# ---- design 1 ----
Fig. 1: design 1, wire density map
Bar = 20 um. 19 x 19 tiles, from dark blue (low) to red (high), scaled to the fullest tile. Values are wire area over tile area, all layers added.
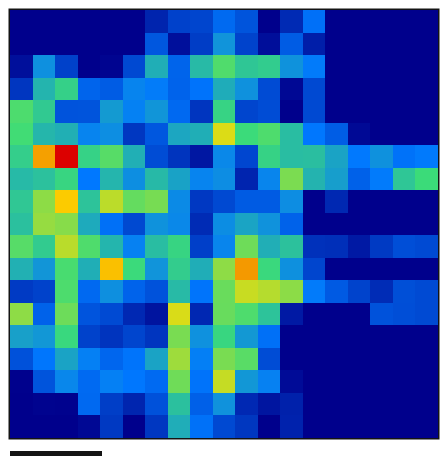

[src/rtl/fetch_unit_if.sv]
// Fetch-stage bus bundle: program-memory read port, decoder handshake and
// branch/halt control.
//   master : the fetch unit (drives mem_addr and the instruction outputs)
//   slave  : the environment (memory, decoder, branch source)
interface fetch_unit_if #(
  parameter int unsigned DATA_WIDTH = 16,
  parameter int unsigned ADDR_WIDTH = 5
);
  logic [ADDR_WIDTH-1:0] mem_addr;
  logic [DATA_WIDTH-1:0] mem_q;
  logic [DATA_WIDTH-1:0] instr;
  logic [DATA_WIDTH-1:0] literal;
  logic [ADDR_WIDTH-1:0] instr_pc;
  logic                  instr_valid;
  logic                  instr_ready;
  logic                  branch_valid;
  logic [ADDR_WIDTH-1:0] branch_target;
  logic                  halted;

  modport master (
    output mem_addr, instr, literal, instr_pc, instr_valid, halted,
    input  mem_q, instr_ready, branch_valid, branch_target
  );

  modport slave (
    input  mem_addr, instr, literal, instr_pc, instr_valid, halted,
    output mem_q, instr_ready, branch_valid, branch_target
  );
endinterface

[src/rtl/fetch_unit.sv]
// Instruction fetch stage in front of a registered-read program memory.
// Fetches one word per instruction (two for PUSH: opcode word + literal),
// presents it to the decoder over valid/ready, supports branch redirect and
// stops after handing off a HALT.
//   clock   : rising-edge clock, shared with the memory read clock
//   reset_n : asynchronous active-low reset
//   bus     : fetch_unit_if.master (mem_addr/mem_q, instr/literal/instr_pc,
//             instr_valid/instr_ready, branch_valid/branch_target, halted)
module fetch_unit #(
  parameter int unsigned             DATA_WIDTH   = 16,
  parameter int unsigned             ADDR_WIDTH   = 5,
  parameter int unsigned             OPCODE_WIDTH = 5,
  parameter logic [OPCODE_WIDTH-1:0] PUSH_OPCODE  = 5'b10000,
  parameter logic [OPCODE_WIDTH-1:0] HALT_OPCODE  = 5'b11100,
  parameter logic [ADDR_WIDTH-1:0]   RESET_PC     = '0
) (
  input  logic        clock,
  input  logic        reset_n,
  fetch_unit_if.master bus
);

  typedef enum logic [2:0] {
    StIssue, StCapture, StLitIssue, StLitCapture, StOut, StHalt
  } state_e;

  state_e                  r_state;
  logic [ADDR_WIDTH-1:0]   r_fetch_ptr;
  logic [DATA_WIDTH-1:0]   r_instr;
  logic [DATA_WIDTH-1:0]   r_literal;
  logic [ADDR_WIDTH-1:0]   r_instr_pc;
  logic                    r_instr_valid;
  logic                    r_halted;

  logic [OPCODE_WIDTH-1:0] w_mem_opcode;
  logic [OPCODE_WIDTH-1:0] w_cur_opcode;
  logic [ADDR_WIDTH-1:0]   w_ptr_inc;

  assign w_mem_opcode = bus.mem_q[DATA_WIDTH-1 -: OPCODE_WIDTH];
  assign w_cur_opcode = r_instr[DATA_WIDTH-1 -: OPCODE_WIDTH];
  // Natural wrap modulo 2**ADDR_WIDTH.
  assign w_ptr_inc    = r_fetch_ptr + 1'b1;

  always_ff @(posedge clock or negedge reset_n) begin
    if (!reset_n) begin
      r_state       <= StIssue;
      r_fetch_ptr   <= RESET_PC;
      r_instr       <= '0;
      r_literal     <= '0;
      r_instr_pc    <= '0;
      r_instr_valid <= 1'b0;
      r_halted      <= 1'b0;
    end else if (bus.branch_valid) begin
      // Redirect beats everything; an accept in the same cycle still completes
      // on the decoder side, but no HALT entry and no in-flight word survives.
      r_state       <= StIssue;
      r_fetch_ptr   <= bus.branch_target;
      r_instr_valid <= 1'b0;
      r_halted      <= 1'b0;
    end else begin
      unique case (r_state)
        StIssue: begin
          r_state <= StCapture;
        end
        StCapture: begin
          r_instr     <= bus.mem_q;
          r_instr_pc  <= r_fetch_ptr;
          r_fetch_ptr <= w_ptr_inc;
          if (w_mem_opcode == PUSH_OPCODE) begin
            r_state <= StLitIssue;
          end else begin
            r_state       <= StOut;
            r_instr_valid <= 1'b1;
          end
        end
        StLitIssue: begin
          r_state <= StLitCapture;
        end
        StLitCapture: begin
          r_literal     <= bus.mem_q;
          r_fetch_ptr   <= w_ptr_inc;
          r_state       <= StOut;
          r_instr_valid <= 1'b1;
        end
        StOut: begin
          if (bus.instr_ready) begin
            r_instr_valid <= 1'b0;
            if (w_cur_opcode == HALT_OPCODE) begin
              r_state  <= StHalt;
              r_halted <= 1'b1;
            end else begin
              r_state <= StIssue;
            end
          end
        end
        StHalt: begin
          r_state <= StHalt;
        end
        default: begin
          r_state       <= StIssue;
          r_instr_valid <= 1'b0;
        end
      endcase
    end
  end

  assign bus.mem_addr    = r_fetch_ptr;
  assign bus.instr       = r_instr;
  assign bus.literal     = r_literal;
  assign bus.instr_pc    = r_instr_pc;
  assign bus.instr_valid = r_instr_valid;
  assign bus.halted      = r_halted;

endmodule

[src/flat_wrapper.sv]
// flat-port wrapper written by rule: the top's interface ports become plain ports
module fetch_unit_flat 
#(
  parameter int unsigned             DATA_WIDTH   = 16,
  parameter int unsigned             ADDR_WIDTH   = 5,
  parameter int unsigned             OPCODE_WIDTH = 5,
  parameter logic [OPCODE_WIDTH-1:0] PUSH_OPCODE  = 5'b10000,
  parameter logic [OPCODE_WIDTH-1:0] HALT_OPCODE  = 5'b11100,
  parameter logic [ADDR_WIDTH-1:0]   RESET_PC     = '0
)
  (clock, reset_n, bus_mem_addr, bus_instr, bus_literal, bus_instr_pc, bus_instr_valid, bus_halted, bus_mem_q, bus_instr_ready, bus_branch_valid, bus_branch_target);
  fetch_unit_if #(.DATA_WIDTH(DATA_WIDTH), .ADDR_WIDTH(ADDR_WIDTH)) bus_i ();
  input  logic clock;
  input  logic reset_n;
  output wire logic [$bits(bus_i.mem_addr)-1:0] bus_mem_addr;
  output wire logic [$bits(bus_i.instr)-1:0] bus_instr;
  output wire logic [$bits(bus_i.literal)-1:0] bus_literal;
  output wire logic [$bits(bus_i.instr_pc)-1:0] bus_instr_pc;
  output wire logic [$bits(bus_i.instr_valid)-1:0] bus_instr_valid;
  output wire logic [$bits(bus_i.halted)-1:0] bus_halted;
  input wire logic [$bits(bus_i.mem_q)-1:0] bus_mem_q;
  input wire logic [$bits(bus_i.instr_ready)-1:0] bus_instr_ready;
  input wire logic [$bits(bus_i.branch_valid)-1:0] bus_branch_valid;
  input wire logic [$bits(bus_i.branch_target)-1:0] bus_branch_target;
  assign bus_mem_addr = bus_i.mem_addr;
  assign bus_instr = bus_i.instr;
  assign bus_literal = bus_i.literal;
  assign bus_instr_pc = bus_i.instr_pc;
  assign bus_instr_valid = bus_i.instr_valid;
  assign bus_halted = bus_i.halted;
  assign bus_i.mem_q = bus_mem_q;
  assign bus_i.instr_ready = bus_instr_ready;
  assign bus_i.branch_valid = bus_branch_valid;
  assign bus_i.branch_target = bus_branch_target;
  fetch_unit #(.DATA_WIDTH(DATA_WIDTH), .ADDR_WIDTH(ADDR_WIDTH), .OPCODE_WIDTH(OPCODE_WIDTH), .PUSH_OPCODE(PUSH_OPCODE), .HALT_OPCODE(HALT_OPCODE), .RESET_PC(RESET_PC)) u_core (.clock(clock), .reset_n(reset_n), .bus(bus_i));
endmodule
[config.mk]
export PLATFORM = sky130hd
export DESIGN_NAME = fetch_unit_flat
export DESIGN_NICKNAME = d
export VERILOG_FILES = /design/src/rtl/fetch_unit_if.sv /design/src/rtl/fetch_unit.sv /design/src/flat_wrapper.sv
export SDC_FILE = /design/constraint.sdc
export NUM_CORES = 1
export LEC_CHECK = 0
export CORE_MARGIN = 2
export CORE_UTILIZATION = 25
export CTS_CLUSTER_DIAMETER = 120
export DETAILED_ROUTE_END_ITERATION = 7
export PLACE_DENSITY = 0.5
export REMOVE_ABC_BUFFERS = 1
export SYNTH_ARGS = -nofsm -noshare
export SYNTH_HDL_FRONTEND = slang
export SYNTH_SLANG_ARGS = --single-unit
[constraint.sdc]
create_clock -name clock -period 2.45 [get_ports clock]
set_input_delay 0.245 -clock clock [delete_from_list [all_inputs] [get_ports clock]]
set_output_delay 0.245 -clock clock [all_outputs]
set_load 0.02 [all_outputs]
# ---- design 2 ----
===== config.mk =====
export PLATFORM = sky130hd
export DESIGN_NAME = random_word_buffer
export DESIGN_NICKNAME = d
export VERILOG_FILES = /design/src/rtl/random_word_buffer.sv
export SDC_FILE = /design/constraint.sdc
export NUM_CORES = 1
export LEC_CHECK = 0
export ABC_AREA = 0
export CORE_ASPECT_RATIO = 1.2
export CORE_MARGIN = 3
export CORE_UTILIZATION = 56
export DETAILED_ROUTE_END_ITERATION = 12
export GPL_TIMING_DRIVEN = 0
export PLACE_DENSITY = 0.78
export SYNTH_ARGS = -nofsm -noshare
export SYNTH_HDL_FRONTEND = slang
export SYNTH_SLANG_ARGS = --single-unit

===== constraint.sdc =====
create_clock -name clk -period 3.6 [get_ports clk]
set_input_delay 0.72 -clock clk [delete_from_list [all_inputs] [get_ports clk]]
set_output_delay 0.72 -clock clk [all_outputs]
set_load 0.03 [all_outputs]

===== src/rtl/random_word_buffer.sv =====
`default_nettype none
// +--------------------------------------------------------------------------+
// | random_word_buffer: packs entropy bytes into words, runs a               |
// | repetition-count health test and buffers words in a small FIFO.          |
// | Revision: 1.0                                                            |
// +--------------------------------------------------------------------------+
module random_word_buffer #(
  parameter int RATE         = 8,
  parameter int WORDSIZE     = 32,
  parameter int DEPTH        = 4,
  parameter int REPEAT_LIMIT = 4
) (
  input  logic                         clk,
  input  logic                         rst,
  input  logic [RATE-1:0]              in,
  input  logic                         in_valid,
  output logic                         in_received,
  output logic [WORDSIZE-1:0]          out,
  output logic                         out_valid,
  input  logic                         out_ready,
  output logic [$clog2(DEPTH+1)-1:0]   level,
  output logic                         health_fail
);

  localparam int SLOTS  = WORDSIZE / RATE;
  localparam int SLOT_W = (SLOTS > 1) ? $clog2(SLOTS) : 1;
  localparam int PTR_W  = $clog2(DEPTH);
  localparam int LVL_W  = $clog2(DEPTH + 1);
  localparam int REP_W  = $clog2(REPEAT_LIMIT + 1);

  localparam logic [LVL_W-1:0]  DEPTH_L   = LVL_W'(DEPTH);
  localparam logic [SLOT_W-1:0] SLOT_LAST = SLOT_W'(SLOTS - 1);
  localparam logic [REP_W-1:0]  REP_MAX   = REP_W'(REPEAT_LIMIT);

  logic                 rcv_q,    rcv_d;
  logic                 health_q, health_d;
  logic                 have_q,   have_d;
  logic [RATE-1:0]      prev_q,   prev_d;
  logic [REP_W-1:0]     rep_q,    rep_d;
  logic [SLOT_W-1:0]    slot_q,   slot_d;
  logic [WORDSIZE-1:0]  word_q,   word_d;
  logic [PTR_W-1:0]     wr_q,     wr_d;
  logic [PTR_W-1:0]     rd_q,     rd_d;
  logic [LVL_W-1:0]     level_q,  level_d;
  logic [WORDSIZE-1:0]  mem_q [DEPTH];

  logic                 w_capture;
  logic                 w_trip;
  logic                 w_accept;
  logic                 w_push;
  logic                 w_pop;
  logic [REP_W-1:0]     w_rep_next;
  logic [WORDSIZE-1:0]  w_word;

  always_comb begin
    w_capture  = in_valid && !rcv_q && (health_q || (level_q != DEPTH_L));
    if (have_q && (in == prev_q))
      w_rep_next = (rep_q == REP_MAX) ? REP_MAX : rep_q + REP_W'(1);
    else
      w_rep_next = REP_W'(1);
    w_trip     = w_capture && !health_q && (w_rep_next == REP_MAX);
    w_accept   = w_capture && !health_q && !w_trip;
    w_push     = w_accept && (slot_q == SLOT_LAST);
    w_pop      = out_valid && out_ready;
    w_word     = word_q;
    for (int k = 0; k < SLOTS; k++) begin
      if (slot_q == SLOT_W'(k))
        w_word[k*RATE +: RATE] = in;
    end
  end

  always_comb begin
    rcv_d    = w_capture;
    health_d = health_q | w_trip;
    have_d   = have_q;
    prev_d   = prev_q;
    rep_d    = rep_q;
    slot_d   = slot_q;
    word_d   = word_q;
    wr_d     = wr_q;
    rd_d     = rd_q;
    level_d  = level_q;
    if (w_capture) begin
      have_d = 1'b1;
      prev_d = in;
      rep_d  = w_rep_next;
    end
    if (w_trip) begin
      // Failure discards the partial word and everything already buffered.
      slot_d  = '0;
      word_d  = '0;
      wr_d    = '0;
      rd_d    = '0;
      level_d = '0;
    end else begin
      if (w_accept) begin
        slot_d = w_push ? '0 : slot_q + SLOT_W'(1);
        word_d = w_push ? '0 : w_word;
      end
      if (w_push) wr_d = wr_q + PTR_W'(1);
      if (w_pop)  rd_d = rd_q + PTR_W'(1);
      if (w_push && !w_pop)      level_d = level_q + LVL_W'(1);
      else if (!w_push && w_pop) level_d = level_q - LVL_W'(1);
    end
  end

  always_ff @(posedge clk) begin
    if (!rst) begin
      rcv_q    <= 1'b0;
      health_q <= 1'b0;
      have_q   <= 1'b0;
      prev_q   <= '0;
      rep_q    <= '0;
      slot_q   <= '0;
      word_q   <= '0;
      wr_q     <= '0;
      rd_q     <= '0;
      level_q  <= '0;
    end else begin
      rcv_q    <= rcv_d;
      health_q <= health_d;
      have_q   <= have_d;
      prev_q   <= prev_d;
      rep_q    <= rep_d;
      slot_q   <= slot_d;
      word_q   <= word_d;
      wr_q     <= wr_d;
      rd_q     <= rd_d;
      level_q  <= level_d;
    end
  end

  // Storage needs no reset: the head is masked whenever the FIFO is empty.
  always_ff @(posedge clk) begin
    if (w_push)
      mem_q[wr_q] <= w_word;
  end

  assign in_received = rcv_q;
  assign level       = level_q;
  assign health_fail = health_q;
  assign out_valid   = (level_q != '0) && !health_q;
  assign out         = (level_q != '0) ? mem_q[rd_q] : '0;

endmodule
`default_nettype wire


# ---- design 3 ----
[src/rtl/data_distributor_pkg.sv]
// rtl/data_distributor_pkg.sv - shared helpers for the one-hot selector/distributor pair
package data_distributor_pkg;

    localparam int MAX_SEL_WIDTH    = 64;
    localparam int DROP_COUNT_WIDTH = 8;
    localparam logic [DROP_COUNT_WIDTH-1:0] DROP_MAX = '1;

    // Callers zero-extend their select to MAX_SEL_WIDTH; extension preserves one-hotness.
    function automatic logic is_onehot(input logic [MAX_SEL_WIDTH-1:0] sel);
        return $onehot(sel);
    endfunction

endpackage

[src/rtl/data_distributor_lane.sv]
// rtl/data_distributor_lane.sv - one-entry registered buffer for one output lane
module data_distributor_lane #(
    parameter int DATA_WIDTH = 5
) (
    input  logic                  clk,
    input  logic                  rst,
    input  logic                  flush,
    input  logic                  wr_en,
    input  logic [DATA_WIDTH-1:0] wr_data,
    input  logic                  rd_ready,
    output logic                  rd_valid,
    output logic [DATA_WIDTH-1:0] rd_data,
    output logic                  can_take
);

    logic                  r_valid;
    logic [DATA_WIDTH-1:0] r_data;

    // A full lane may refill in the same cycle its consumer drains it.
    assign can_take = !r_valid || rd_ready;
    assign rd_valid = r_valid;
    assign rd_data  = r_data;

    always_ff @(posedge clk or posedge rst) begin
        if (rst) begin
            r_valid <= 1'b0;
            r_data  <= '0;
        end else if (flush) begin
            r_valid <= 1'b0;
        end else if (wr_en) begin
            r_valid <= 1'b1;
            r_data  <= wr_data;
        end else if (r_valid && rd_ready) begin
            r_valid <= 1'b0;
        end
    end

endmodule

[src/rtl/data_distributor.sv]
// rtl/data_distributor.sv - one-hot demux of one producer onto independently backpressured lanes
module data_distributor
    import data_distributor_pkg::*;
#(
    parameter int SEL_WIDTH  = 5,
    parameter int DATA_WIDTH = 5
) (
    input  logic                        clk,
    input  logic                        rst,
    input  logic                        flush,
    input  logic [SEL_WIDTH-1:0]        sel_in,
    input  logic [DATA_WIDTH-1:0]       data_in,
    input  logic                        data_in_valid,
    output logic                        data_in_ready,
    output logic [DATA_WIDTH-1:0]       data_out [0:SEL_WIDTH-1],
    output logic [SEL_WIDTH-1:0]        data_out_valid,
    input  logic [SEL_WIDTH-1:0]        data_out_ready,
    output logic                        sel_error,
    output logic [DROP_COUNT_WIDTH-1:0] drop_count
);

    logic [SEL_WIDTH-1:0]        w_can_take;
    logic [SEL_WIDTH-1:0]        w_wr_en;
    logic                        w_legal;
    logic                        w_xfer;
    logic                        r_sel_error;
    logic [DROP_COUNT_WIDTH-1:0] r_drop_count;

    assign w_legal = is_onehot(MAX_SEL_WIDTH'(sel_in));

    // Illegal selects are always taken so a bad producer cannot stall itself.
    assign data_in_ready = !flush && (!w_legal || |(sel_in & w_can_take));
    assign w_xfer        = data_in_valid && data_in_ready;
    assign w_wr_en       = (w_xfer && w_legal) ? sel_in : '0;

    for (genvar i = 0; i < SEL_WIDTH; i++) begin : g_lane
        data_distributor_lane #(
            .DATA_WIDTH (DATA_WIDTH)
        ) u_lane (
            .clk      (clk),
            .rst      (rst),
            .flush    (flush),
            .wr_en    (w_wr_en[i]),
            .wr_data  (data_in),
            .rd_ready (data_out_ready[i]),
            .rd_valid (data_out_valid[i]),
            .rd_data  (data_out[i]),
            .can_take (w_can_take[i])
        );
    end

    always_ff @(posedge clk or posedge rst) begin
        if (rst) begin
            r_sel_error  <= 1'b0;
            r_drop_count <= '0;
        end else begin
            r_sel_error <= w_xfer && !w_legal;
            if (w_xfer && !w_legal && r_drop_count != DROP_MAX) begin
                r_drop_count <= r_drop_count + 1'b1;
            end
        end
    end

    assign sel_error  = r_sel_error;
    assign drop_count = r_drop_count;

endmodule

[config.mk]
export PLATFORM = sky130hd
export DESIGN_NAME = data_distributor
export DESIGN_NICKNAME = d
export VERILOG_FILES = /design/src/rtl/data_distributor_pkg.sv /design/src/rtl/data_distributor_lane.sv /design/src/rtl/data_distributor.sv
export SDC_FILE = /design/constraint.sdc
export NUM_CORES = 1
export LEC_CHECK = 0
export CAP_MARGIN = 20
export CELL_PAD_IN_SITES_DETAIL_PLACEMENT = 0
export CELL_PAD_IN_SITES_GLOBAL_PLACEMENT = 1
export CORE_MARGIN = 4
export CORE_UTILIZATION = 40
export CTS_BUF_LIST = sky130_fd_sc_hd__clkbuf_8 sky130_fd_sc_hd__clkbuf_16
export DETAILED_ROUTE_END_ITERATION = 10
export PLACE_DENSITY = 0.91
export RECOVER_POWER = 25
export SLEW_MARGIN = 5
export SYNTH_ARGS = -nofsm -noshare
export SYNTH_HDL_FRONTEND = slang
export SYNTH_SLANG_ARGS = --single-unit
export TNS_END_PERCENT = 50
[constraint.sdc]
create_clock -name clk -period 7.2 [get_ports clk]
set_clock_uncertainty 0.2 [all_clocks]
set_input_delay 1.08 -clock clk [delete_from_list [all_inputs] [get_ports clk]]
set_output_delay 1.08 -clock clk [all_outputs]
set_load 0.05 [all_outputs]
Fig. 2: design 1, sequential cells grouped by signal name
Bar = 20 um.
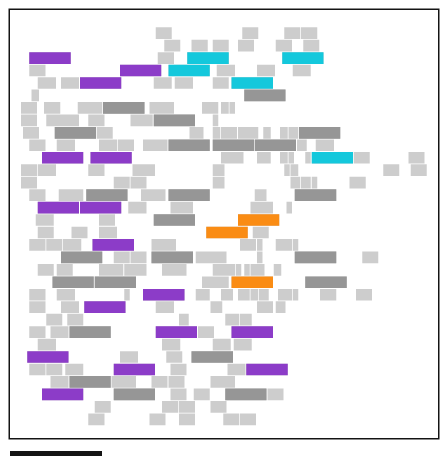
legend:
  orange:
    signal: u_core.r_state
    flops: 3
  purple:
    signal: u_core.bus.instr
    flops: 16
  cyan:
    signal: u_core.bus.instr_pc
    flops: 5
    where: top centre
not coloured: 23

Fig. 3: design 1, wiring by layer
Bar = 20 um.
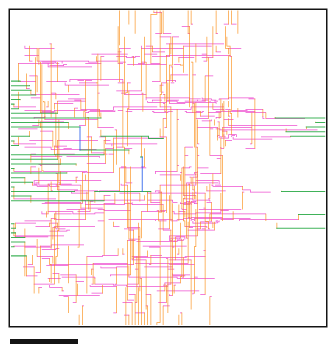
legend:
  orange:
    layer: met2
    wire_length: 2,050 um
  green:
    layer: met3
    wire_length: 396 um
  blue:
    layer: met4
    wire_length: 17.0 um
  magenta:
    layer: met1
    wire_length: 2,020 um

About Fig. 1:
densest ninth of the die: middle left
nearly empty tiles: 30%
mean over tiles: 0.082
tiles over half the peak: 11%

==> results.yml, design 1 <==
# yosys + openroad results
power_and_ir_drop:
  design_power_total_mw: 2.339
  p_leak_nw: 1.228
  internal-power_mw: 1.609
job:
  tool_warnings: 25
synthesis:
  ys_sh_adder: 0.006254
  synth.avg_cell_area_sq_um: 14.71
  synth.logic.top_family: "multiplexers"
  synth_area_sq_um: 2001
  ys_cells: 136
worst_setup_path:
  slowest_delay_ns: 0.47
  slowest_stage: "dfrtp_1"
  critical_path_class: "reg2reg"
  cp_cell_sequence: "nand2b_4, nor3b_4, buf_4, mux2_2"
  r2r_start: "u_core.r_state[2]"
cells_and_area:
  antenna_cells: 0
  nFlopsAndLatches: 47
  fill_cells: 739
  largest_class: "registers"
  combGateArea_sq_um: 767.0
  final_cell_mix: "67 x clkdlybuf4s50_1, 47 x dfrtp_1, 27 x mux2_2, 10 x mux2_4, 7 x nand2_1"
  nMultiInputCombCells: 81
  areaGrowthSynthToFinish_pct: 45.40
grt:
  track_usage: 0.1092
  globalRouteOverflowTotal: 0
die:
  fp_util: 0.2589
cts:
  tritoncts: "built"
  clock.latency.late_pin_ns: 0.29
routing:
  ant_nets: 0
place:
  place_inst: 305
  io_buffer_count: 68
timing:
  worst_pin_slew_ns: 0.6063
run_status:
  status: "finished, final reports clean"
design 1: worst max-delay path: cells and delay by family (launching register included):
| kind | cells | cell delay (ns) |
|---|---|---|
| flip-flops | 1 | 0.47 |
| multiplexers | 1 | 0.37 |
| AND/OR/NAND/NOR | 2 | 0.45 |
| buffers and inverters | 1 | 0.31 |
design 1: power by group through the flow:
stage          Combinational [mW]  Clock, mW  Sequential, mW
4_1_cts                     0.823      0.518            1.04
2_1_floorplan               0.199          0            1.23
3_5_place_dp                0.820          0            1.05
5_1_grt                     0.862      0.546            1.07
3_3_place_gp                0.818          0            1.06
6_report                    0.810      0.489            1.04
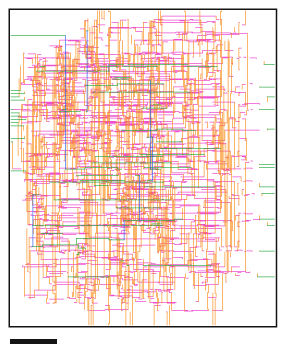
Fig. 4. Wiring by layer (design 2).
Bar = 20 um.
legend:
  magenta:
    layer: met1
    wire_length: 5,960 um
  green:
    layer: met3
    wire_length: 953 um
  orange:
    layer: met2
    wire_length: 8,140 um
  blue:
    layer: met4
    wire_length: 198 um

==> results.yml, design 2 <==
# yosys + openroad results
grt:
  grt.met3_usage: 0.04089
  grt_pass1_vias: 4583
  globalRouteOverflowTotal: 0
  busiest_layer: "met2"
worst_hold_path:
  min_path_cells: 2
routing:
  met3WireLength_um: 953
  met1Wirelength_mm: 5.964
  drt-pass1-iter-count: 4
run_status:
  status: "finished, final reports clean"
cells_and_area:
  top_register: "mem_q"
  reg.largest.list: "mem_q x128, word_q x32, prev_q x8"
  combGateArea_sq_um: 2472
  inverters: 9
  clkCellAreaFrac: 0.07412
worst_setup_path:
  crit_required_ns: 2.88
  slowest_delay_ns: 0.61
  r2r_start: "rep_q[0]"
synthesis:
  yosysChipArea_sq_um: 7601
  common_cells: "128 x edfxtp_1, 57 x dfxtp_1, 33 x nor2b_1"
cts:
  cts_resized: 3
  cts_max_path_buffers: 2
  clock.latency.late_pin_ns: 0.42
power_and_ir_drop:
  seq_cell_power_mw: 2.47
  p_seq_frac: 0.365
die:
  rows: 46
  die_w_um: 112.4
  ios: 50
  chip_area_sq_um: 15010
timing:
  slew_violations: 0
  hold_viol: 0
place:
  io_buffer_count: 49
job:
  tool_warnings: 33
design 2: stage by stage:
stage	power (mW)	worst slack (ns)	hold WS (ns)	cell area, sq um	utilization
3_5_place_dp	4.758	-0.07307	0.4439	8312	0.6279
4_1_cts	6.832	0.08948	0.4523	8985	0.6787
5_1_grt	7.035	0.08547	0.4815	8981	0.6785
3_3_place_gp	4.692	-0.4697	0.4389	8302	0.6271
2_1_floorplan	3.927	0.9536	0.4317	7601	-
6_report	6.770	0.2199	0.4513	8981	0.6785
Fig. 5: design 3, routing congestion map
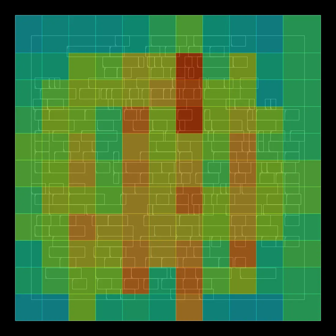
busiest grt layer: met2
GR Util met2: 0.2351
GRT met3 Usage: 0.04422

==> results.yml, design 3 <==
# yosys + openroad results
run_status:
  status: "finished, violations left"
  violations: "max-capacitance violations, max-slew violations"
cells_and_area:
  comb_area_share: 0.3385
  seq_share: 0.3588
  combGateArea_sq_um: 920.9
routing:
  num_vias: 1405
timing:
  slew_violations: 40
  layout_setup_ws_ns: 0.9226
  hold_viol: 0
grt:
  antenna_found_initial: 0
worst_setup_path:
  cp_data_arrival_time_ns: 5.00
  cp_cell_sequence: "clkdlybuf4s50_1, inv_1, fa_1, fa_1, inv_1, ha_1, or3_1, a21oi_4, and3_1, nor2_1, clkdlybuf4s50_1"
die:
  fp_util: 0.4178
  fp.dieH_um: 78.70
  die_w_um: 78.70
job:
  drv_cap: 1
synthesis:
  synthSimpleGateAreaFrac: 0.1158
design 3: final timing paths:
kind	to	slack, ns	cells past startpoint
min in group asynchronous	g_lane[2].u_lane.rd_data[3]	1.75	3
min	g_lane[3].u_lane.rd_data[1]	0.29	1
max	data_in_ready	0.92	11
max in group asynchronous	g_lane[4].u_lane.rd_data[3]	3.90	3
min reg2reg	g_lane[3].u_lane.rd_data[1]	0.29	1
max reg2reg	g_lane[4].u_lane.rd_data[4]	5.31	4
design 3: metal layers:
metal,routed length (um),part of all wire
met1,1916,0.45
met2,2039,0.48
met3,249,0.058
met4,53,0.012
met5,0,0

==> notes/layouts.md <==
Pictures saved along the way, in no particular order.

Placed cells, one colour a class.
(a)
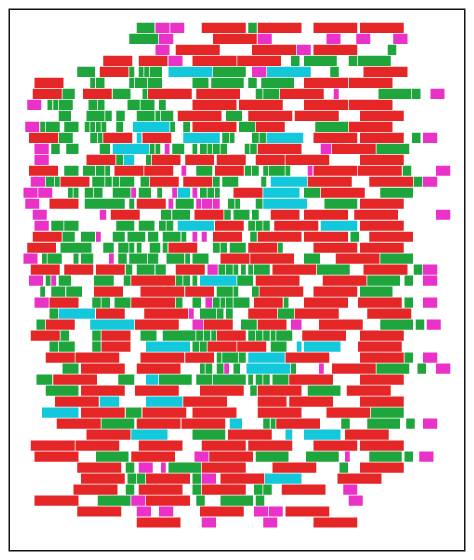
(b)
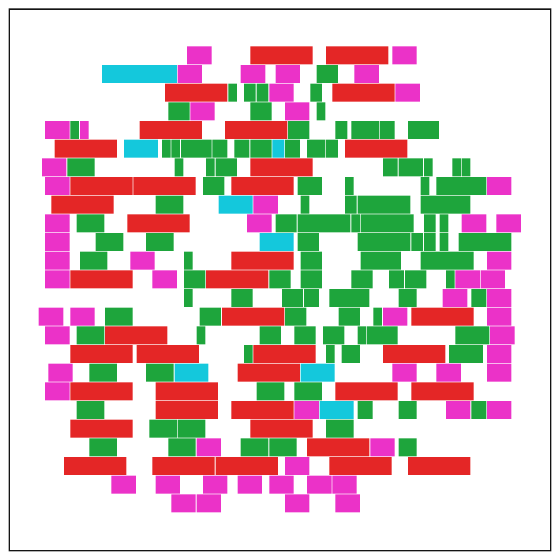
(c)
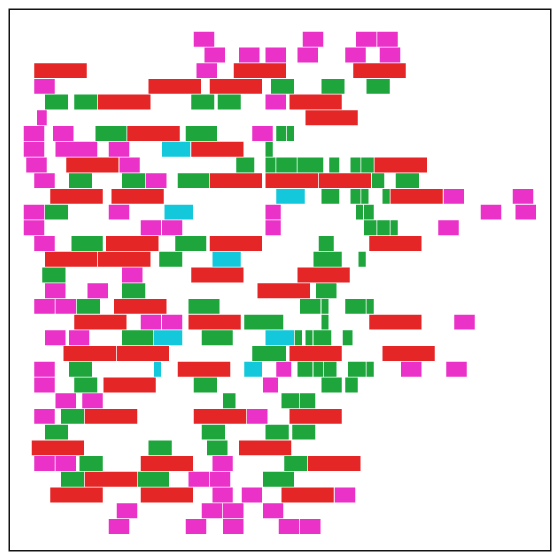
design 2: (a)
design 1: (c)
design 3: (b)
Of these, highest utilization: (a)
Of these, lowest utilization: (c)


# ---- design 4 ----
Fig. 6: design 4, routing congestion map
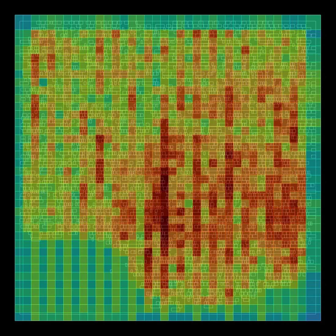

--- src/rtl/mul_pkg.sv ---
// Shared encodings, FSM state type and operand helper for the iterative multiplier.
package mul_pkg;

    localparam logic [1:0] MUL_LO  = 2'b00;
    localparam logic [1:0] MUL_HSS = 2'b01;
    localparam logic [1:0] MUL_HSU = 2'b10;
    localparam logic [1:0] MUL_HUU = 2'b11;

    typedef enum logic [3:0] {
        ST_IDLE = 4'b0001,
        ST_CALC = 4'b0010,
        ST_SIGN = 4'b0100,
        ST_DONE = 4'b1000
    } state_e;

    // Works on a wide container so any operand width up to 128 bits can share it;
    // the caller truncates, which keeps the low bits of the two's complement exact.
    function automatic logic [127:0] abs_if_signed(input logic [127:0] value, input logic negate);
        return negate ? (~value + 128'd1) : value;
    endfunction

endpackage

--- src/rtl/mul_step.sv ---
// One shift-add iteration: adds the multiplicand times one multiplier digit,
// aligned to the current bit position, into the double-width accumulator.
module mul_step #(
    parameter int WIDTH      = 32,
    parameter int RADIX_BITS = 1,
    parameter int SHIFT_W    = $clog2(2 * WIDTH)
) (
    input  logic [2*WIDTH-1:0]    acc_i,
    input  logic [WIDTH-1:0]      a_i,
    input  logic [RADIX_BITS-1:0] digit_i,
    input  logic [SHIFT_W-1:0]    shift_i,
    output logic [2*WIDTH-1:0]    acc_o
);

    logic [2*WIDTH-1:0] aWide;
    logic [2*WIDTH-1:0] partial;

    assign aWide = {{WIDTH{1'b0}}, a_i};

    // Digit times multiplicand built from per-bit shifted copies, no multiplier needed.
    always_comb begin
        partial = '0;
        for (int k = 0; k < RADIX_BITS; k++) begin
            if (digit_i[k]) begin
                partial = partial + (aWide << k);
            end
        end
        acc_o = acc_i + (partial << shift_i);
    end

endmodule

--- src/rtl/seq_multiplier.sv ---
// Iterative radix-2^R shift-add multiplier supporting MUL/MULH/MULHSU/MULHU,
// with optional early termination once the remaining multiplier bits are zero.
module seq_multiplier
    import mul_pkg::*;
#(
    parameter int WIDTH      = 32,
    parameter int RADIX_BITS = 1,
    parameter int EARLY_OUT  = 1
) (
    input  logic                 clk,
    input  logic                 reset,
    input  logic [WIDTH-1:0]     factor1,
    input  logic [WIDTH-1:0]     factor2,
    input  logic [1:0]           mul_op,
    input  logic                 valid,
    output logic                 ready,
    output logic                 busy,
    output logic [WIDTH-1:0]     product,
    output logic [2*WIDTH-1:0]   product_full
);

    localparam int STEPS = WIDTH / RADIX_BITS;
    localparam int CW    = $clog2(2 * WIDTH);
    localparam logic [CW-1:0] LAST_STEP = CW'(STEPS - 1);

    state_e             state_q, state_d;
    logic [WIDTH-1:0]   a_q, a_d;
    logic [WIDTH-1:0]   m_q, m_d;
    logic [2*WIDTH-1:0] acc_q, acc_d;
    logic [CW-1:0]      shift_q, shift_d;
    logic [CW-1:0]      step_q, step_d;
    logic               neg_q, neg_d;
    logic [1:0]         op_q, op_d;
    logic [2*WIDTH-1:0] full_q, full_d;
    logic               ready_q, ready_d;
    logic               busy_q, busy_d;

    logic               sign1, sign2;
    logic [WIDTH-1:0]   abs1, abs2;
    logic [WIDTH-1:0]   mShifted;
    logic [2*WIDTH-1:0] accNext;

    mul_step #(
        .WIDTH      (WIDTH),
        .RADIX_BITS (RADIX_BITS),
        .SHIFT_W    (CW)
    ) u_step (
        .acc_i   (acc_q),
        .a_i     (a_q),
        .digit_i (m_q[RADIX_BITS-1:0]),
        .shift_i (shift_q),
        .acc_o   (accNext)
    );

    // Operands are reduced to magnitudes up front so the datapath is purely unsigned.
    always_comb begin
        sign1    = factor1[WIDTH-1] & ((mul_op == MUL_HSS) | (mul_op == MUL_HSU));
        sign2    = factor2[WIDTH-1] & (mul_op == MUL_HSS);
        abs1     = WIDTH'(abs_if_signed(128'(factor1), sign1));
        abs2     = WIDTH'(abs_if_signed(128'(factor2), sign2));
        mShifted = m_q >> RADIX_BITS;
    end

    always_comb begin
        state_d = state_q;
        a_d     = a_q;
        m_d     = m_q;
        acc_d   = acc_q;
        shift_d = shift_q;
        step_d  = step_q;
        neg_d   = neg_q;
        op_d    = op_q;
        full_d  = full_q;
        ready_d = 1'b0;
        busy_d  = busy_q;

        case (state_q)
            ST_IDLE: begin
                if (valid && !ready_q) begin
                    a_d     = abs1;
                    m_d     = abs2;
                    neg_d   = sign1 ^ sign2;
                    op_d    = mul_op;
                    acc_d   = '0;
                    shift_d = '0;
                    step_d  = '0;
                    busy_d  = 1'b1;
                    state_d = ST_CALC;
                end
            end
            ST_CALC: begin
                acc_d   = accNext;
                m_d     = mShifted;
                shift_d = shift_q + CW'(RADIX_BITS);
                step_d  = step_q + CW'(1);
                if ((step_q == LAST_STEP) || ((EARLY_OUT != 0) && (mShifted == '0))) begin
                    state_d = ST_SIGN;
                end
            end
            ST_SIGN: begin
                full_d  = neg_q ? (~acc_q + {{(2*WIDTH-1){1'b0}}, 1'b1}) : acc_q;
                state_d = ST_DONE;
            end
            ST_DONE: begin
                ready_d = 1'b1;
                busy_d  = 1'b0;
                state_d = ST_IDLE;
            end
            default: begin
                state_d = ST_IDLE;
            end
        endcase
    end

    always_ff @(posedge clk) begin
        if (reset) begin
            state_q <= ST_IDLE;
            a_q     <= '0;
            m_q     <= '0;
            acc_q   <= '0;
            shift_q <= '0;
            step_q  <= '0;
            neg_q   <= 1'b0;
            op_q    <= MUL_LO;
            full_q  <= '0;
            ready_q <= 1'b0;
            busy_q  <= 1'b0;
        end else begin
            state_q <= state_d;
            a_q     <= a_d;
            m_q     <= m_d;
            acc_q   <= acc_d;
            shift_q <= shift_d;
            step_q  <= step_d;
            neg_q   <= neg_d;
            op_q    <= op_d;
            full_q  <= full_d;
            ready_q <= ready_d;
            busy_q  <= busy_d;
        end
    end

    assign ready        = ready_q;
    assign busy         = busy_q;
    assign product_full = full_q;
    assign product      = (op_q == MUL_LO) ? full_q[WIDTH-1:0] : full_q[2*WIDTH-1:WIDTH];

endmodule

--- config.mk ---
export PLATFORM = sky130hd
export DESIGN_NAME = seq_multiplier
export DESIGN_NICKNAME = d
export VERILOG_FILES = /design/src/rtl/mul_pkg.sv /design/src/rtl/mul_step.sv /design/src/rtl/seq_multiplier.sv
export SDC_FILE = /design/constraint.sdc
export NUM_CORES = 1
export LEC_CHECK = 0
export ABC_AREA = 1
export CAP_MARGIN = 20
export CORE_MARGIN = 4
export CORE_UTILIZATION = 30
export DETAILED_ROUTE_END_ITERATION = 10
export PLACE_DENSITY = 0.47
export SLEW_MARGIN = 15
export SYNTH_ARGS = -nofsm -noshare
export SYNTH_HDL_FRONTEND = slang
export SYNTH_SLANG_ARGS = --single-unit
export TNS_END_PERCENT = 30
--- constraint.sdc ---
create_clock -name clk -period 3.7 [get_ports clk]
set_input_delay 1.11 -clock clk [delete_from_list [all_inputs] [get_ports clk]]
set_output_delay 1.11 -clock clk [all_outputs]
set_load 0.005 [all_outputs]
# ---- design 5 ----
<file path="src/rtl/mant_div_seq.sv">
// mant_div_seq: multi-cycle restoring divider for floating-point mantissas.
// Produces Q = floor(A*2^(QUO_W-1)/B), the final remainder and a sticky bit,
// with valid/ready on the operand side and valid/ack on the result side.
// Optional feature macro: MANT_DIV_EARLY_TERM_EN. When it is defined, the
// calculation finishes as soon as the partial remainder reaches zero, and the
// remaining quotient LSBs are filled with zeros.
module mant_div_seq #(
    parameter int MANT_W         = 24,
    parameter int QUO_W          = 26,
    parameter int BITS_PER_CYCLE = 1
) (
    input  logic              in_clk,
    input  logic              in_rst_n,
    input  logic              in_valid,
    output logic              out_ready,
    input  logic [MANT_W-1:0] in_dividend,
    input  logic [MANT_W-1:0] in_divisor,
    output logic              out_valid,
    input  logic              in_ack,
    output logic [QUO_W-1:0]  out_quotient,
    output logic [MANT_W-1:0] out_remainder,
    output logic              out_sticky,
    output logic              out_dbz,
    output logic              out_ovf,
    output logic              out_busy
);

    localparam int N_CYC = QUO_W / BITS_PER_CYCLE;
    localparam int CNT_W = $clog2(N_CYC + 1);

    // Reject unsupported step widths at elaboration time.
    generate
        if (!((BITS_PER_CYCLE == 1) || (BITS_PER_CYCLE == 2)) ||
            ((QUO_W % BITS_PER_CYCLE) != 0)) begin : g_param_err
            $error("mant_div_seq: BITS_PER_CYCLE must be 1 or 2 and divide QUO_W");
        end
    endgenerate

    typedef enum logic [1:0] {
        S_IDLE = 2'b00,
        S_CALC = 2'b01,
        S_DONE = 2'b10
    } state_e;

    state_e            state_q, state_d;
    logic [CNT_W-1:0]  cnt_q, cnt_d;
    logic [QUO_W-1:0]  quo_q, quo_d;
    logic [MANT_W:0]   rem_q, rem_d;
    logic [MANT_W-1:0] div_q, div_d;
    logic              sticky_q, sticky_d;
    logic              dbz_q, dbz_d;
    logic              ovf_q, ovf_d;

    logic [QUO_W-1:0]  quo_step_s;
    logic [MANT_W:0]   rem_step_s;
    logic              last_cycle_s;

    // One clock's worth of restoring steps on the held remainder; the last
    // quotient bit of the whole operation leaves the remainder unshifted.
    always_comb begin
        quo_step_s   = quo_q;
        rem_step_s   = rem_q;
        last_cycle_s = (cnt_q == CNT_W'(1));
        for (int i = 0; i < BITS_PER_CYCLE; i++) begin
            if (rem_step_s >= {1'b0, div_q}) begin
                rem_step_s = rem_step_s - {1'b0, div_q};
                quo_step_s = {quo_step_s[QUO_W-2:0], 1'b1};
            end else begin
                quo_step_s = {quo_step_s[QUO_W-2:0], 1'b0};
            end
            if (last_cycle_s && (i == BITS_PER_CYCLE - 1)) begin
                rem_step_s = rem_step_s;
            end else begin
                rem_step_s = {rem_step_s[MANT_W-1:0], 1'b0};
            end
        end
    end

    // Control FSM and datapath next-state: accept, iterate, hold result.
    always_comb begin
        state_d  = state_q;
        cnt_d    = cnt_q;
        quo_d    = quo_q;
        rem_d    = rem_q;
        div_d    = div_q;
        sticky_d = sticky_q;
        dbz_d    = dbz_q;
        ovf_d    = ovf_q;
        case (state_q)
            S_IDLE: begin
                if (in_valid) begin
                    div_d = in_divisor;
                    if (in_divisor == {MANT_W{1'b0}}) begin
                        state_d  = S_DONE;
                        dbz_d    = 1'b1;
                        ovf_d    = 1'b0;
                        quo_d    = {QUO_W{1'b1}};
                        rem_d    = {(MANT_W+1){1'b0}};
                        sticky_d = 1'b1;
                    end else if ({1'b0, in_dividend} >= {in_divisor, 1'b0}) begin
                        state_d  = S_DONE;
                        dbz_d    = 1'b0;
                        ovf_d    = 1'b1;
                        quo_d    = {QUO_W{1'b1}};
                        rem_d    = {(MANT_W+1){1'b0}};
                        sticky_d = 1'b1;
                    end else begin
                        state_d  = S_CALC;
                        dbz_d    = 1'b0;
                        ovf_d    = 1'b0;
                        quo_d    = {QUO_W{1'b0}};
                        rem_d    = {1'b0, in_dividend};
                        sticky_d = 1'b0;
                        cnt_d    = CNT_W'(N_CYC);
                    end
                end else begin
                    state_d = S_IDLE;
                end
            end
            S_CALC: begin
                quo_d = quo_step_s;
                rem_d = rem_step_s;
                cnt_d = cnt_q - CNT_W'(1);
                if (last_cycle_s) begin
                    state_d  = S_DONE;
                    sticky_d = (rem_step_s != {(MANT_W+1){1'b0}});
                end else begin
`ifdef MANT_DIV_EARLY_TERM_EN
                    if (rem_step_s == {(MANT_W+1){1'b0}}) begin
                        // Remaining quotient bits are all zero; align Q now.
                        state_d  = S_DONE;
                        quo_d    = quo_step_s << ((int'(cnt_q) - 1) * BITS_PER_CYCLE);
                        sticky_d = 1'b0;
                    end else begin
                        state_d = S_CALC;
                    end
`else
                    state_d = S_CALC;
`endif
                end
            end
            S_DONE: begin
                if (in_ack) begin
                    state_d = S_IDLE;
                end else begin
                    state_d = S_DONE;
                end
            end
            default: begin
                state_d = S_IDLE;
            end
        endcase
    end

    // State and datapath registers; reset aborts any operation in flight.
    always_ff @(posedge in_clk or negedge in_rst_n) begin
        if (!in_rst_n) begin
            state_q  <= S_IDLE;
            cnt_q    <= {CNT_W{1'b0}};
            quo_q    <= {QUO_W{1'b0}};
            rem_q    <= {(MANT_W+1){1'b0}};
            div_q    <= {MANT_W{1'b0}};
            sticky_q <= 1'b0;
            dbz_q    <= 1'b0;
            ovf_q    <= 1'b0;
        end else begin
            state_q  <= state_d;
            cnt_q    <= cnt_d;
            quo_q    <= quo_d;
            rem_q    <= rem_d;
            div_q    <= div_d;
            sticky_q <= sticky_d;
            dbz_q    <= dbz_d;
            ovf_q    <= ovf_d;
        end
    end

    assign out_ready     = (state_q == S_IDLE);
    assign out_valid     = (state_q == S_DONE);
    assign out_busy      = (state_q == S_CALC);
    assign out_quotient  = quo_q;
    assign out_remainder = rem_q[MANT_W-1:0];
    assign out_sticky    = sticky_q;
    assign out_dbz       = dbz_q;
    assign out_ovf       = ovf_q;

endmodule

</file>
<file path="config.mk">
export PLATFORM = sky130hd
export DESIGN_NAME = mant_div_seq
export DESIGN_NICKNAME = d
export VERILOG_FILES = /design/src/rtl/mant_div_seq.sv
export SDC_FILE = /design/constraint.sdc
export NUM_CORES = 1
export LEC_CHECK = 0
export CORE_MARGIN = 8
export CORE_UTILIZATION = 52
export DETAILED_ROUTE_END_ITERATION = 7
export PLACE_DENSITY_LB_ADDON = 0.15
export SYNTH_ARGS = -nofsm -noshare
export SYNTH_HDL_FRONTEND = slang
export SYNTH_SLANG_ARGS = --single-unit
</file>
<file path="constraint.sdc">
create_clock -name in_clk -period 4.4 [get_ports in_clk]
set_input_delay 0.44 -clock in_clk [delete_from_list [all_inputs] [get_ports in_clk]]
set_output_delay 0.44 -clock in_clk [all_outputs]
set_load 0.01 [all_outputs]
</file>
# ---- design 6 ----
### src/rtl/cdc_tx_handshake.sv
// cdc_tx_handshake
// Source-domain transmit controller for the CDC data path. Bytes from a local
// producer (ready/valid) are buffered in a small FIFO and presented one at a
// time to the source-side data register. Each byte is held with a level
// request on valid_send_o until the destination acknowledge is seen (4-phase
// req/ack), so the destination can sample it regardless of the clock ratio.
//
// Build option: define CDC_TX_TIMEOUT_EN to add a request timeout. If no
// acknowledge arrives within TIMEOUT_CYCLES cycles, the byte is abandoned and
// err_timeout_o is set. Without the macro, REQ waits forever and
// err_timeout_o is tied low.
//
// state   | meaning
// --------+--------------------------------------------------------------
// IDLE    | no request out; pops the head byte once ack_s has returned to 0
// REQ     | valid_send_o high, data_o stable, waiting for ack_s == 1
// RELEASE | request withdrawn, waiting for ack_s to fall (phase 4)

module cdc_tx_handshake #(
  parameter int unsigned DEPTH          = 4,
  parameter int unsigned SYNC_STAGES    = 2,
  parameter int unsigned TIMEOUT_CYCLES = 256
) (
  input  logic                     clk_i,
  input  logic                     resetn_i,
  input  logic [7:0]               in_data_i,
  input  logic                     in_valid_i,
  output logic                     in_ready_o,
  output logic [7:0]               data_o,
  output logic                     valid_send_o,
  input  logic                     ack_async_i,
  output logic                     sent_o,
  output logic [$clog2(DEPTH):0]   level_o,
  output logic                     err_timeout_o
);

  localparam int unsigned AW = $clog2(DEPTH);
  localparam int unsigned CW = AW + 1;

  localparam logic [1:0] ST_IDLE    = 2'd0;
  localparam logic [1:0] ST_REQ     = 2'd1;
  localparam logic [1:0] ST_RELEASE = 2'd2;

  logic [7:0]             mem_q [DEPTH];
  logic [AW-1:0]          wr_ptr_q, wr_ptr_d;
  logic [AW-1:0]          rd_ptr_q, rd_ptr_d;
  logic [CW-1:0]          count_q, count_d;
  logic [SYNC_STAGES-1:0] sync_q;
  logic                   ack_s;
  logic [1:0]             state_q, state_d;
  logic [7:0]             data_q, data_d;
  logic                   valid_q, valid_d;
  logic                   sent_q, sent_d;
  logic                   push;
  logic                   pop;

`ifdef CDC_TX_TIMEOUT_EN
  // Counter only needs to hold TIMEOUT_CYCLES-1.
  localparam int unsigned TW = (TIMEOUT_CYCLES > 2) ? $clog2(TIMEOUT_CYCLES) : 1;
  localparam logic [TW-1:0] TMO_LAST = TW'(TIMEOUT_CYCLES - 1);

  logic [TW-1:0] tmo_cnt_q, tmo_cnt_d;
  logic          err_q, err_d;
`endif

  // Full blocks the push even when a pop happens on the same edge.
  assign in_ready_o = (count_q != CW'(DEPTH));
  assign push       = in_valid_i && in_ready_o;
  assign ack_s      = sync_q[SYNC_STAGES-1];

  assign data_o       = data_q;
  assign valid_send_o = valid_q;
  assign sent_o       = sent_q;
  assign level_o      = count_q;
`ifdef CDC_TX_TIMEOUT_EN
  assign err_timeout_o = err_q;
`else
  assign err_timeout_o = 1'b0;
`endif

  // Resynchronize the destination acknowledge; all stages clear on reset so
  // IDLE never sees a stale acknowledge after a reset.
  always_ff @(posedge clk_i or negedge resetn_i) begin
    if (!resetn_i) begin
      sync_q <= '0;
    end else begin
      sync_q <= {sync_q[SYNC_STAGES-2:0], ack_async_i};
    end
  end

  // FIFO storage; contents are don't-care after reset since the pointers clear.
  always_ff @(posedge clk_i) begin
    if (push) begin
      mem_q[wr_ptr_q] <= in_data_i;
    end
  end

  // Next pointers and occupancy; DEPTH is a power of two so pointers wrap freely.
  always_comb begin
    wr_ptr_d = wr_ptr_q;
    rd_ptr_d = rd_ptr_q;
    count_d  = count_q;
    if (push) begin
      wr_ptr_d = wr_ptr_q + AW'(1);
    end
    if (pop) begin
      rd_ptr_d = rd_ptr_q + AW'(1);
    end
    case ({push, pop})
      2'b10:   count_d = count_q + CW'(1);
      2'b01:   count_d = count_q - CW'(1);
      default: count_d = count_q;
    endcase
  end

  // FIFO pointer and occupancy registers.
  always_ff @(posedge clk_i or negedge resetn_i) begin
    if (!resetn_i) begin
      wr_ptr_q <= '0;
      rd_ptr_q <= '0;
      count_q  <= '0;
    end else begin
      wr_ptr_q <= wr_ptr_d;
      rd_ptr_q <= rd_ptr_d;
      count_q  <= count_d;
    end
  end

  // Handshake sequencing: pop into the output register, hold, release.
  always_comb begin
    state_d = state_q;
    data_d  = data_q;
    valid_d = valid_q;
    sent_d  = 1'b0;
    pop     = 1'b0;
`ifdef CDC_TX_TIMEOUT_EN
    tmo_cnt_d = tmo_cnt_q;
    err_d     = err_q;
`endif
    case (state_q)
      ST_IDLE: begin
        if ((count_q != '0) && !ack_s) begin
          pop     = 1'b1;
          data_d  = mem_q[rd_ptr_q];
          valid_d = 1'b1;
          state_d = ST_REQ;
`ifdef CDC_TX_TIMEOUT_EN
          tmo_cnt_d = '0;
`endif
        end
      end
      ST_REQ: begin
        if (ack_s) begin
          valid_d = 1'b0;
          sent_d  = 1'b1;
          state_d = ST_RELEASE;
        end else begin
`ifdef CDC_TX_TIMEOUT_EN
          // Abandon the byte; RELEASE still waits for ack_s low before reuse.
          if (tmo_cnt_q == TMO_LAST) begin
            valid_d = 1'b0;
            err_d   = 1'b1;
            state_d = ST_RELEASE;
          end else begin
            tmo_cnt_d = tmo_cnt_q + TW'(1);
          end
`endif
        end
      end
      ST_RELEASE: begin
        if (!ack_s) begin
          state_d = ST_IDLE;
        end
      end
      default: begin
        valid_d = 1'b0;
        state_d = ST_IDLE;
      end
    endcase
  end

  // Handshake registers; reset drops the request immediately.
  always_ff @(posedge clk_i or negedge resetn_i) begin
    if (!resetn_i) begin
      state_q <= ST_IDLE;
      data_q  <= '0;
      valid_q <= 1'b0;
      sent_q  <= 1'b0;
    end else begin
      state_q <= state_d;
      data_q  <= data_d;
      valid_q <= valid_d;
      sent_q  <= sent_d;
    end
  end

`ifdef CDC_TX_TIMEOUT_EN
  // Timeout counter and sticky error flag.
  always_ff @(posedge clk_i or negedge resetn_i) begin
    if (!resetn_i) begin
      tmo_cnt_q <= '0;
      err_q     <= 1'b0;
    end else begin
      tmo_cnt_q <= tmo_cnt_d;
      err_q     <= err_d;
    end
  end
`endif

endmodule
### config.mk
export PLATFORM = sky130hd
export DESIGN_NAME = cdc_tx_handshake
export DESIGN_NICKNAME = d
export VERILOG_FILES = /design/src/rtl/cdc_tx_handshake.sv
export SDC_FILE = /design/constraint.sdc
export NUM_CORES = 1
export LEC_CHECK = 0
export ABC_AREA = 1
export CAP_MARGIN = 20
export CORE_ASPECT_RATIO = 1.75
export CORE_MARGIN = 2
export CORE_UTILIZATION = 43
export DETAILED_ROUTE_END_ITERATION = 8
export GPL_ROUTABILITY_DRIVEN = 0
export MAX_ROUTING_LAYER = met4
export PLACE_DENSITY_LB_ADDON = 0.15
export SLEW_MARGIN = 10
export SYNTH_ARGS = -nofsm -noshare
export SYNTH_HDL_FRONTEND = slang
export SYNTH_SLANG_ARGS = --single-unit
### constraint.sdc
create_clock -name clk_i -period 1.6 [get_ports clk_i]
set_input_delay 0.16 -clock clk_i [delete_from_list [all_inputs] [get_ports clk_i]]
set_output_delay 0.16 -clock clk_i [all_outputs]
set_load 0.05 [all_outputs]
Fig. 7: design 5, sequential cells grouped by signal name
Bar = 50 um.
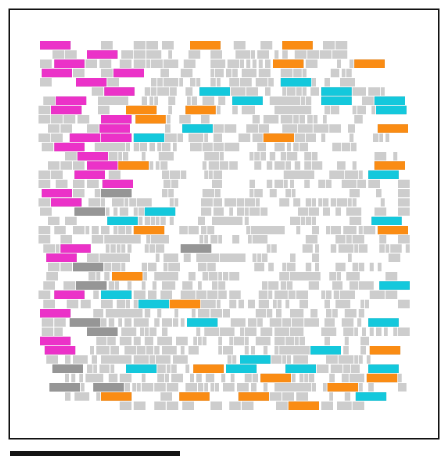
legend:
  magenta:
    signal: out_quotient
    flops: 26
  cyan:
    signal: rem_q
    flops: 25
  orange:
    signal: div_q
    flops: 24
not coloured: 10

==> results.yml, design 5 <==
# yosys + openroad results
cts:
  path_clk_slew_ns: 0.07
  ctsHoldBuffers: 0
  root_buffer: "clkbuf_16"
  cts_buffers: 9
  clock.latency.late_pin_ns: 0.35
grt:
  track_usage: 0.2568
  antenna_found_initial: 1
cells_and_area:
  nFlopsAndLatches: 85
  largest_class: "multi-input combinational cells"
  combGateArea_sq_um: 3635
  buffers: 118
  layout.nets: 898
  nClkBuffers: 9
job:
  drv_cap: 0
  tool_warnings: 27
routing:
  wl_per_cell_um: 21.18
  drt_wl_total_mm: 20.08
die:
  tap_cells: 147
timing:
  layout_setup_ws_ns: 0.4713
  worst_pin_slew_ns: 0.9184
  layout_min_cycle_time_ns: 3.929
worst_setup_path:
  crit_fanout: 24
  cp_data_arrival_time_ns: 4.14
  crit_family: "AND-OR/OR-AND gates"
  crit_end: "out_sticky"
synthesis:
  ys_warn_count: 0
  ys_cells: 727
  synth_seq_share: 0.3381
  synth_nets: 829
  ff_type: "dfrtp_1"
  synth.logic.top_family: "AND-OR/OR-AND gates"
  mux_share: 0.03958
place:
  place_area_sq_um: 7315
  place.gp.congestion: 0.9172
run_status:
  status: "finished, final reports clean"
[design 5: layer usage]
layer,part of all wire,vias to the layer above
met5,0.00065,-
met2,0.47,219
li1,-,2757
met1,0.43,2867
met3,0.068,40
met4,0.031,2
[design 5: sequential cells by signal, indices dropped and copies added (netlist names)]
signal / cells
state_q: 2
out_ovf: 1
rem_q: 25
out_dbz: 1
out_quotient: 26
cnt_q: 5
div_q: 24
out_sticky: 1
Fig. 8: design 4, wire density map
Bar = 100 um. 26 x 26 tiles, from dark blue (low) to red (high), scaled to the fullest tile. Values are wire area over tile area, all layers added.
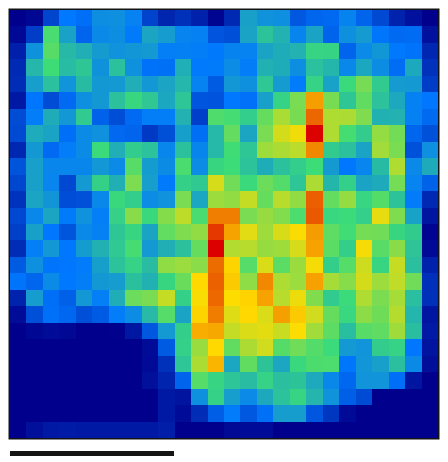
emptiest ninth of the die: lower left
densest ninth of the die: centre
fullest tile: 0.59
mean over tiles: 0.21

Fig. 9: design 4, placed cells, one colour a class
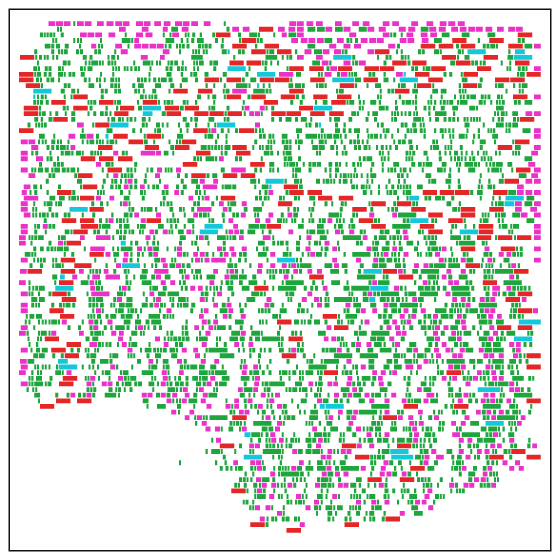
legend:
  green:
    class: all other logic
    cells: 2,956
  red:
    class: flip-flops
    cells: 213
  magenta:
    class: other buffers and delay cells
    cells: 675
  cyan:
    class: clock drivers and dummy loads
    cells: 50

Notes on Fig. 6 above:
busiest grt layer: met2
WL per Instance: 18.68 um
GRT met3 Usage: 0.01698
gr usage total: 0.2461
Util after Layout: 0.4497

==> results.yml, design 4 <==
# yosys + openroad results
run_status:
  status: "finished, final reports clean"
synthesis:
  synth_nets: 3449
  synthSimpleGateAreaFrac: 0.3676
  yosys.cell_count.top_type: "nand2_1"
  area_leaders: "dfxtp_1 22%, nand2_1 17%, nor2_1 7.9%"
  yosysChipArea_sq_um: 19190
  ff_type: "dfxtp_1"
  mux_share: 0.01617
cts:
  ctsHoldBuffers: 0
  ctsHtreeMaxLevel: 1
  cts_max_path_buffers: 3
  root_buffer: "clkbuf_16"
worst_setup_path:
  crit_family: "simple AND/OR/NAND/NOR gates"
  crit_buf_inv: 7
  cp_data_arrival_time_ns: 4.07
  r2r_start: "m_q[0]"
  crit_required_ns: 4.14
  r2r_slack_ns: 0.07
timing:
  slew_violations: 0
routing:
  ant_nets: 0
  drt-pass1-iter-count: 5
  num_vias: 23570
die:
  fp.dieH_um: 260.9
  die_w_um: 260.9
place:
  io_buffer_count: 166
  place.gp.congestion: 0.9653
cells_and_area:
  areaGrowthSynthToFinish_pct: 48.12
  instances_no_fill: 4740
  final_cell_mix: "779 x nand2_1, 489 x buf_4, 349 x inv_1, 313 x nor2_1, 213 x a21oi_1"
  layout.nets: 4013
worst_hold_path:
  holdPathEnd: "step_q[4]"
-- design 4: final cells by class --
cell class,count,area (sq um),area share
Tap cell,846,1059,0.03724
Inverter,398,1504,0.05292
Clock buffer,40,817.0,0.02875
Sequential cell,213,4273,0.1503
Multi-Input combinational cell,2558,14930,0.5252
Timing Repair Buffer,675,5678,0.1998
Clock inverter,10,165.2,0.005811
-- design 4: registers in the layout, indices dropped and copies added (netlist names) --
name and flops:
ready 1, shift_q 6, busy 1, acc_q 64
a_q 32, state_q 4, product_full 64, step_q 6
op_q 2, neg_q 1, m_q 32
Fig. 10: design 6, wiring by layer
Bar = 20 um.
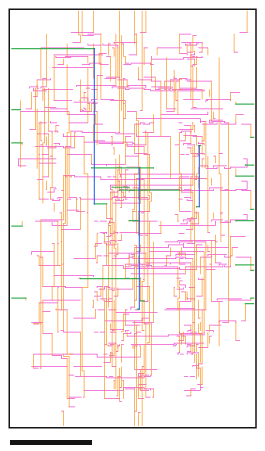
legend:
  magenta:
    layer: met1
    wire_length: 1,570 um
  blue:
    layer: met4
    wire_length: 87.7 um
  orange:
    layer: met2
    wire_length: 2,230 um
  green:
    layer: met3
    wire_length: 111 um

==> results.yml, design 6 <==
# yosys + openroad results
cells_and_area:
  nClkBuffers: 6
  instances_no_fill: 353
  nFlopsAndLatches: 53
worst_setup_path:
  cp_data_arrival_time_ns: 1.85
die:
  coreArea_sq_um: 5299
  fp_util: 0.4482
synthesis:
  ys_cells: 233
place:
  place_inst: 343
  dp_slack_ns: -0.07739
  io_buffer_count: 25
routing:
  drc: 0
  met1Wirelength_mm: 1.574
  drt-pass1-iter-count: 4
timing:
  whs_ns: 0.1967
  setup_viol: 1
  layout_setup_ws_ns: -0.05405
  fin_skew_ns: 0.01118
grt:
  grt_pass1_vias: 1489
run_status:
  status: "finished, violations left"
  violations: "negative setup slack"
cts:
  tritoncts: "built"
==> design 6: registers in the layout (all words and copies together) (netlist names) <==
signal,count
data_o,8
level_o,3
mem_q,32
rd_ptr_q,2
sent_o,1
state_q,2
sync_q,2
valid_send_o,1
wr_ptr_q,2
==> design 6: logic make-up (layout without fill, tap and decap cells) <==
group           after synthesis  count (layout)  share of synthesized area
flops                        53              53                     0.6259
xor+xnor                      4               4                    0.01476
fa+ha+maj                     6               6                    0.03477
compound gates                4               4                   0.008426
buf+inv                      57             103                     0.1106
other cells                   1               1                   0.001579
simple gates                108             108                     0.2039

# ---- design 7 ----
Fig. 11: design 7, routing congestion map
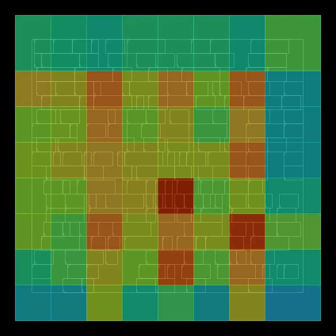

===== src/rtl/cpu_vram_readback.sv =====
// cpu_vram_readback: answers Z80 memory reads inside the back-VRAM window
// with the byte stored in back VRAM, and yields the VRAM bus to the buffer
// copier whenever a copy is running.
// Optional feature macro: READBACK_WAIT_EN. When defined, the CPU is stalled
// through /WAIT until data is ready, and a read that meets a running copy
// waits for it. When undefined, /WAIT is never asserted and such a read
// returns 8'hFF without touching VRAM.
module cpu_vram_readback #(
    parameter logic [15:0] BASE_ADDR = 16'h8000,
    parameter int          VRAM_AW   = 13,
    parameter int          RD_WAIT   = 2
) (
    input  logic               clk_i,
    input  logic               rst_i,
    input  logic [15:0]        cpu_addr_i,
    input  logic               cpu_rd_i,
    input  logic               cpu_mreq_i,
    input  logic               copy_in_progress_i,
    input  logic [7:0]         back_vram_data_i,
    output logic [VRAM_AW-1:0] back_vram_addr_o,
    output logic               back_vram_rd_low_o,
    output logic               back_vram_addr_en_o,
    output logic [7:0]         cpu_data_out_o,
    output logic               cpu_data_oe_o,
    output logic               cpu_wait_n_o,
    output logic               busy_o
);

    typedef enum logic [1:0] {
        IDLE   = 2'd0,
        HOLD   = 2'd1,
        ACCESS = 2'd2,
        DRIVE  = 2'd3
    } state_t;

    // Last value of the access counter; the VRAM byte is latched on this cycle.
    localparam logic [3:0] LAST = 4'(RD_WAIT - 1);

    logic               rd_s1_q, rd_s2_q;
    logic               mreq_s1_q, mreq_s2_q;
    logic               strb_q;
    state_t             state_q, state_d;
    logic [3:0]         cnt_q, cnt_d;
    logic [VRAM_AW-1:0] addr_q, addr_d;
    logic [7:0]         data_q, data_d;

    logic strb;
    logic start;
    logic hit;
    logic rd_low;
    logic addr_en;
    logic oe;
    logic wait_n;

    // Synchronised strobe is active while both /MREQ and /RD are low;
    // a new transaction starts on its rising edge only.
    assign strb  = ~mreq_s2_q & ~rd_s2_q;
    assign start = strb & ~strb_q;
    assign hit   = (cpu_addr_i[15:VRAM_AW] == BASE_ADDR[15:VRAM_AW]);

    // Two-stage synchronisers for the asynchronous Z80 strobes plus the
    // strobe history used for edge detection.
    always_ff @(posedge clk_i) begin
        if (rst_i) begin
            rd_s1_q   <= 1'b1;
            rd_s2_q   <= 1'b1;
            mreq_s1_q <= 1'b1;
            mreq_s2_q <= 1'b1;
            strb_q    <= 1'b0;
        end else begin
            rd_s1_q   <= cpu_rd_i;
            rd_s2_q   <= rd_s1_q;
            mreq_s1_q <= cpu_mreq_i;
            mreq_s2_q <= mreq_s1_q;
            strb_q    <= strb;
        end
    end

    // FSM state, access counter, latched VRAM address and returned byte.
    always_ff @(posedge clk_i) begin
        if (rst_i) begin
            state_q <= IDLE;
            cnt_q   <= 4'd0;
            addr_q  <= '0;
            data_q  <= 8'h00;
        end else begin
            state_q <= state_d;
            cnt_q   <= cnt_d;
            addr_q  <= addr_d;
            data_q  <= data_d;
        end
    end

    // Next-state logic and bus outputs; a copy in progress always wins the
    // VRAM bus, and a dropped CPU strobe always aborts back to IDLE.
    always_comb begin
        state_d = state_q;
        cnt_d   = cnt_q;
        addr_d  = addr_q;
        data_d  = data_q;
        rd_low  = 1'b1;
        addr_en = 1'b0;
        oe      = 1'b0;
        wait_n  = 1'b1;
        case (state_q)
            IDLE: begin
                if (start && hit) begin
                    addr_d = cpu_addr_i[VRAM_AW-1:0];
                    cnt_d  = 4'd0;
`ifdef READBACK_WAIT_EN
                    state_d = copy_in_progress_i ? HOLD : ACCESS;
`else
                    if (copy_in_progress_i) begin
                        data_d  = 8'hFF;
                        state_d = DRIVE;
                    end else begin
                        state_d = ACCESS;
                    end
`endif
                end
            end
            HOLD: begin
`ifdef READBACK_WAIT_EN
                wait_n = 1'b0;
`endif
                if (!strb) begin
                    state_d = IDLE;
                end else if (!copy_in_progress_i) begin
                    cnt_d   = 4'd0;
                    state_d = ACCESS;
                end
            end
            ACCESS: begin
                rd_low  = 1'b0;
                addr_en = 1'b1;
`ifdef READBACK_WAIT_EN
                wait_n  = 1'b0;
`endif
                if (!strb) begin
                    cnt_d   = 4'd0;
                    state_d = IDLE;
                end else if (copy_in_progress_i) begin
                    cnt_d   = 4'd0;
`ifdef READBACK_WAIT_EN
                    state_d = HOLD;
`else
                    data_d  = 8'hFF;
                    state_d = DRIVE;
`endif
                end else if (cnt_q == LAST) begin
                    cnt_d   = 4'd0;
                    data_d  = back_vram_data_i;
                    state_d = DRIVE;
                end else begin
                    cnt_d = cnt_q + 4'd1;
                end
            end
            DRIVE: begin
                oe = 1'b1;
                if (!strb) begin
                    state_d = IDLE;
                end
            end
            default: begin
                state_d = IDLE;
            end
        endcase
    end

    assign back_vram_addr_o    = addr_q;
    assign back_vram_rd_low_o  = rd_low;
    assign back_vram_addr_en_o = addr_en;
    assign cpu_data_out_o      = data_q;
    assign cpu_data_oe_o       = oe;
    assign cpu_wait_n_o        = wait_n;
    assign busy_o              = (state_q != IDLE);

endmodule


===== config.mk =====
export PLATFORM = sky130hd
export DESIGN_NAME = cpu_vram_readback
export DESIGN_NICKNAME = d
export VERILOG_FILES = /design/src/rtl/cpu_vram_readback.sv
export SDC_FILE = /design/constraint.sdc
export NUM_CORES = 1
export LEC_CHECK = 0
export ABC_CLOCK_PERIOD_IN_PS = 2500
export CAP_MARGIN = 40
export CORE_MARGIN = 3
export CORE_UTILIZATION = 44
export DETAILED_ROUTE_END_ITERATION = 10
export GPL_TIMING_DRIVEN = 0
export PLACE_DENSITY_LB_ADDON = 0.1
export SLEW_MARGIN = 20
export SYNTH_ARGS = -nofsm -noshare
export SYNTH_HDL_FRONTEND = slang
export SYNTH_SLANG_ARGS = --single-unit
export TNS_END_PERCENT = 30

===== constraint.sdc =====
create_clock -name clk_i -period 2.5 [get_ports clk_i]
set_clock_uncertainty 0.1 [all_clocks]
set_input_delay 0.5 -clock clk_i [delete_from_list [all_inputs] [get_ports clk_i]]
set_output_delay 0.5 -clock clk_i [all_outputs]
set_load 0.05 [all_outputs]

# ---- design 8 ----
==> src/rtl/inv_test_sequencer.sv <==
// Applies a programmed bit sequence to the analog inverter and measures each response
// delay in clk cycles, reporting timeouts, error count and worst-case delay.
module inv_test_sequencer #(
    parameter int NUM_VECTORS   = 16,
    parameter int SETTLE_CYCLES = 4,
    parameter int TIMEOUT       = 200
) (
    input  logic       clk,
    input  logic       rst,
    input  logic       start,
    input  logic [7:0] pattern,
    input  logic       resp_in,
    output logic       stim_out,
    output logic       busy,
    output logic       done,
    output logic       pass,
    output logic [7:0] err_count,
    output logic [7:0] max_delay,
    output logic       timeout_flag
);

    typedef enum logic [1:0] {IDLE, WAIT, SETTLE, DONE} state_t;

    state_t      state, state_nxt;
    logic        s1, s2;
    logic [7:0]  pat_q;
    logic [7:0]  idx;
    logic [7:0]  idx_inc;
    logic [7:0]  dcnt;
    logic [15:0] scnt;
    logic        resp_match;
    logic        wait_expired;
    logic        settle_end;
    logic        last_vec;

    assign resp_match   = (s2 == ~stim_out);
    assign wait_expired = (dcnt == 8'(TIMEOUT - 1));
    assign settle_end   = (scnt == 16'(SETTLE_CYCLES - 1));
    assign last_vec     = (idx == 8'(NUM_VECTORS - 1));
    assign idx_inc      = idx + 8'd1;

    always_ff @(posedge clk) begin
        if (rst) state <= IDLE;
        else     state <= state_nxt;
    end

    always_comb begin
        state_nxt = state;
        case (state)
            IDLE:    if (start) state_nxt = WAIT;
            WAIT:    if (resp_match || wait_expired) state_nxt = SETTLE;
            SETTLE:  if (settle_end) state_nxt = last_vec ? DONE : WAIT;
            DONE:    state_nxt = IDLE;
            default: state_nxt = IDLE;
        endcase
    end

    always_ff @(posedge clk) begin
        if (rst) begin
            s1           <= 1'b0;
            s2           <= 1'b0;
            pat_q        <= '0;
            idx          <= '0;
            dcnt         <= '0;
            scnt         <= '0;
            stim_out     <= 1'b0;
            busy         <= 1'b0;
            done         <= 1'b0;
            pass         <= 1'b0;
            err_count    <= '0;
            max_delay    <= '0;
            timeout_flag <= 1'b0;
        end else begin
            s1 <= resp_in;
            s2 <= s1;
            case (state)
                IDLE: begin
                    if (start) begin
                        pat_q        <= pattern;
                        err_count    <= '0;
                        max_delay    <= '0;
                        timeout_flag <= 1'b0;
                        done         <= 1'b0;
                        pass         <= 1'b0;
                        idx          <= '0;
                        dcnt         <= '0;
                        busy         <= 1'b1;
                        stim_out     <= pattern[0];
                    end
                end
                WAIT: begin
                    // A match in the same cycle as expiry counts as resolved.
                    if (resp_match) begin
                        if (dcnt > max_delay) max_delay <= dcnt;
                        scnt <= '0;
                    end else if (wait_expired) begin
                        if (err_count != 8'hFF) err_count <= err_count + 8'd1;
                        timeout_flag <= 1'b1;
                        scnt         <= '0;
                    end else begin
                        dcnt <= dcnt + 8'd1;
                    end
                end
                SETTLE: begin
                    if (settle_end) begin
                        if (!last_vec) begin
                            idx      <= idx_inc;
                            stim_out <= pat_q[idx_inc[2:0]];
                            dcnt     <= '0;
                        end
                    end else begin
                        scnt <= scnt + 16'd1;
                    end
                end
                DONE: begin
                    busy <= 1'b0;
                    done <= 1'b1;
                    pass <= (err_count == 8'd0);
                end
                default: ;
            endcase
        end
    end

endmodule

==> config.mk <==
export PLATFORM = sky130hd
export DESIGN_NAME = inv_test_sequencer
export DESIGN_NICKNAME = d
export VERILOG_FILES = /design/src/rtl/inv_test_sequencer.sv
export SDC_FILE = /design/constraint.sdc
export NUM_CORES = 1
export LEC_CHECK = 0
export CORE_AREA = 5 5 88 82
export CTS_BUF_LIST = sky130_fd_sc_hd__clkbuf_16
export DETAILED_ROUTE_END_ITERATION = 6
export DIE_AREA = 0 0 93 87
export PLACE_DENSITY = 0.85
export SLEW_MARGIN = 20
export SYNTH_ARGS = -nofsm -noshare
export SYNTH_HDL_FRONTEND = slang
export SYNTH_SLANG_ARGS = --single-unit
==> constraint.sdc <==
create_clock -name clk -period 2.8 [get_ports clk]
set_input_delay 0.28 -clock clk [delete_from_list [all_inputs] [get_ports clk]]
set_output_delay 0.28 -clock clk [all_outputs]
set_load 0.01 [all_outputs]
# ---- design 9 ----
==> src/rtl/mult_share_arbiter_pkg.sv <==
// Shared types and default sizes for the multiplier-sharing arbiter.
// Contents: FSM state enum, default NREQ/W and derived tag width IDW.
package mult_arb_pkg;

  localparam int NREQ_DEF = 4;
  localparam int W_DEF    = 8;
  localparam int IDW_DEF  = $clog2(NREQ_DEF);

  typedef enum logic [1:0] {
    IDLE = 2'd0,
    MUL  = 2'd1,
    RESP = 2'd2
  } state_t;

endpackage

==> src/rtl/mult_share_arbiter_if.sv <==
// Request/response bus between requesters, consumer and the arbiter.
// master: drives req_valid/req_a/req_b/rsp_ready; slave: the arbiter.
interface mult_share_arbiter_if
  import mult_arb_pkg::*;
#(
  parameter int NREQ = NREQ_DEF,
  parameter int W    = W_DEF,
  parameter int IDW  = IDW_DEF
);

  logic [NREQ-1:0]   req_valid;
  logic [NREQ-1:0]   req_ready;
  logic [NREQ*W-1:0] req_a;
  logic [NREQ*W-1:0] req_b;
  logic              rsp_valid;
  logic              rsp_ready;
  logic [IDW-1:0]    rsp_id;
  logic [2*W-1:0]    rsp_p;

  modport master (
    output req_valid, req_a, req_b, rsp_ready,
    input  req_ready, rsp_valid, rsp_id, rsp_p
  );

  modport slave (
    input  req_valid, req_a, req_b, rsp_ready,
    output req_ready, rsp_valid, rsp_id, rsp_p
  );

endinterface

==> src/rtl/barrel_multiplier.sv <==
// Combinational unsigned 8x8 -> 16 shift-and-add multiplier.
// Ports: i_a, i_b operands; o_p full 16-bit product.
module barrel_multiplier (
  input  logic [7:0]  i_a,
  input  logic [7:0]  i_b,
  output logic [15:0] o_p
);

  always_comb begin
    o_p = '0;
    for (int i = 0; i < 8; i++) begin
      if (i_b[i]) o_p = o_p + ({8'd0, i_a} << i);
    end
  end

endmodule

==> src/rtl/mult_share_arbiter_rr.sv <==
// Combinational round-robin picker: first valid index after i_ptr.
// Ports: i_valid, i_ptr in; o_grant one-hot, o_winner binary, o_any.
module mult_arb_rr #(
  parameter int NREQ = 4,
  parameter int IDW  = 2
) (
  input  logic [NREQ-1:0] i_valid,
  input  logic [IDW-1:0]  i_ptr,
  output logic [NREQ-1:0] o_grant,
  output logic [IDW-1:0]  o_winner,
  output logic            o_any
);

  always_comb begin
    int w_idx;
    logic [IDW-1:0] w_sel;
    w_idx    = 0;
    w_sel    = '0;
    o_grant  = '0;
    o_winner = '0;
    o_any    = 1'b0;
    // Scan starts one past the last winner, ends on the last winner.
    for (int i = 1; i <= NREQ; i++) begin
      w_idx = (int'(i_ptr) + i) % NREQ;
      w_sel = IDW'(w_idx);
      if (!o_any && i_valid[w_sel]) begin
        o_any          = 1'b1;
        o_winner       = w_sel;
        o_grant[w_sel] = 1'b1;
      end
    end
  end

endmodule

==> src/rtl/mult_share_arbiter.sv <==
// Round-robin shares one barrel_multiplier among NREQ requesters.
// Ports: clk, rst (async high), bus (slave), perf_ops if MUL_PERF_CNT_EN.
module mult_share_arbiter
  import mult_arb_pkg::*;
#(
  parameter int NREQ = NREQ_DEF,
  parameter int W    = W_DEF,
  parameter int IDW  = IDW_DEF
) (
  input  logic                 clk,
  input  logic                 rst,
  mult_share_arbiter_if.slave  bus
`ifdef MUL_PERF_CNT_EN
  ,
  output logic [31:0]          perf_ops
`endif
);

  state_t          r_state;
  state_t          w_next;
  logic [IDW-1:0]  r_rr_ptr;
  logic [IDW-1:0]  r_op_id;
  logic [W-1:0]    r_op_a;
  logic [W-1:0]    r_op_b;
  logic            r_rsp_valid;
  logic [IDW-1:0]  r_rsp_id;
  logic [2*W-1:0]  r_rsp_p;

  logic [NREQ-1:0] w_grant;
  logic [IDW-1:0]  w_winner;
  logic            w_any;
  logic            w_grant_en;
  logic            w_take;
  logic            w_rsp_hs;
  logic [2*W-1:0]  w_prod;

  mult_arb_rr #(.NREQ(NREQ), .IDW(IDW)) u_rr (
    .i_valid  (bus.req_valid),
    .i_ptr    (r_rr_ptr),
    .o_grant  (w_grant),
    .o_winner (w_winner),
    .o_any    (w_any)
  );

  barrel_multiplier u_mul (
    .i_a (r_op_a),
    .i_b (r_op_b),
    .o_p (w_prod)
  );

  assign w_rsp_hs = r_rsp_valid & bus.rsp_ready;
  assign w_take   = w_grant_en & w_any;

  always_ff @(posedge clk or posedge rst) begin
    if (rst) r_state <= IDLE;
    else     r_state <= w_next;
  end

  always_comb begin
    w_next = r_state;
    unique case (r_state)
      IDLE:    if (w_take) w_next = MUL;
      MUL:     w_next = RESP;
      RESP:    if (w_rsp_hs) w_next = w_take ? MUL : IDLE;
      default: w_next = IDLE;
    endcase
  end

  // Grants are gated by rst so every output reads 0 while in reset.
  always_comb begin
    w_grant_en = 1'b0;
    unique case (r_state)
      IDLE:    w_grant_en = !rst;
      RESP:    w_grant_en = !rst && bus.rsp_ready;
      default: w_grant_en = 1'b0;
    endcase
    bus.req_ready = w_grant_en ? w_grant : '0;
  end

  // rsp_valid drops on every handshake; a back-to-back op
  // re-raises it from MUL, so a product is never presented twice.
  always_ff @(posedge clk or posedge rst) begin
    if (rst) begin
      r_rr_ptr    <= IDW'(NREQ - 1);
      r_op_id     <= '0;
      r_op_a      <= '0;
      r_op_b      <= '0;
      r_rsp_valid <= 1'b0;
      r_rsp_id    <= '0;
      r_rsp_p     <= '0;
    end else begin
      if (w_take) begin
        r_op_a   <= bus.req_a[w_winner*W +: W];
        r_op_b   <= bus.req_b[w_winner*W +: W];
        r_op_id  <= w_winner;
        r_rr_ptr <= w_winner;
      end
      if (r_state == MUL) begin
        r_rsp_valid <= 1'b1;
        r_rsp_p     <= w_prod;
        r_rsp_id    <= r_op_id;
      end else if (w_rsp_hs) begin
        r_rsp_valid <= 1'b0;
      end
    end
  end

  assign bus.rsp_valid = r_rsp_valid;
  assign bus.rsp_id    = r_rsp_id;
  assign bus.rsp_p     = r_rsp_p;

`ifdef MUL_PERF_CNT_EN
  logic [31:0] r_perf_ops;

  always_ff @(posedge clk or posedge rst) begin
    if (rst)
      r_perf_ops <= '0;
    else if (w_rsp_hs && r_perf_ops != 32'hFFFF_FFFF)
      r_perf_ops <= r_perf_ops + 32'd1;
  end

  assign perf_ops = r_perf_ops;
`endif

endmodule

==> src/flat_wrapper.sv <==
// flat-port wrapper written by rule: the top's interface ports become plain ports
module mult_share_arbiter_flat import mult_arb_pkg::*;
#(
  parameter int NREQ = NREQ_DEF,
  parameter int W    = W_DEF,
  parameter int IDW  = IDW_DEF
)
  (clk, rst, bus_req_valid, bus_req_a, bus_req_b, bus_rsp_ready, bus_req_ready, bus_rsp_valid, bus_rsp_id, bus_rsp_p);
  mult_share_arbiter_if #(.NREQ(NREQ), .W(W), .IDW(IDW)) bus_i ();
  input  logic clk;
  input  logic rst;
  input wire logic [$bits(bus_i.req_valid)-1:0] bus_req_valid;
  input wire logic [$bits(bus_i.req_a)-1:0] bus_req_a;
  input wire logic [$bits(bus_i.req_b)-1:0] bus_req_b;
  input wire logic [$bits(bus_i.rsp_ready)-1:0] bus_rsp_ready;
  output wire logic [$bits(bus_i.req_ready)-1:0] bus_req_ready;
  output wire logic [$bits(bus_i.rsp_valid)-1:0] bus_rsp_valid;
  output wire logic [$bits(bus_i.rsp_id)-1:0] bus_rsp_id;
  output wire logic [$bits(bus_i.rsp_p)-1:0] bus_rsp_p;
  assign bus_i.req_valid = bus_req_valid;
  assign bus_i.req_a = bus_req_a;
  assign bus_i.req_b = bus_req_b;
  assign bus_i.rsp_ready = bus_rsp_ready;
  assign bus_req_ready = bus_i.req_ready;
  assign bus_rsp_valid = bus_i.rsp_valid;
  assign bus_rsp_id = bus_i.rsp_id;
  assign bus_rsp_p = bus_i.rsp_p;
  mult_share_arbiter #(.NREQ(NREQ), .W(W), .IDW(IDW)) u_core (.clk(clk), .rst(rst), .bus(bus_i));
endmodule
==> config.mk <==
export PLATFORM = sky130hd
export DESIGN_NAME = mult_share_arbiter_flat
export DESIGN_NICKNAME = d
export VERILOG_FILES = /design/src/rtl/mult_share_arbiter_pkg.sv /design/src/rtl/mult_share_arbiter_if.sv /design/src/rtl/barrel_multiplier.sv /design/src/rtl/mult_share_arbiter_rr.sv /design/src/rtl/mult_share_arbiter.sv /design/src/flat_wrapper.sv
export SDC_FILE = /design/constraint.sdc
export NUM_CORES = 1
export LEC_CHECK = 0
export ABC_AREA = 1
export CORE_MARGIN = 4
export CORE_UTILIZATION = 25
export CTS_BUF_LIST = sky130_fd_sc_hd__clkbuf_8 sky130_fd_sc_hd__clkbuf_16
export DETAILED_ROUTE_END_ITERATION = 6
export GPL_ROUTABILITY_DRIVEN = 0
export PLACE_DENSITY_LB_ADDON = 0.25
export SLEW_MARGIN = 5
export SYNTH_ARGS = -nofsm -noshare
export SYNTH_HDL_FRONTEND = slang
export SYNTH_SLANG_ARGS = --single-unit
==> constraint.sdc <==
create_clock -name clk -period 7.79 [get_ports clk]
set_input_delay 2.337 -clock clk [delete_from_list [all_inputs] [get_ports clk]]
set_output_delay 2.337 -clock clk [all_outputs]
set_load 0.02 [all_outputs]

==> gallery <==
Wire density map.
shot_01.png
Bar = 20 um. 12 x 12 tiles, from dark blue (low) to red (high), scaled to the fullest tile. Values are wire area over tile area, all layers added.
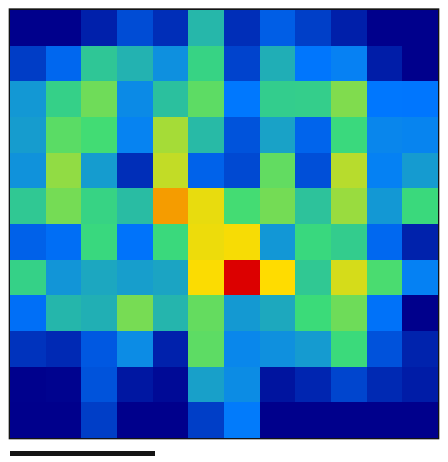
shot_02.png
Bar = 20 um. 19 x 17 tiles, from dark blue (low) to red (high), scaled to the fullest tile. Values are wire area over tile area, all layers added.
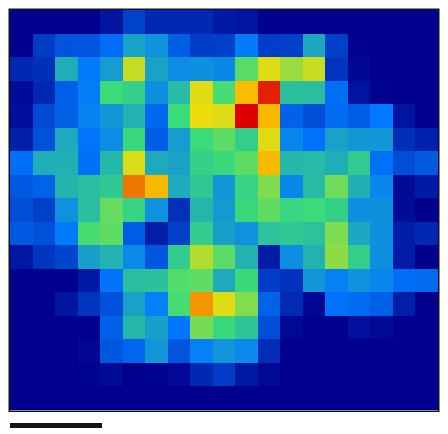
shot_03.png
Bar = 50 um. 31 x 31 tiles, from dark blue (low) to red (high), scaled to the fullest tile. Values are wire area over tile area, all layers added.
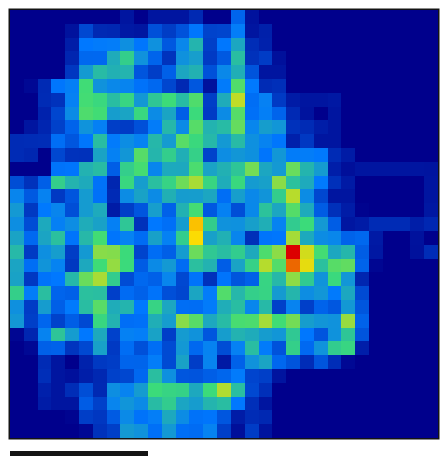
| from | picture |
|---|---|
| design 7 | shot_01.png |
| design 8 | shot_02.png |
| design 9 | shot_03.png |
Of these, largest die: shot_03.png
Of these, smallest die: shot_01.png

Fig. 12: design 8, routing congestion map
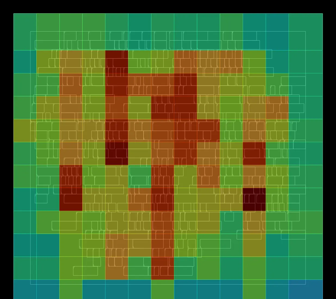
gr usage total: 0.2022
GR Util met2: 0.3349
Util after Layout: 0.6327

Fig. 13: design 8, sequential cells grouped by signal name
Bar = 20 um.
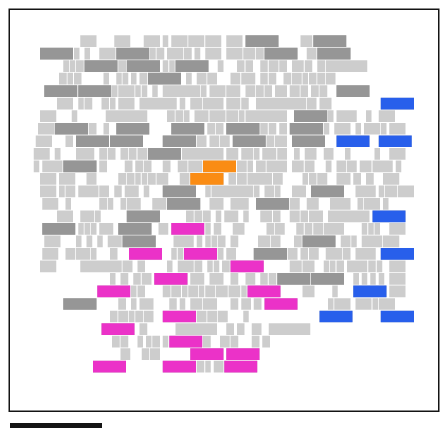
legend:
  orange:
    signal: state
    flops: 2
  magenta:
    signal: scnt
    flops: 16
  blue:
    signal: max_delay
    flops: 8

==> results.yml, design 8 <==
# yosys + openroad results
run_status:
  status: "finished, final reports clean"
cells_and_area:
  nMultiInputCombCells: 312
  comb_area_share: 0.4748
  buffers: 36
  areaGrowthSynthToFinish_pct: 19.89
worst_setup_path:
  worstSetupEndpointType: "flop"
  cp_data_arrival_time_ns: 2.56
  critical_path_class: "reg2reg"
  crit_fanout: 17
  crit_start: "state[1]"
  r2r_slack_ns: 0.49
routing:
  drc: 0
  num_vias: 3155
  ant_nets: 0
  drt_wl_total_mm: 7.629
  drt-pass1-iter-count: 5
synthesis:
  yosysChipArea_sq_um: 3328
  synth-compound-area-share: 0.1797
  ys_ff: 65
  synth_area_sq_um: 3328
worst_hold_path:
  holdPathEnd: "s2"
cts:
  cts_sinks: 65
  cts_setup_buffers: 0
  root_buffer: "clkbuf_16"
grt:
  antenna_found_initial: 0
  grt_pass1_vias: 2995
timing:
  worst_pin_slew_ns: 0.8519
  setup_total_negative_slack_ns: 0
  layout_setup_ws_ns: 0.4916
  slew_headroom: 0.4321
  hold_viol: 0
job:
  tool_warnings: 27
  drv_cap: 0
die:
  fp.dieH_um: 87
  ios: 33
  rows: 28
place:
  place_inst: 507
  place.gp.congestion: 0.8328
## design 8: state kept, by name, summed over array words and instances (netlist names), 2 cells and up
name and count:
err_count 8, state 2, pat_q 8, idx 8, dcnt 8, max_delay 8, scnt 16
## design 8: layer usage
layer,share of wire,vias up
met5,0,-
met4,0.022,0
met3,0.054,20
met2,0.47,96
met1,0.45,1481
li1,-,1558
## design 8: critical path: stages (launching register included)
cell      delay, ns
dfxtp_1        0.64
nand2b_1       0.39
nor2_1         0.09
a221oi_2       0.74
o21ai_0        0.20
a21boi_0       0.18
Fig. 14: design 7, placed cells, one colour a class
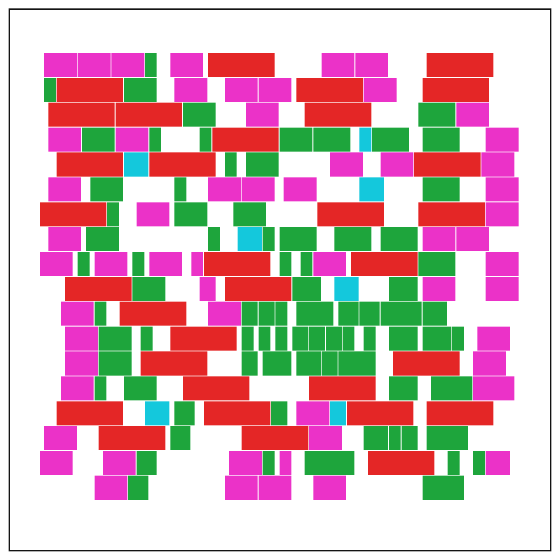
legend:
  cyan:
    class: clock drivers and dummy loads
    cells: 7
  red:
    class: flip-flops
    cells: 32
  magenta:
    class: other buffers and delay cells
    cells: 57
  green:
    class: all other logic
    cells: 80

Notes on Fig. 11 above:
gr usage total: 0.1887
met1 global-route usage: 0.2097
GR Util met2: 0.3328
busiest grt layer: met2
Util after Layout: 0.7227

==> results.yml, design 7 <==
# yosys + openroad results
run_status:
  status: "finished, final reports clean"
worst_setup_path:
  worstSetupEndpointType: "output port"
  r2r-end: "cnt_q[2]"
  critical_path_class: "reg2out"
  slowest_stage: "clkdlybuf4s50_1"
routing:
  drt_wl_total_mm: 2.815
  drt-pass1-iter-count: 4
cells_and_area:
  largest_class: "registers"
  combGateArea_sq_um: 559.3
  drive_above_1_share: 0.1534
  antenna_cells: 0
cts:
  clock.latency.late_pin_ns: 0.32
  cts_max_path_buffers: 2
  ctsHtreeMaxLevel: 2
synthesis:
  ys_cells: 116
  area_leaders: "dfxtp_1 52%, mux2i_1 11%, o221a_2 8.2%"
  synth_nets: 147
  syn_inst: 116
  synth-xor-area-share: 0.007071
  ff_type: "dfxtp_1"
die:
  fp_util: 0.4825
  die_w_um: 59.06
  coreArea_sq_um: 2567
place:
  place_area_sq_um: 1807
  dp_slack_ns: 0.1142
grt:
  globalRouteOverflowTotal: 0
-- design 7: per-layer routing --
metal / global-route usage / routed length [um] / vias up
li1: - / - / 534
met1: 0.2097 / 1080 / 499
met2: 0.3328 / 1489 / 38
met3: 0.06100 / 205 / 5
met4: 0.07120 / 40 / 0
met5: 0 / 0 / -
-- design 7: critical path: cells and delay by family, from the launching register on --
family | cells | cell delay, ns
buffers and inverters | 2 | 0.90
flip-flops | 1 | 0.45
AND/OR/NAND/NOR | 1 | 0.11
Fig. 15: design 9, routing congestion map
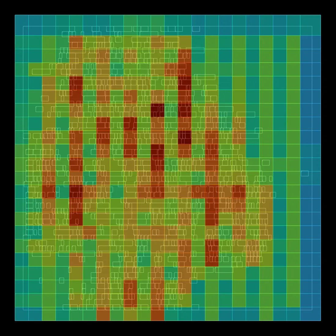
gr usage total: 0.1489
busiest grt layer: met2
GRT met3 Usage: 0.01725

==> results.yml, design 9 <==
# yosys + openroad results
run_status:
  status: "finished, final reports clean"
worst_setup_path:
  r2r-end: "u_core.bus.rsp_p[14]"
  start_kind: "flop"
  crit_family: "adder cells"
  worstSetupEndpointType: "flop"
  critical_path_class: "reg2reg"
  path_depth: 46
timing:
  worst_pin_slew_ns: 0.9138
  whs_ns: 0.4875
routing:
  drt-pass1-iter-count: 4
  drc: 0
  viasPerCell: 4.594
  met1Wirelength_mm: 9.051
  ant_nets: 0
  route.met2.wl_mm: 9.006
  drt_iter0_markers: 265
cts:
  clock.latency.late_pin_ns: 0.30
  cts_buffers: 5
  cts_sinks: 41
worst_hold_path:
  min_path_cells: 2
synthesis:
  synth_seq_share: 0.1896
  edf_count: 0
  yosys.cell_count.top_type: "nand2_1"
die:
  fp.dieH_um: 155.3
place:
  dp_slack_ns: -0.3173
[design 9: cell type report]
cell class	count	area share
flip-flops and latches	41	0.1193
inverters	111	0.04889
repair buffers	224	0.2220
clock inverters	3	0.007979
clock buffers	5	0.01451
well taps	275	0.03990
multi-input cells	682	0.5475
[design 9: cells in the final DEF, fill, tap and decap left out, types with 17 or more instances in the layout]
cell type / count
ha_4: 34
o21ai_1: 21
inv_1: 90
nor2_1: 19
nand3_1: 109
dfrtp_1: 39
a21oi_1: 22
clkdlybuf4s50_1: 93
nand2_2: 32
ha_1: 31
inv_2: 17
nand2_1: 260
a21oi_2: 19
buf_4: 131

# ---- design 10 ----
`config.mk`:
```
export PLATFORM = sky130hd
export DESIGN_NAME = jtcop_mcu_bridge
export DESIGN_NICKNAME = d
export VERILOG_FILES = /design/src/rtl/jtcop_mcu_bridge.sv
export SDC_FILE = /design/constraint.sdc
export NUM_CORES = 1
export LEC_CHECK = 0
export ABC_AREA = 1
export CAP_MARGIN = 40
export CORE_MARGIN = 4
export CORE_UTILIZATION = 40
export CTS_CLUSTER_DIAMETER = 150
export CTS_CLUSTER_SIZE = 14
export DETAILED_ROUTE_END_ITERATION = 6
export GPL_TIMING_DRIVEN = 0
export PLACE_DENSITY = 0.78
export SLEW_MARGIN = 15
export SYNTH_ARGS = -nofsm -noshare
export SYNTH_HDL_FRONTEND = slang
export SYNTH_SLANG_ARGS = --single-unit
```
`constraint.sdc`:
```
create_clock -name clk -period 1.23 [get_ports clk]
set_clock_uncertainty 0.1 [all_clocks]
set_input_delay 0.246 -clock clk [delete_from_list [all_inputs] [get_ports clk]]
set_output_delay 0.246 -clock clk [all_outputs]
set_load 0.03 [all_outputs]
```
`src/rtl/jtcop_mcu_bridge.sv`:
```
// Purpose : bridge between the 68000 security-chip window and the i8751 MCU ports (P0, P2, INT1).
// Latency : CPU edge -> mcu_din/int1n 1 clk; MCU P2 strobe -> p0_i/mcu_dout/rpl_rdy/int1n SYNC+1 clks.
// Backpres: none; one request may be queued while INT1 is acknowledged, later writes overwrite mcu_din.
//
// Ports:
//   clk, rst_n           : clock, asynchronous active-low reset
//   mcu_cs, cpu_rnw      : CPU window select (level) and read/not-write
//   cpu_dsn, cpu_dout    : CPU data strobes {UDSn, LDSn} (active low) and write data
//   mcu_din              : command register (CPU -> MCU)
//   mcu_dout, rpl_rdy    : reply register (MCU -> CPU) and its valid flag
//   p0_o, p2_o           : MCU port outputs; p2_o[3]=ack_n [4]=rdhi_n [5]=rdlo_n [6]=wrlo_n [7]=wrhi_n
//   p0_i                 : MCU port 0 input (command byte read-out)
//   int1n                : MCU INT1, active low
module jtcop_mcu_bridge #(
    parameter int SYNC = 1
) (
    input  logic        clk,
    input  logic        rst_n,
    input  logic        mcu_cs,
    input  logic        cpu_rnw,
    input  logic [1:0]  cpu_dsn,
    input  logic [15:0] cpu_dout,
    output logic [15:0] mcu_din,
    output logic [15:0] mcu_dout,
    output logic        rpl_rdy,
    input  logic [7:0]  p0_o,
    input  logic [7:0]  p2_o,
    output logic [7:0]  p0_i,
    output logic        int1n
);

    typedef enum logic [1:0] {
        S_IDLE,
        S_ASSERT,
        S_ACKED
    } state_t;

    logic        r_cs_l;
    logic        w_cs_rise;
    logic        w_wr_req;
    logic        w_rd_req;
    logic [7:3]  w_p2;
    logic [7:0]  w_p0;
    logic        w_ack;
    logic        r_wrlo_l;
    logic        w_wrlo_rise;
    state_t      r_state;
    logic        r_pending;

    // P2 bits 2:0 carry nothing for this bridge.
    logic        w_unused_p2;
    assign w_unused_p2 = &{1'b0, p2_o[2:0]};

    // P0 data is delayed with the strobes so a write strobe always sees the
    // data byte that was on the pins in the same MCU cycle.
    generate
        if (SYNC == 0) begin : g_nosync
            assign w_p2 = p2_o[7:3];
            assign w_p0 = p0_o;
        end else begin : g_sync
            logic [7:3] r_p2_s [SYNC];
            logic [7:0] r_p0_s [SYNC];
            always_ff @(posedge clk or negedge rst_n) begin
                if (!rst_n) begin
                    for (int i = 0; i < SYNC; i++) begin
                        r_p2_s[i] <= 5'h1f;
                        r_p0_s[i] <= 8'h00;
                    end
                end else begin
                    r_p2_s[0] <= p2_o[7:3];
                    r_p0_s[0] <= p0_o;
                    for (int i = 1; i < SYNC; i++) begin
                        r_p2_s[i] <= r_p2_s[i-1];
                        r_p0_s[i] <= r_p0_s[i-1];
                    end
                end
            end
            assign w_p2 = r_p2_s[SYNC-1];
            assign w_p0 = r_p0_s[SYNC-1];
        end
    endgenerate

    assign w_cs_rise   = mcu_cs & ~r_cs_l;
    assign w_wr_req    = w_cs_rise & ~cpu_rnw;
    assign w_rd_req    = w_cs_rise &  cpu_rnw;
    assign w_ack       = ~w_p2[3];
    assign w_wrlo_rise = w_p2[6] & ~r_wrlo_l;

    // Datapath: command latch, P0 read-out mux, reply assembly and reply flag.
    always_ff @(posedge clk or negedge rst_n) begin
        if (!rst_n) begin
            r_cs_l   <= 1'b0;
            r_wrlo_l <= 1'b1;
            mcu_din  <= 16'h0000;
            mcu_dout <= 16'h0000;
            p0_i     <= 8'h00;
            rpl_rdy  <= 1'b0;
        end else begin
            r_cs_l   <= mcu_cs;
            r_wrlo_l <= w_p2[6];
            if (w_wr_req && !cpu_dsn[1]) mcu_din[15:8] <= cpu_dout[15:8];
            if (w_wr_req && !cpu_dsn[0]) mcu_din[7:0]  <= cpu_dout[7:0];
            // Low byte has priority when the MCU drives both read strobes.
            if (!w_p2[5])      p0_i <= mcu_din[7:0];
            else if (!w_p2[4]) p0_i <= mcu_din[15:8];
            if (!w_p2[7]) mcu_dout[15:8] <= w_p0;
            if (!w_p2[6]) mcu_dout[7:0]  <= w_p0;
            // Reply completion beats a colliding CPU read so no reply is lost.
            if (w_wrlo_rise)   rpl_rdy <= 1'b1;
            else if (w_rd_req) rpl_rdy <= 1'b0;
        end
    end

    // INT1 request/acknowledge tracking with a single-entry pending slot.
    always_ff @(posedge clk or negedge rst_n) begin
        if (!rst_n) begin
            r_state   <= S_IDLE;
            r_pending <= 1'b0;
            int1n     <= 1'b1;
        end else begin
            case (r_state)
                S_IDLE: begin
                    if (w_wr_req) begin
                        r_state <= S_ASSERT;
                        int1n   <= 1'b0;
                    end
                end
                S_ASSERT: begin
                    if (w_ack) begin
                        r_state <= S_ACKED;
                        int1n   <= 1'b1;
                        if (w_wr_req) r_pending <= 1'b1;
                    end
                end
                S_ACKED: begin
                    if (!w_ack) begin
                        r_pending <= 1'b0;
                        if (r_pending || w_wr_req) begin
                            r_state <= S_ASSERT;
                            int1n   <= 1'b0;
                        end else begin
                            r_state <= S_IDLE;
                        end
                    end else if (w_wr_req) begin
                        r_pending <= 1'b1;
                    end
                end
                default: begin
                    r_state <= S_IDLE;
                    int1n   <= 1'b1;
                end
            endcase
        end
    end

endmodule

```
# ---- design 11 ----
`config.mk`:
```
export PLATFORM = sky130hd
export DESIGN_NAME = fetch_aligner_flat
export DESIGN_NICKNAME = d
export VERILOG_FILES = /design/src/rtl/fetch_aligner_pkg.sv /design/src/rtl/fetch_aligner_if.sv /design/src/rtl/fetch_aligner_hw_queue.sv /design/src/rtl/fetch_aligner.sv /design/src/flat_wrapper.sv
export SDC_FILE = /design/constraint.sdc
export NUM_CORES = 1
export LEC_CHECK = 0
export CELL_PAD_IN_SITES_DETAIL_PLACEMENT = 1
export CELL_PAD_IN_SITES_GLOBAL_PLACEMENT = 1
export CORE_UTILIZATION = 30
export DETAILED_ROUTE_END_ITERATION = 6
export PLACE_DENSITY_LB_ADDON = 0.12
export SYNTH_ARGS = -nofsm -noshare
export SYNTH_HDL_FRONTEND = slang
export SYNTH_SLANG_ARGS = --single-unit
```
`constraint.sdc`:
```
create_clock -name clk -period 5.6 [get_ports clk]
set_input_delay 0.56 -clock clk [delete_from_list [all_inputs] [get_ports clk]]
set_output_delay 0.56 -clock clk [all_outputs]
set_load 0.02 [all_outputs]
```
`src/rtl/fetch_aligner_pkg.sv`:
```
// Shared fetch/decode definitions: reset PC default, halfword queue depth
// and the compact-instruction detect rule, also used by the decoder.
package fetch_aligner_pkg;

    localparam logic [31:0] FA_RESET_PC = 32'h0000_0000;
    localparam int          HWQ_DEPTH   = 3;

    typedef logic [15:0] halfword_t;

    // A halfword starts a compact (16-bit) instruction unless its low two bits are 2'b11.
    function automatic logic is_compact(input halfword_t hw);
        return hw[1:0] != 2'b11;
    endfunction

    // Instruction length in halfwords for the given head halfword.
    function automatic logic [1:0] hw_len(input halfword_t hw);
        return is_compact(hw) ? 2'd1 : 2'd2;
    endfunction

endpackage

```
`src/rtl/fetch_aligner_if.sv`:
```
// Instruction memory bus between the fetch aligner (master) and memory (slave).
// A transfer is any cycle with mem_req && mem_ready; mem_rdata is sampled then.
interface fetch_aligner_if;

    logic        mem_req;
    logic [31:0] mem_addr;
    logic        mem_ready;
    logic [31:0] mem_rdata;

    modport master (output mem_req, output mem_addr, input mem_ready, input mem_rdata);
    modport slave  (input mem_req, input mem_addr, output mem_ready, output mem_rdata);

endinterface

```
`src/rtl/fetch_aligner_hw_queue.sv`:
```
// Three-entry halfword queue: pops 0..2 from the head and pushes 0..2 at the
// tail in the same cycle; pops are applied before pushes.
module hw_queue
    import fetch_aligner_pkg::*;
(
    input  logic      clk,
    input  logic      rst,
    input  logic      flush_i,
    input  logic [1:0] pop_i,
    input  logic [1:0] push_i,
    input  halfword_t push_lo_i,
    input  halfword_t push_hi_i,
    output halfword_t head_o,
    output halfword_t second_o,
    output logic [1:0] count_o
);

    halfword_t  entry_q [HWQ_DEPTH];
    halfword_t  entry_d [HWQ_DEPTH];
    halfword_t  rem     [HWQ_DEPTH];
    logic [1:0] count_q;
    logic [1:0] count_d;
    logic [1:0] rem_count;

    // Shift out popped halfwords, then place pushed halfwords behind the survivors.
    always_comb begin
        // NOTE: every variable gets a default at the top so no path leaves it unassigned (no latch).
        rem = entry_q;
        case (pop_i)
            2'd1: begin
                rem[0] = entry_q[1];
                rem[1] = entry_q[2];
            end
            2'd2:    rem[0] = entry_q[2];
            default: ;
        endcase
        rem_count = count_q - pop_i;
        entry_d   = rem;
        for (int i = 0; i < HWQ_DEPTH; i++) begin
            if (push_i != 2'd0 && 2'(i) == rem_count)         entry_d[i] = push_lo_i;
            if (push_i == 2'd2 && 2'(i) == rem_count + 2'd1)  entry_d[i] = push_hi_i;
        end
        count_d = flush_i ? 2'd0 : rem_count + push_i;
    end

    // Queue storage and occupancy.
    always_ff @(posedge clk or posedge rst) begin
        if (rst) begin
            count_q <= 2'd0;
            // NOTE: storage is reset too, so the head reads zero and the instruction output is zero in reset.
            entry_q <= '{default: '0};
        end else begin
            // NOTE: non-blocking assignments so every register samples pre-edge values.
            count_q <= count_d;
            entry_q <= entry_d;
        end
    end

    assign head_o   = entry_q[0];
    assign second_o = entry_q[1];
    assign count_o  = count_q;

endmodule

```
`src/rtl/fetch_aligner.sv`:
```
// Fetch aligner: fetches 32-bit words, splits them into halfwords and
// presents aligned 16/32-bit instructions to the decoder.
module fetch_aligner
    import fetch_aligner_pkg::*;
#(
    parameter logic [31:0] RESET_PC = FA_RESET_PC
) (
    input  logic                   clk,
    input  logic                   reset,
    input  logic                   redirect_valid,
    input  logic [31:0]            redirect_pc,
    input  logic                   stall,
    fetch_aligner_if.master        mem_bus,
    output logic                   instr_valid,
    output logic [31:0]            instruction,
    output logic [31:0]            instr_pc
);

    logic [31:0] buf_pc_q, buf_pc_d;
    logic [31:0] fetch_addr_q, fetch_addr_d;
    logic        skip_low_q, skip_low_d;

    halfword_t   head, second;
    logic [1:0]  hw_count, head_len, pop, push;
    logic        consume, transfer;

    hw_queue u_hw_queue (
        .clk       (clk),
        .rst       (reset),
        .flush_i   (redirect_valid),
        .pop_i     (pop),
        .push_i    (push),
        .push_lo_i (skip_low_q ? mem_bus.mem_rdata[31:16] : mem_bus.mem_rdata[15:0]),
        .push_hi_i (mem_bus.mem_rdata[31:16]),
        .head_o    (head),
        .second_o  (second),
        .count_o   (hw_count)
    );

    // Decoder-side outputs, consume decision and memory request, all from current queue state.
    always_comb begin
        head_len         = hw_len(head);
        instr_valid      = !reset && !redirect_valid && (hw_count >= head_len);
        consume          = instr_valid && !stall;
        pop              = consume ? head_len : 2'd0;
        // Request when at most one halfword survives this cycle, leaving room for a whole word.
        mem_bus.mem_req  = !reset && ((hw_count - pop) <= 2'd1);
        mem_bus.mem_addr = fetch_addr_q;
        transfer         = mem_bus.mem_req && mem_bus.mem_ready;
        // Redirect discards any same-cycle transfer data.
        push             = (transfer && !redirect_valid) ? (skip_low_q ? 2'd1 : 2'd2) : 2'd0;
        instruction      = is_compact(head) ? {16'h0000, head} : {second, head};
        instr_pc         = buf_pc_q;
    end

    // Next head PC, fetch address and skip flag; redirect wins over consume and transfer.
    always_comb begin
        buf_pc_d     = buf_pc_q;
        fetch_addr_d = fetch_addr_q;
        skip_low_d   = skip_low_q;
        if (redirect_valid) begin
            buf_pc_d     = redirect_pc & ~32'd1;
            fetch_addr_d = redirect_pc & ~32'd3;
            skip_low_d   = redirect_pc[1];
        end else begin
            if (consume)  buf_pc_d = buf_pc_q + {29'd0, pop, 1'b0};
            if (transfer) begin
                fetch_addr_d = fetch_addr_q + 32'd4;
                skip_low_d   = 1'b0;
            end
        end
    end

    // PC and fetch-address registers.
    always_ff @(posedge clk or posedge reset) begin
        if (reset) begin
            buf_pc_q     <= RESET_PC & ~32'd1;
            fetch_addr_q <= RESET_PC & ~32'd3;
            skip_low_q   <= RESET_PC[1];
        end else begin
            buf_pc_q     <= buf_pc_d;
            fetch_addr_q <= fetch_addr_d;
            skip_low_q   <= skip_low_d;
        end
    end

endmodule

```
`src/flat_wrapper.sv`:
```
// flat-port wrapper written by rule: the top's interface ports become plain ports
module fetch_aligner_flat import fetch_aligner_pkg::*;
#(
    parameter logic [31:0] RESET_PC = FA_RESET_PC
)
  (clk, reset, redirect_valid, redirect_pc, stall, instr_valid, instruction, instr_pc, mem_bus_mem_req, mem_bus_mem_addr, mem_bus_mem_ready, mem_bus_mem_rdata);
  fetch_aligner_if mem_bus_i ();
  input  logic clk;
  input  logic reset;
  input  logic redirect_valid;
  input  logic [31:0] redirect_pc;
  input  logic stall;
  output logic instr_valid;
  output logic [31:0] instruction;
  output logic [31:0] instr_pc;
  output wire logic [$bits(mem_bus_i.mem_req)-1:0] mem_bus_mem_req;
  output wire logic [$bits(mem_bus_i.mem_addr)-1:0] mem_bus_mem_addr;
  input wire logic [$bits(mem_bus_i.mem_ready)-1:0] mem_bus_mem_ready;
  input wire logic [$bits(mem_bus_i.mem_rdata)-1:0] mem_bus_mem_rdata;
  assign mem_bus_mem_req = mem_bus_i.mem_req;
  assign mem_bus_mem_addr = mem_bus_i.mem_addr;
  assign mem_bus_i.mem_ready = mem_bus_mem_ready;
  assign mem_bus_i.mem_rdata = mem_bus_mem_rdata;
  fetch_aligner #(.RESET_PC(RESET_PC)) u_core (.clk(clk), .reset(reset), .redirect_valid(redirect_valid), .redirect_pc(redirect_pc), .stall(stall), .mem_bus(mem_bus_i), .instr_valid(instr_valid), .instruction(instruction), .instr_pc(instr_pc));
endmodule
```
Fig. 16: design 11, placed cells, one colour a class
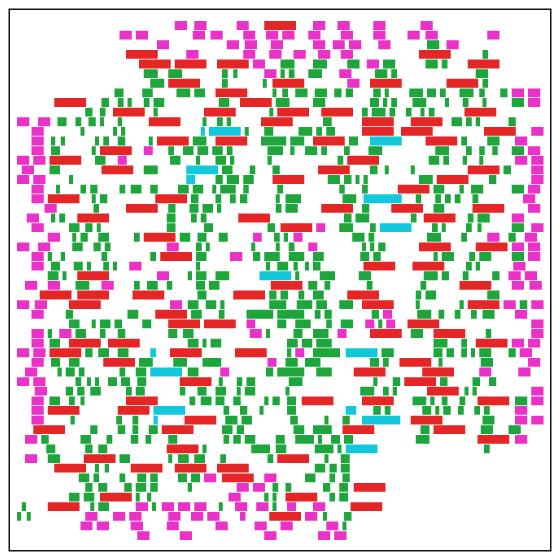
legend:
  cyan:
    class: clock drivers and dummy loads
    cells: 16
  magenta:
    class: other buffers and delay cells
    cells: 177
  red:
    class: flip-flops
    cells: 112
  green:
    class: all other logic
    cells: 536

==> results.yml, design 11 <==
# yosys + openroad results
run_status:
  violations: "design-rule violations"
  status: "finished, violations left"
power_and_ir_drop:
  power.switching_mw: 1.244
  comb_power_mw: 1.31
synthesis:
  yosys.cell_count.top_type: "dfrtp_1"
  ys_warn_count: 0
  synthSimpleGateAreaFrac: 0.1767
  synth-compound-area-share: 0.1921
cells_and_area:
  nonClkBufAreaFrac: 0.1946
  clkCellAreaFrac: 0.03535
  drive_above_1_share: 0.09988
  nFlopsAndLatches: 112
routing:
  wl_per_cell_um: 21.17
  viasPerCell: 5.539
  drc: 2
timing:
  setup_viol: 0
  fmax_mhz: 206.0
  fin_skew_ns: 0.008256
  hold_viol: 0
job:
  drv_cap: 0
grt:
  track_usage: 0.2091
  busiest_layer: "met2"
  grt_pass1_vias: 6708
die:
  rows: 54
-- design 11: through the flow --
stage / hold WS, ns / utilization / instances / instance area, sq um / setup slack (ns)
after floorplan: 0.4622 / - / 710 / 6814 / 0.7526
after global placement: 0.4835 / 0.3891 / 1105 / 8571 / 0.7486
after detailed placement: 0.5093 / 0.3891 / 1105 / 8571 / 0.7184
after CTS: 0.5289 / 0.4034 / 1121 / 8885 / 0.6989
after global routing: 0.5564 / 0.4034 / 1121 / 8885 / 0.5586
final: 0.5257 / 0.4034 / 1121 / 8885 / 0.7467
Fig. 17: design 10, wire density map
Bar = 20 um. 17 x 17 tiles, from dark blue (low) to red (high), scaled to the fullest tile. Values are wire area over tile area, all layers added.
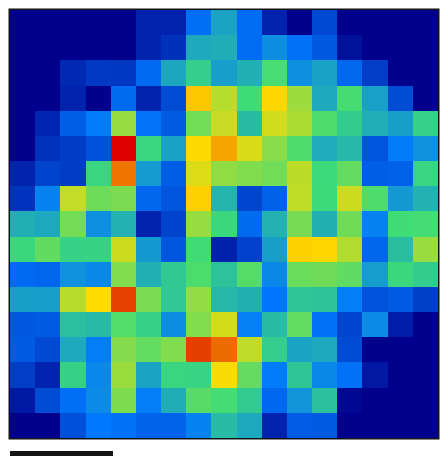
nearly empty tiles: 15%
fullest tile: 0.39
emptiest ninth of the die: upper left

==> results.yml, design 10 <==
# yosys + openroad results
run_status:
  status: "finished, violations left"
  violations: "negative setup slack"
die:
  coreArea_sq_um: 5507
  chip_area_sq_um: 6957
  fp_util: 0.4131
  rows: 27
power_and_ir_drop:
  power_leader: "sequential cells"
  combPwrFrac: 0.325
  peakVddDrop_v: 0.0008915
cells_and_area:
  buffers: 111
  nonClkBufAreaFrac: 0.3000
  reg.largest.list: "mcu_din x16, mcu_dout x16"
  final_cell_mix: "54 x nand2_1, 53 x dfrtp_1, 47 x buf_6, 31 x clkdlybuf4s50_1, 29 x buf_4"
  antenna_cells: 0
  lay_top_count: "nand2_1"
  instances_no_fill: 405
  areaGrowthSynthToFinish_pct: 60.23
  combGateArea_sq_um: 694.4
routing:
  drt_iter0_markers: 70
  drt_wl_total_mm: 5.567
  drc: 0
  drt-pass1-iter-count: 4
  met3WireLength_um: 312
cts:
  cts_buffers: 9
  cts_resized: 295
  ctsHtreeMaxLevel: 3
  clock.latency.late_pin_ns: 0.33
synthesis:
  synthSimpleGateAreaFrac: 0.1502
  synth_nets: 250
  yosysChipArea_sq_um: 2275
worst_hold_path:
  holdPathEnd: "r_cs_l"
timing:
  fmax_mhz: 753.1
  setup_total_negative_slack_ns: -0.4205
  setup_viol: 10
  layout_setup_ws_ns: -0.09784
grt:
  track_usage: 0.1607
  use_met2: 0.2529
  grt_max_degree: 61
  use_met1: 0.1951
worst_setup_path:
  crit_family: "flip-flops"
  crit_fanout: 2
place:
  dp_slack_ns: -0.4341
  io_buffer_count: 76
==> design 10: Yosys cell counts <==
master	count	area share
nand2_1	55	0.091
nand3b_4	1	0.0088
clkbuf_1	2	0.0033
nor2_1	2	0.0033
nand4_1	1	0.0028
inv_1	24	0.040
dfstp_2	7	0.081
nand3b_1	1	0.0033
buf_2	3	0.0066
o2bb2ai_1	1	0.0039
dfrtp_1	53	0.58
nand3_1	14	0.031
inv_4	1	0.0028
o21ai_0	34	0.075
nor2_2	1	0.0028
o211ai_2	7	0.039
or2_1	1	0.0028
o221ai_2	1	0.0066
nor2_4	1	0.0050
buf_6	2	0.0099


==> screenshots <==
Wire density map.
panel A
Bar = 20 um. 12 x 20 tiles, from dark blue (low) to red (high), scaled to the fullest tile. Values are wire area over tile area, all layers added.
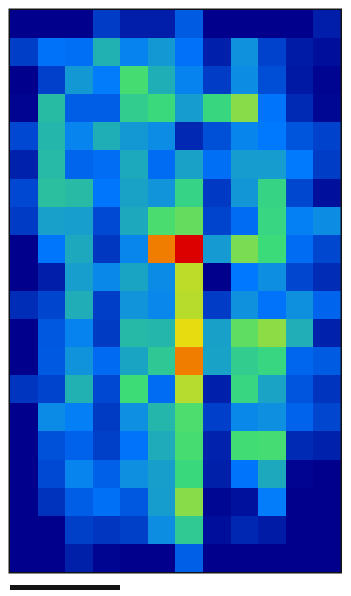
panel B
Bar = 20 um. 16 x 16 tiles, from dark blue (low) to red (high), scaled to the fullest tile. Values are wire area over tile area, all layers added.
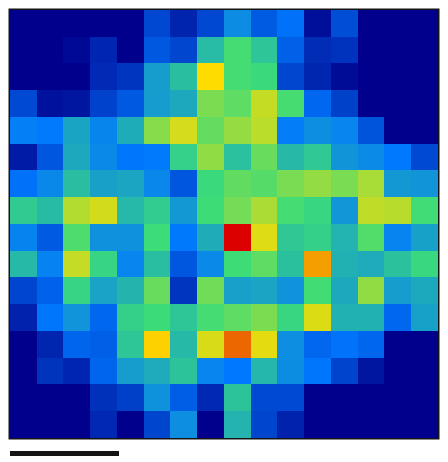
panel C
Bar = 20 um. 22 x 27 tiles, from dark blue (low) to red (high), scaled to the fullest tile. Values are wire area over tile area, all layers added.
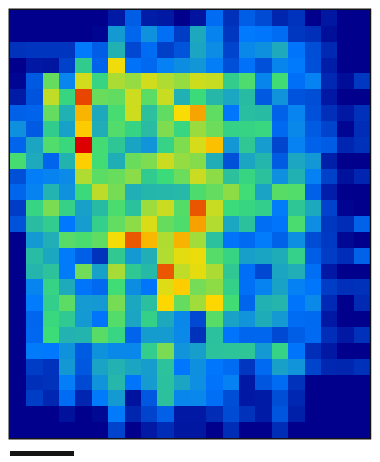
panel D
Bar = 50 um. 31 x 31 tiles, from dark blue (low) to red (high), scaled to the fullest tile. Values are wire area over tile area, all layers added.
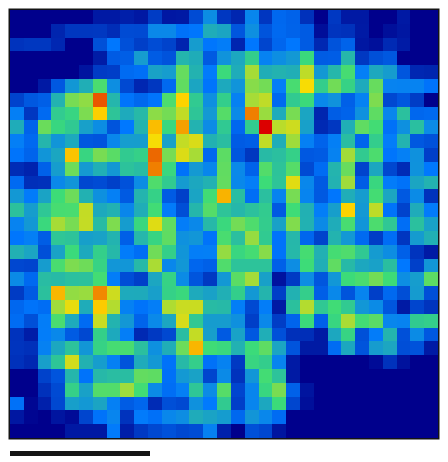
panel E
Bar = 50 um. 25 x 25 tiles, from dark blue (low) to red (high), scaled to the fullest tile. Values are wire area over tile area, all layers added.
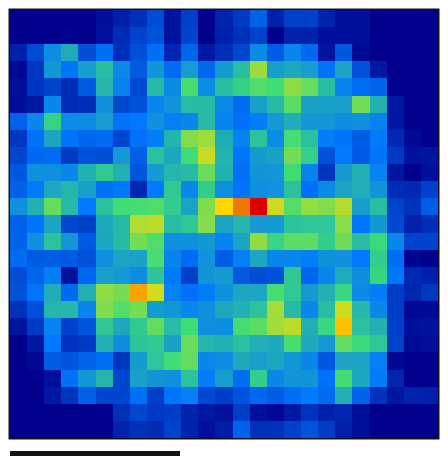
design 11: panel D
design 5: panel E
design 3: panel B
design 2: panel C
design 6: panel A

Key to panel B:
mean over tiles: 0.11
emptiest ninth of the die: upper right
nearly empty tiles: 20%
tiles over half the peak: 19%
fullest tile: 0.38


==> notes/layouts.md <==
Pictures saved along the way, in no particular order.

Routing congestion map.
Plate I
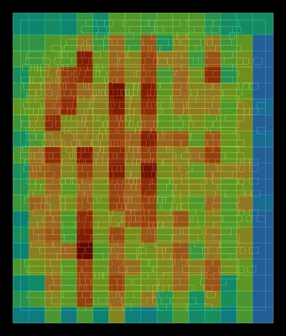
Plate II
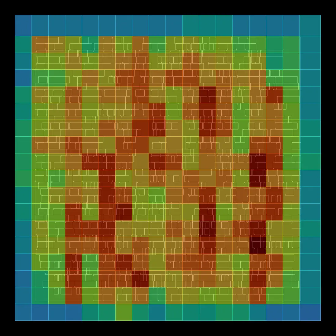
Plate III
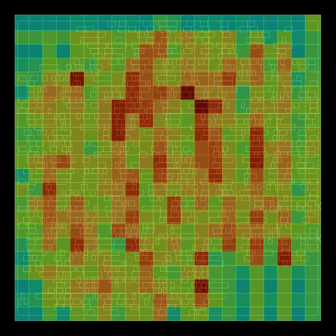
Plate IV
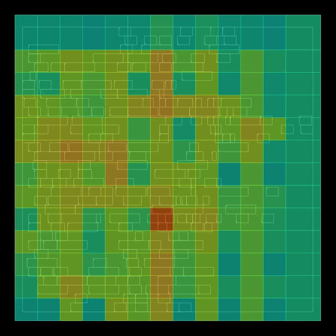
Plate V
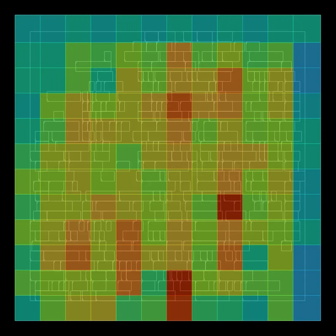
Plate VI
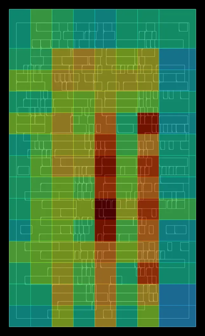
Design 11 is Plate III.
Design 1 is Plate IV.
Design 10 is Plate V.
Design 5 is Plate II.
Design 2 is Plate I.
Design 6 is Plate VI.

Power is estimated from default activity; no workload was simulated.
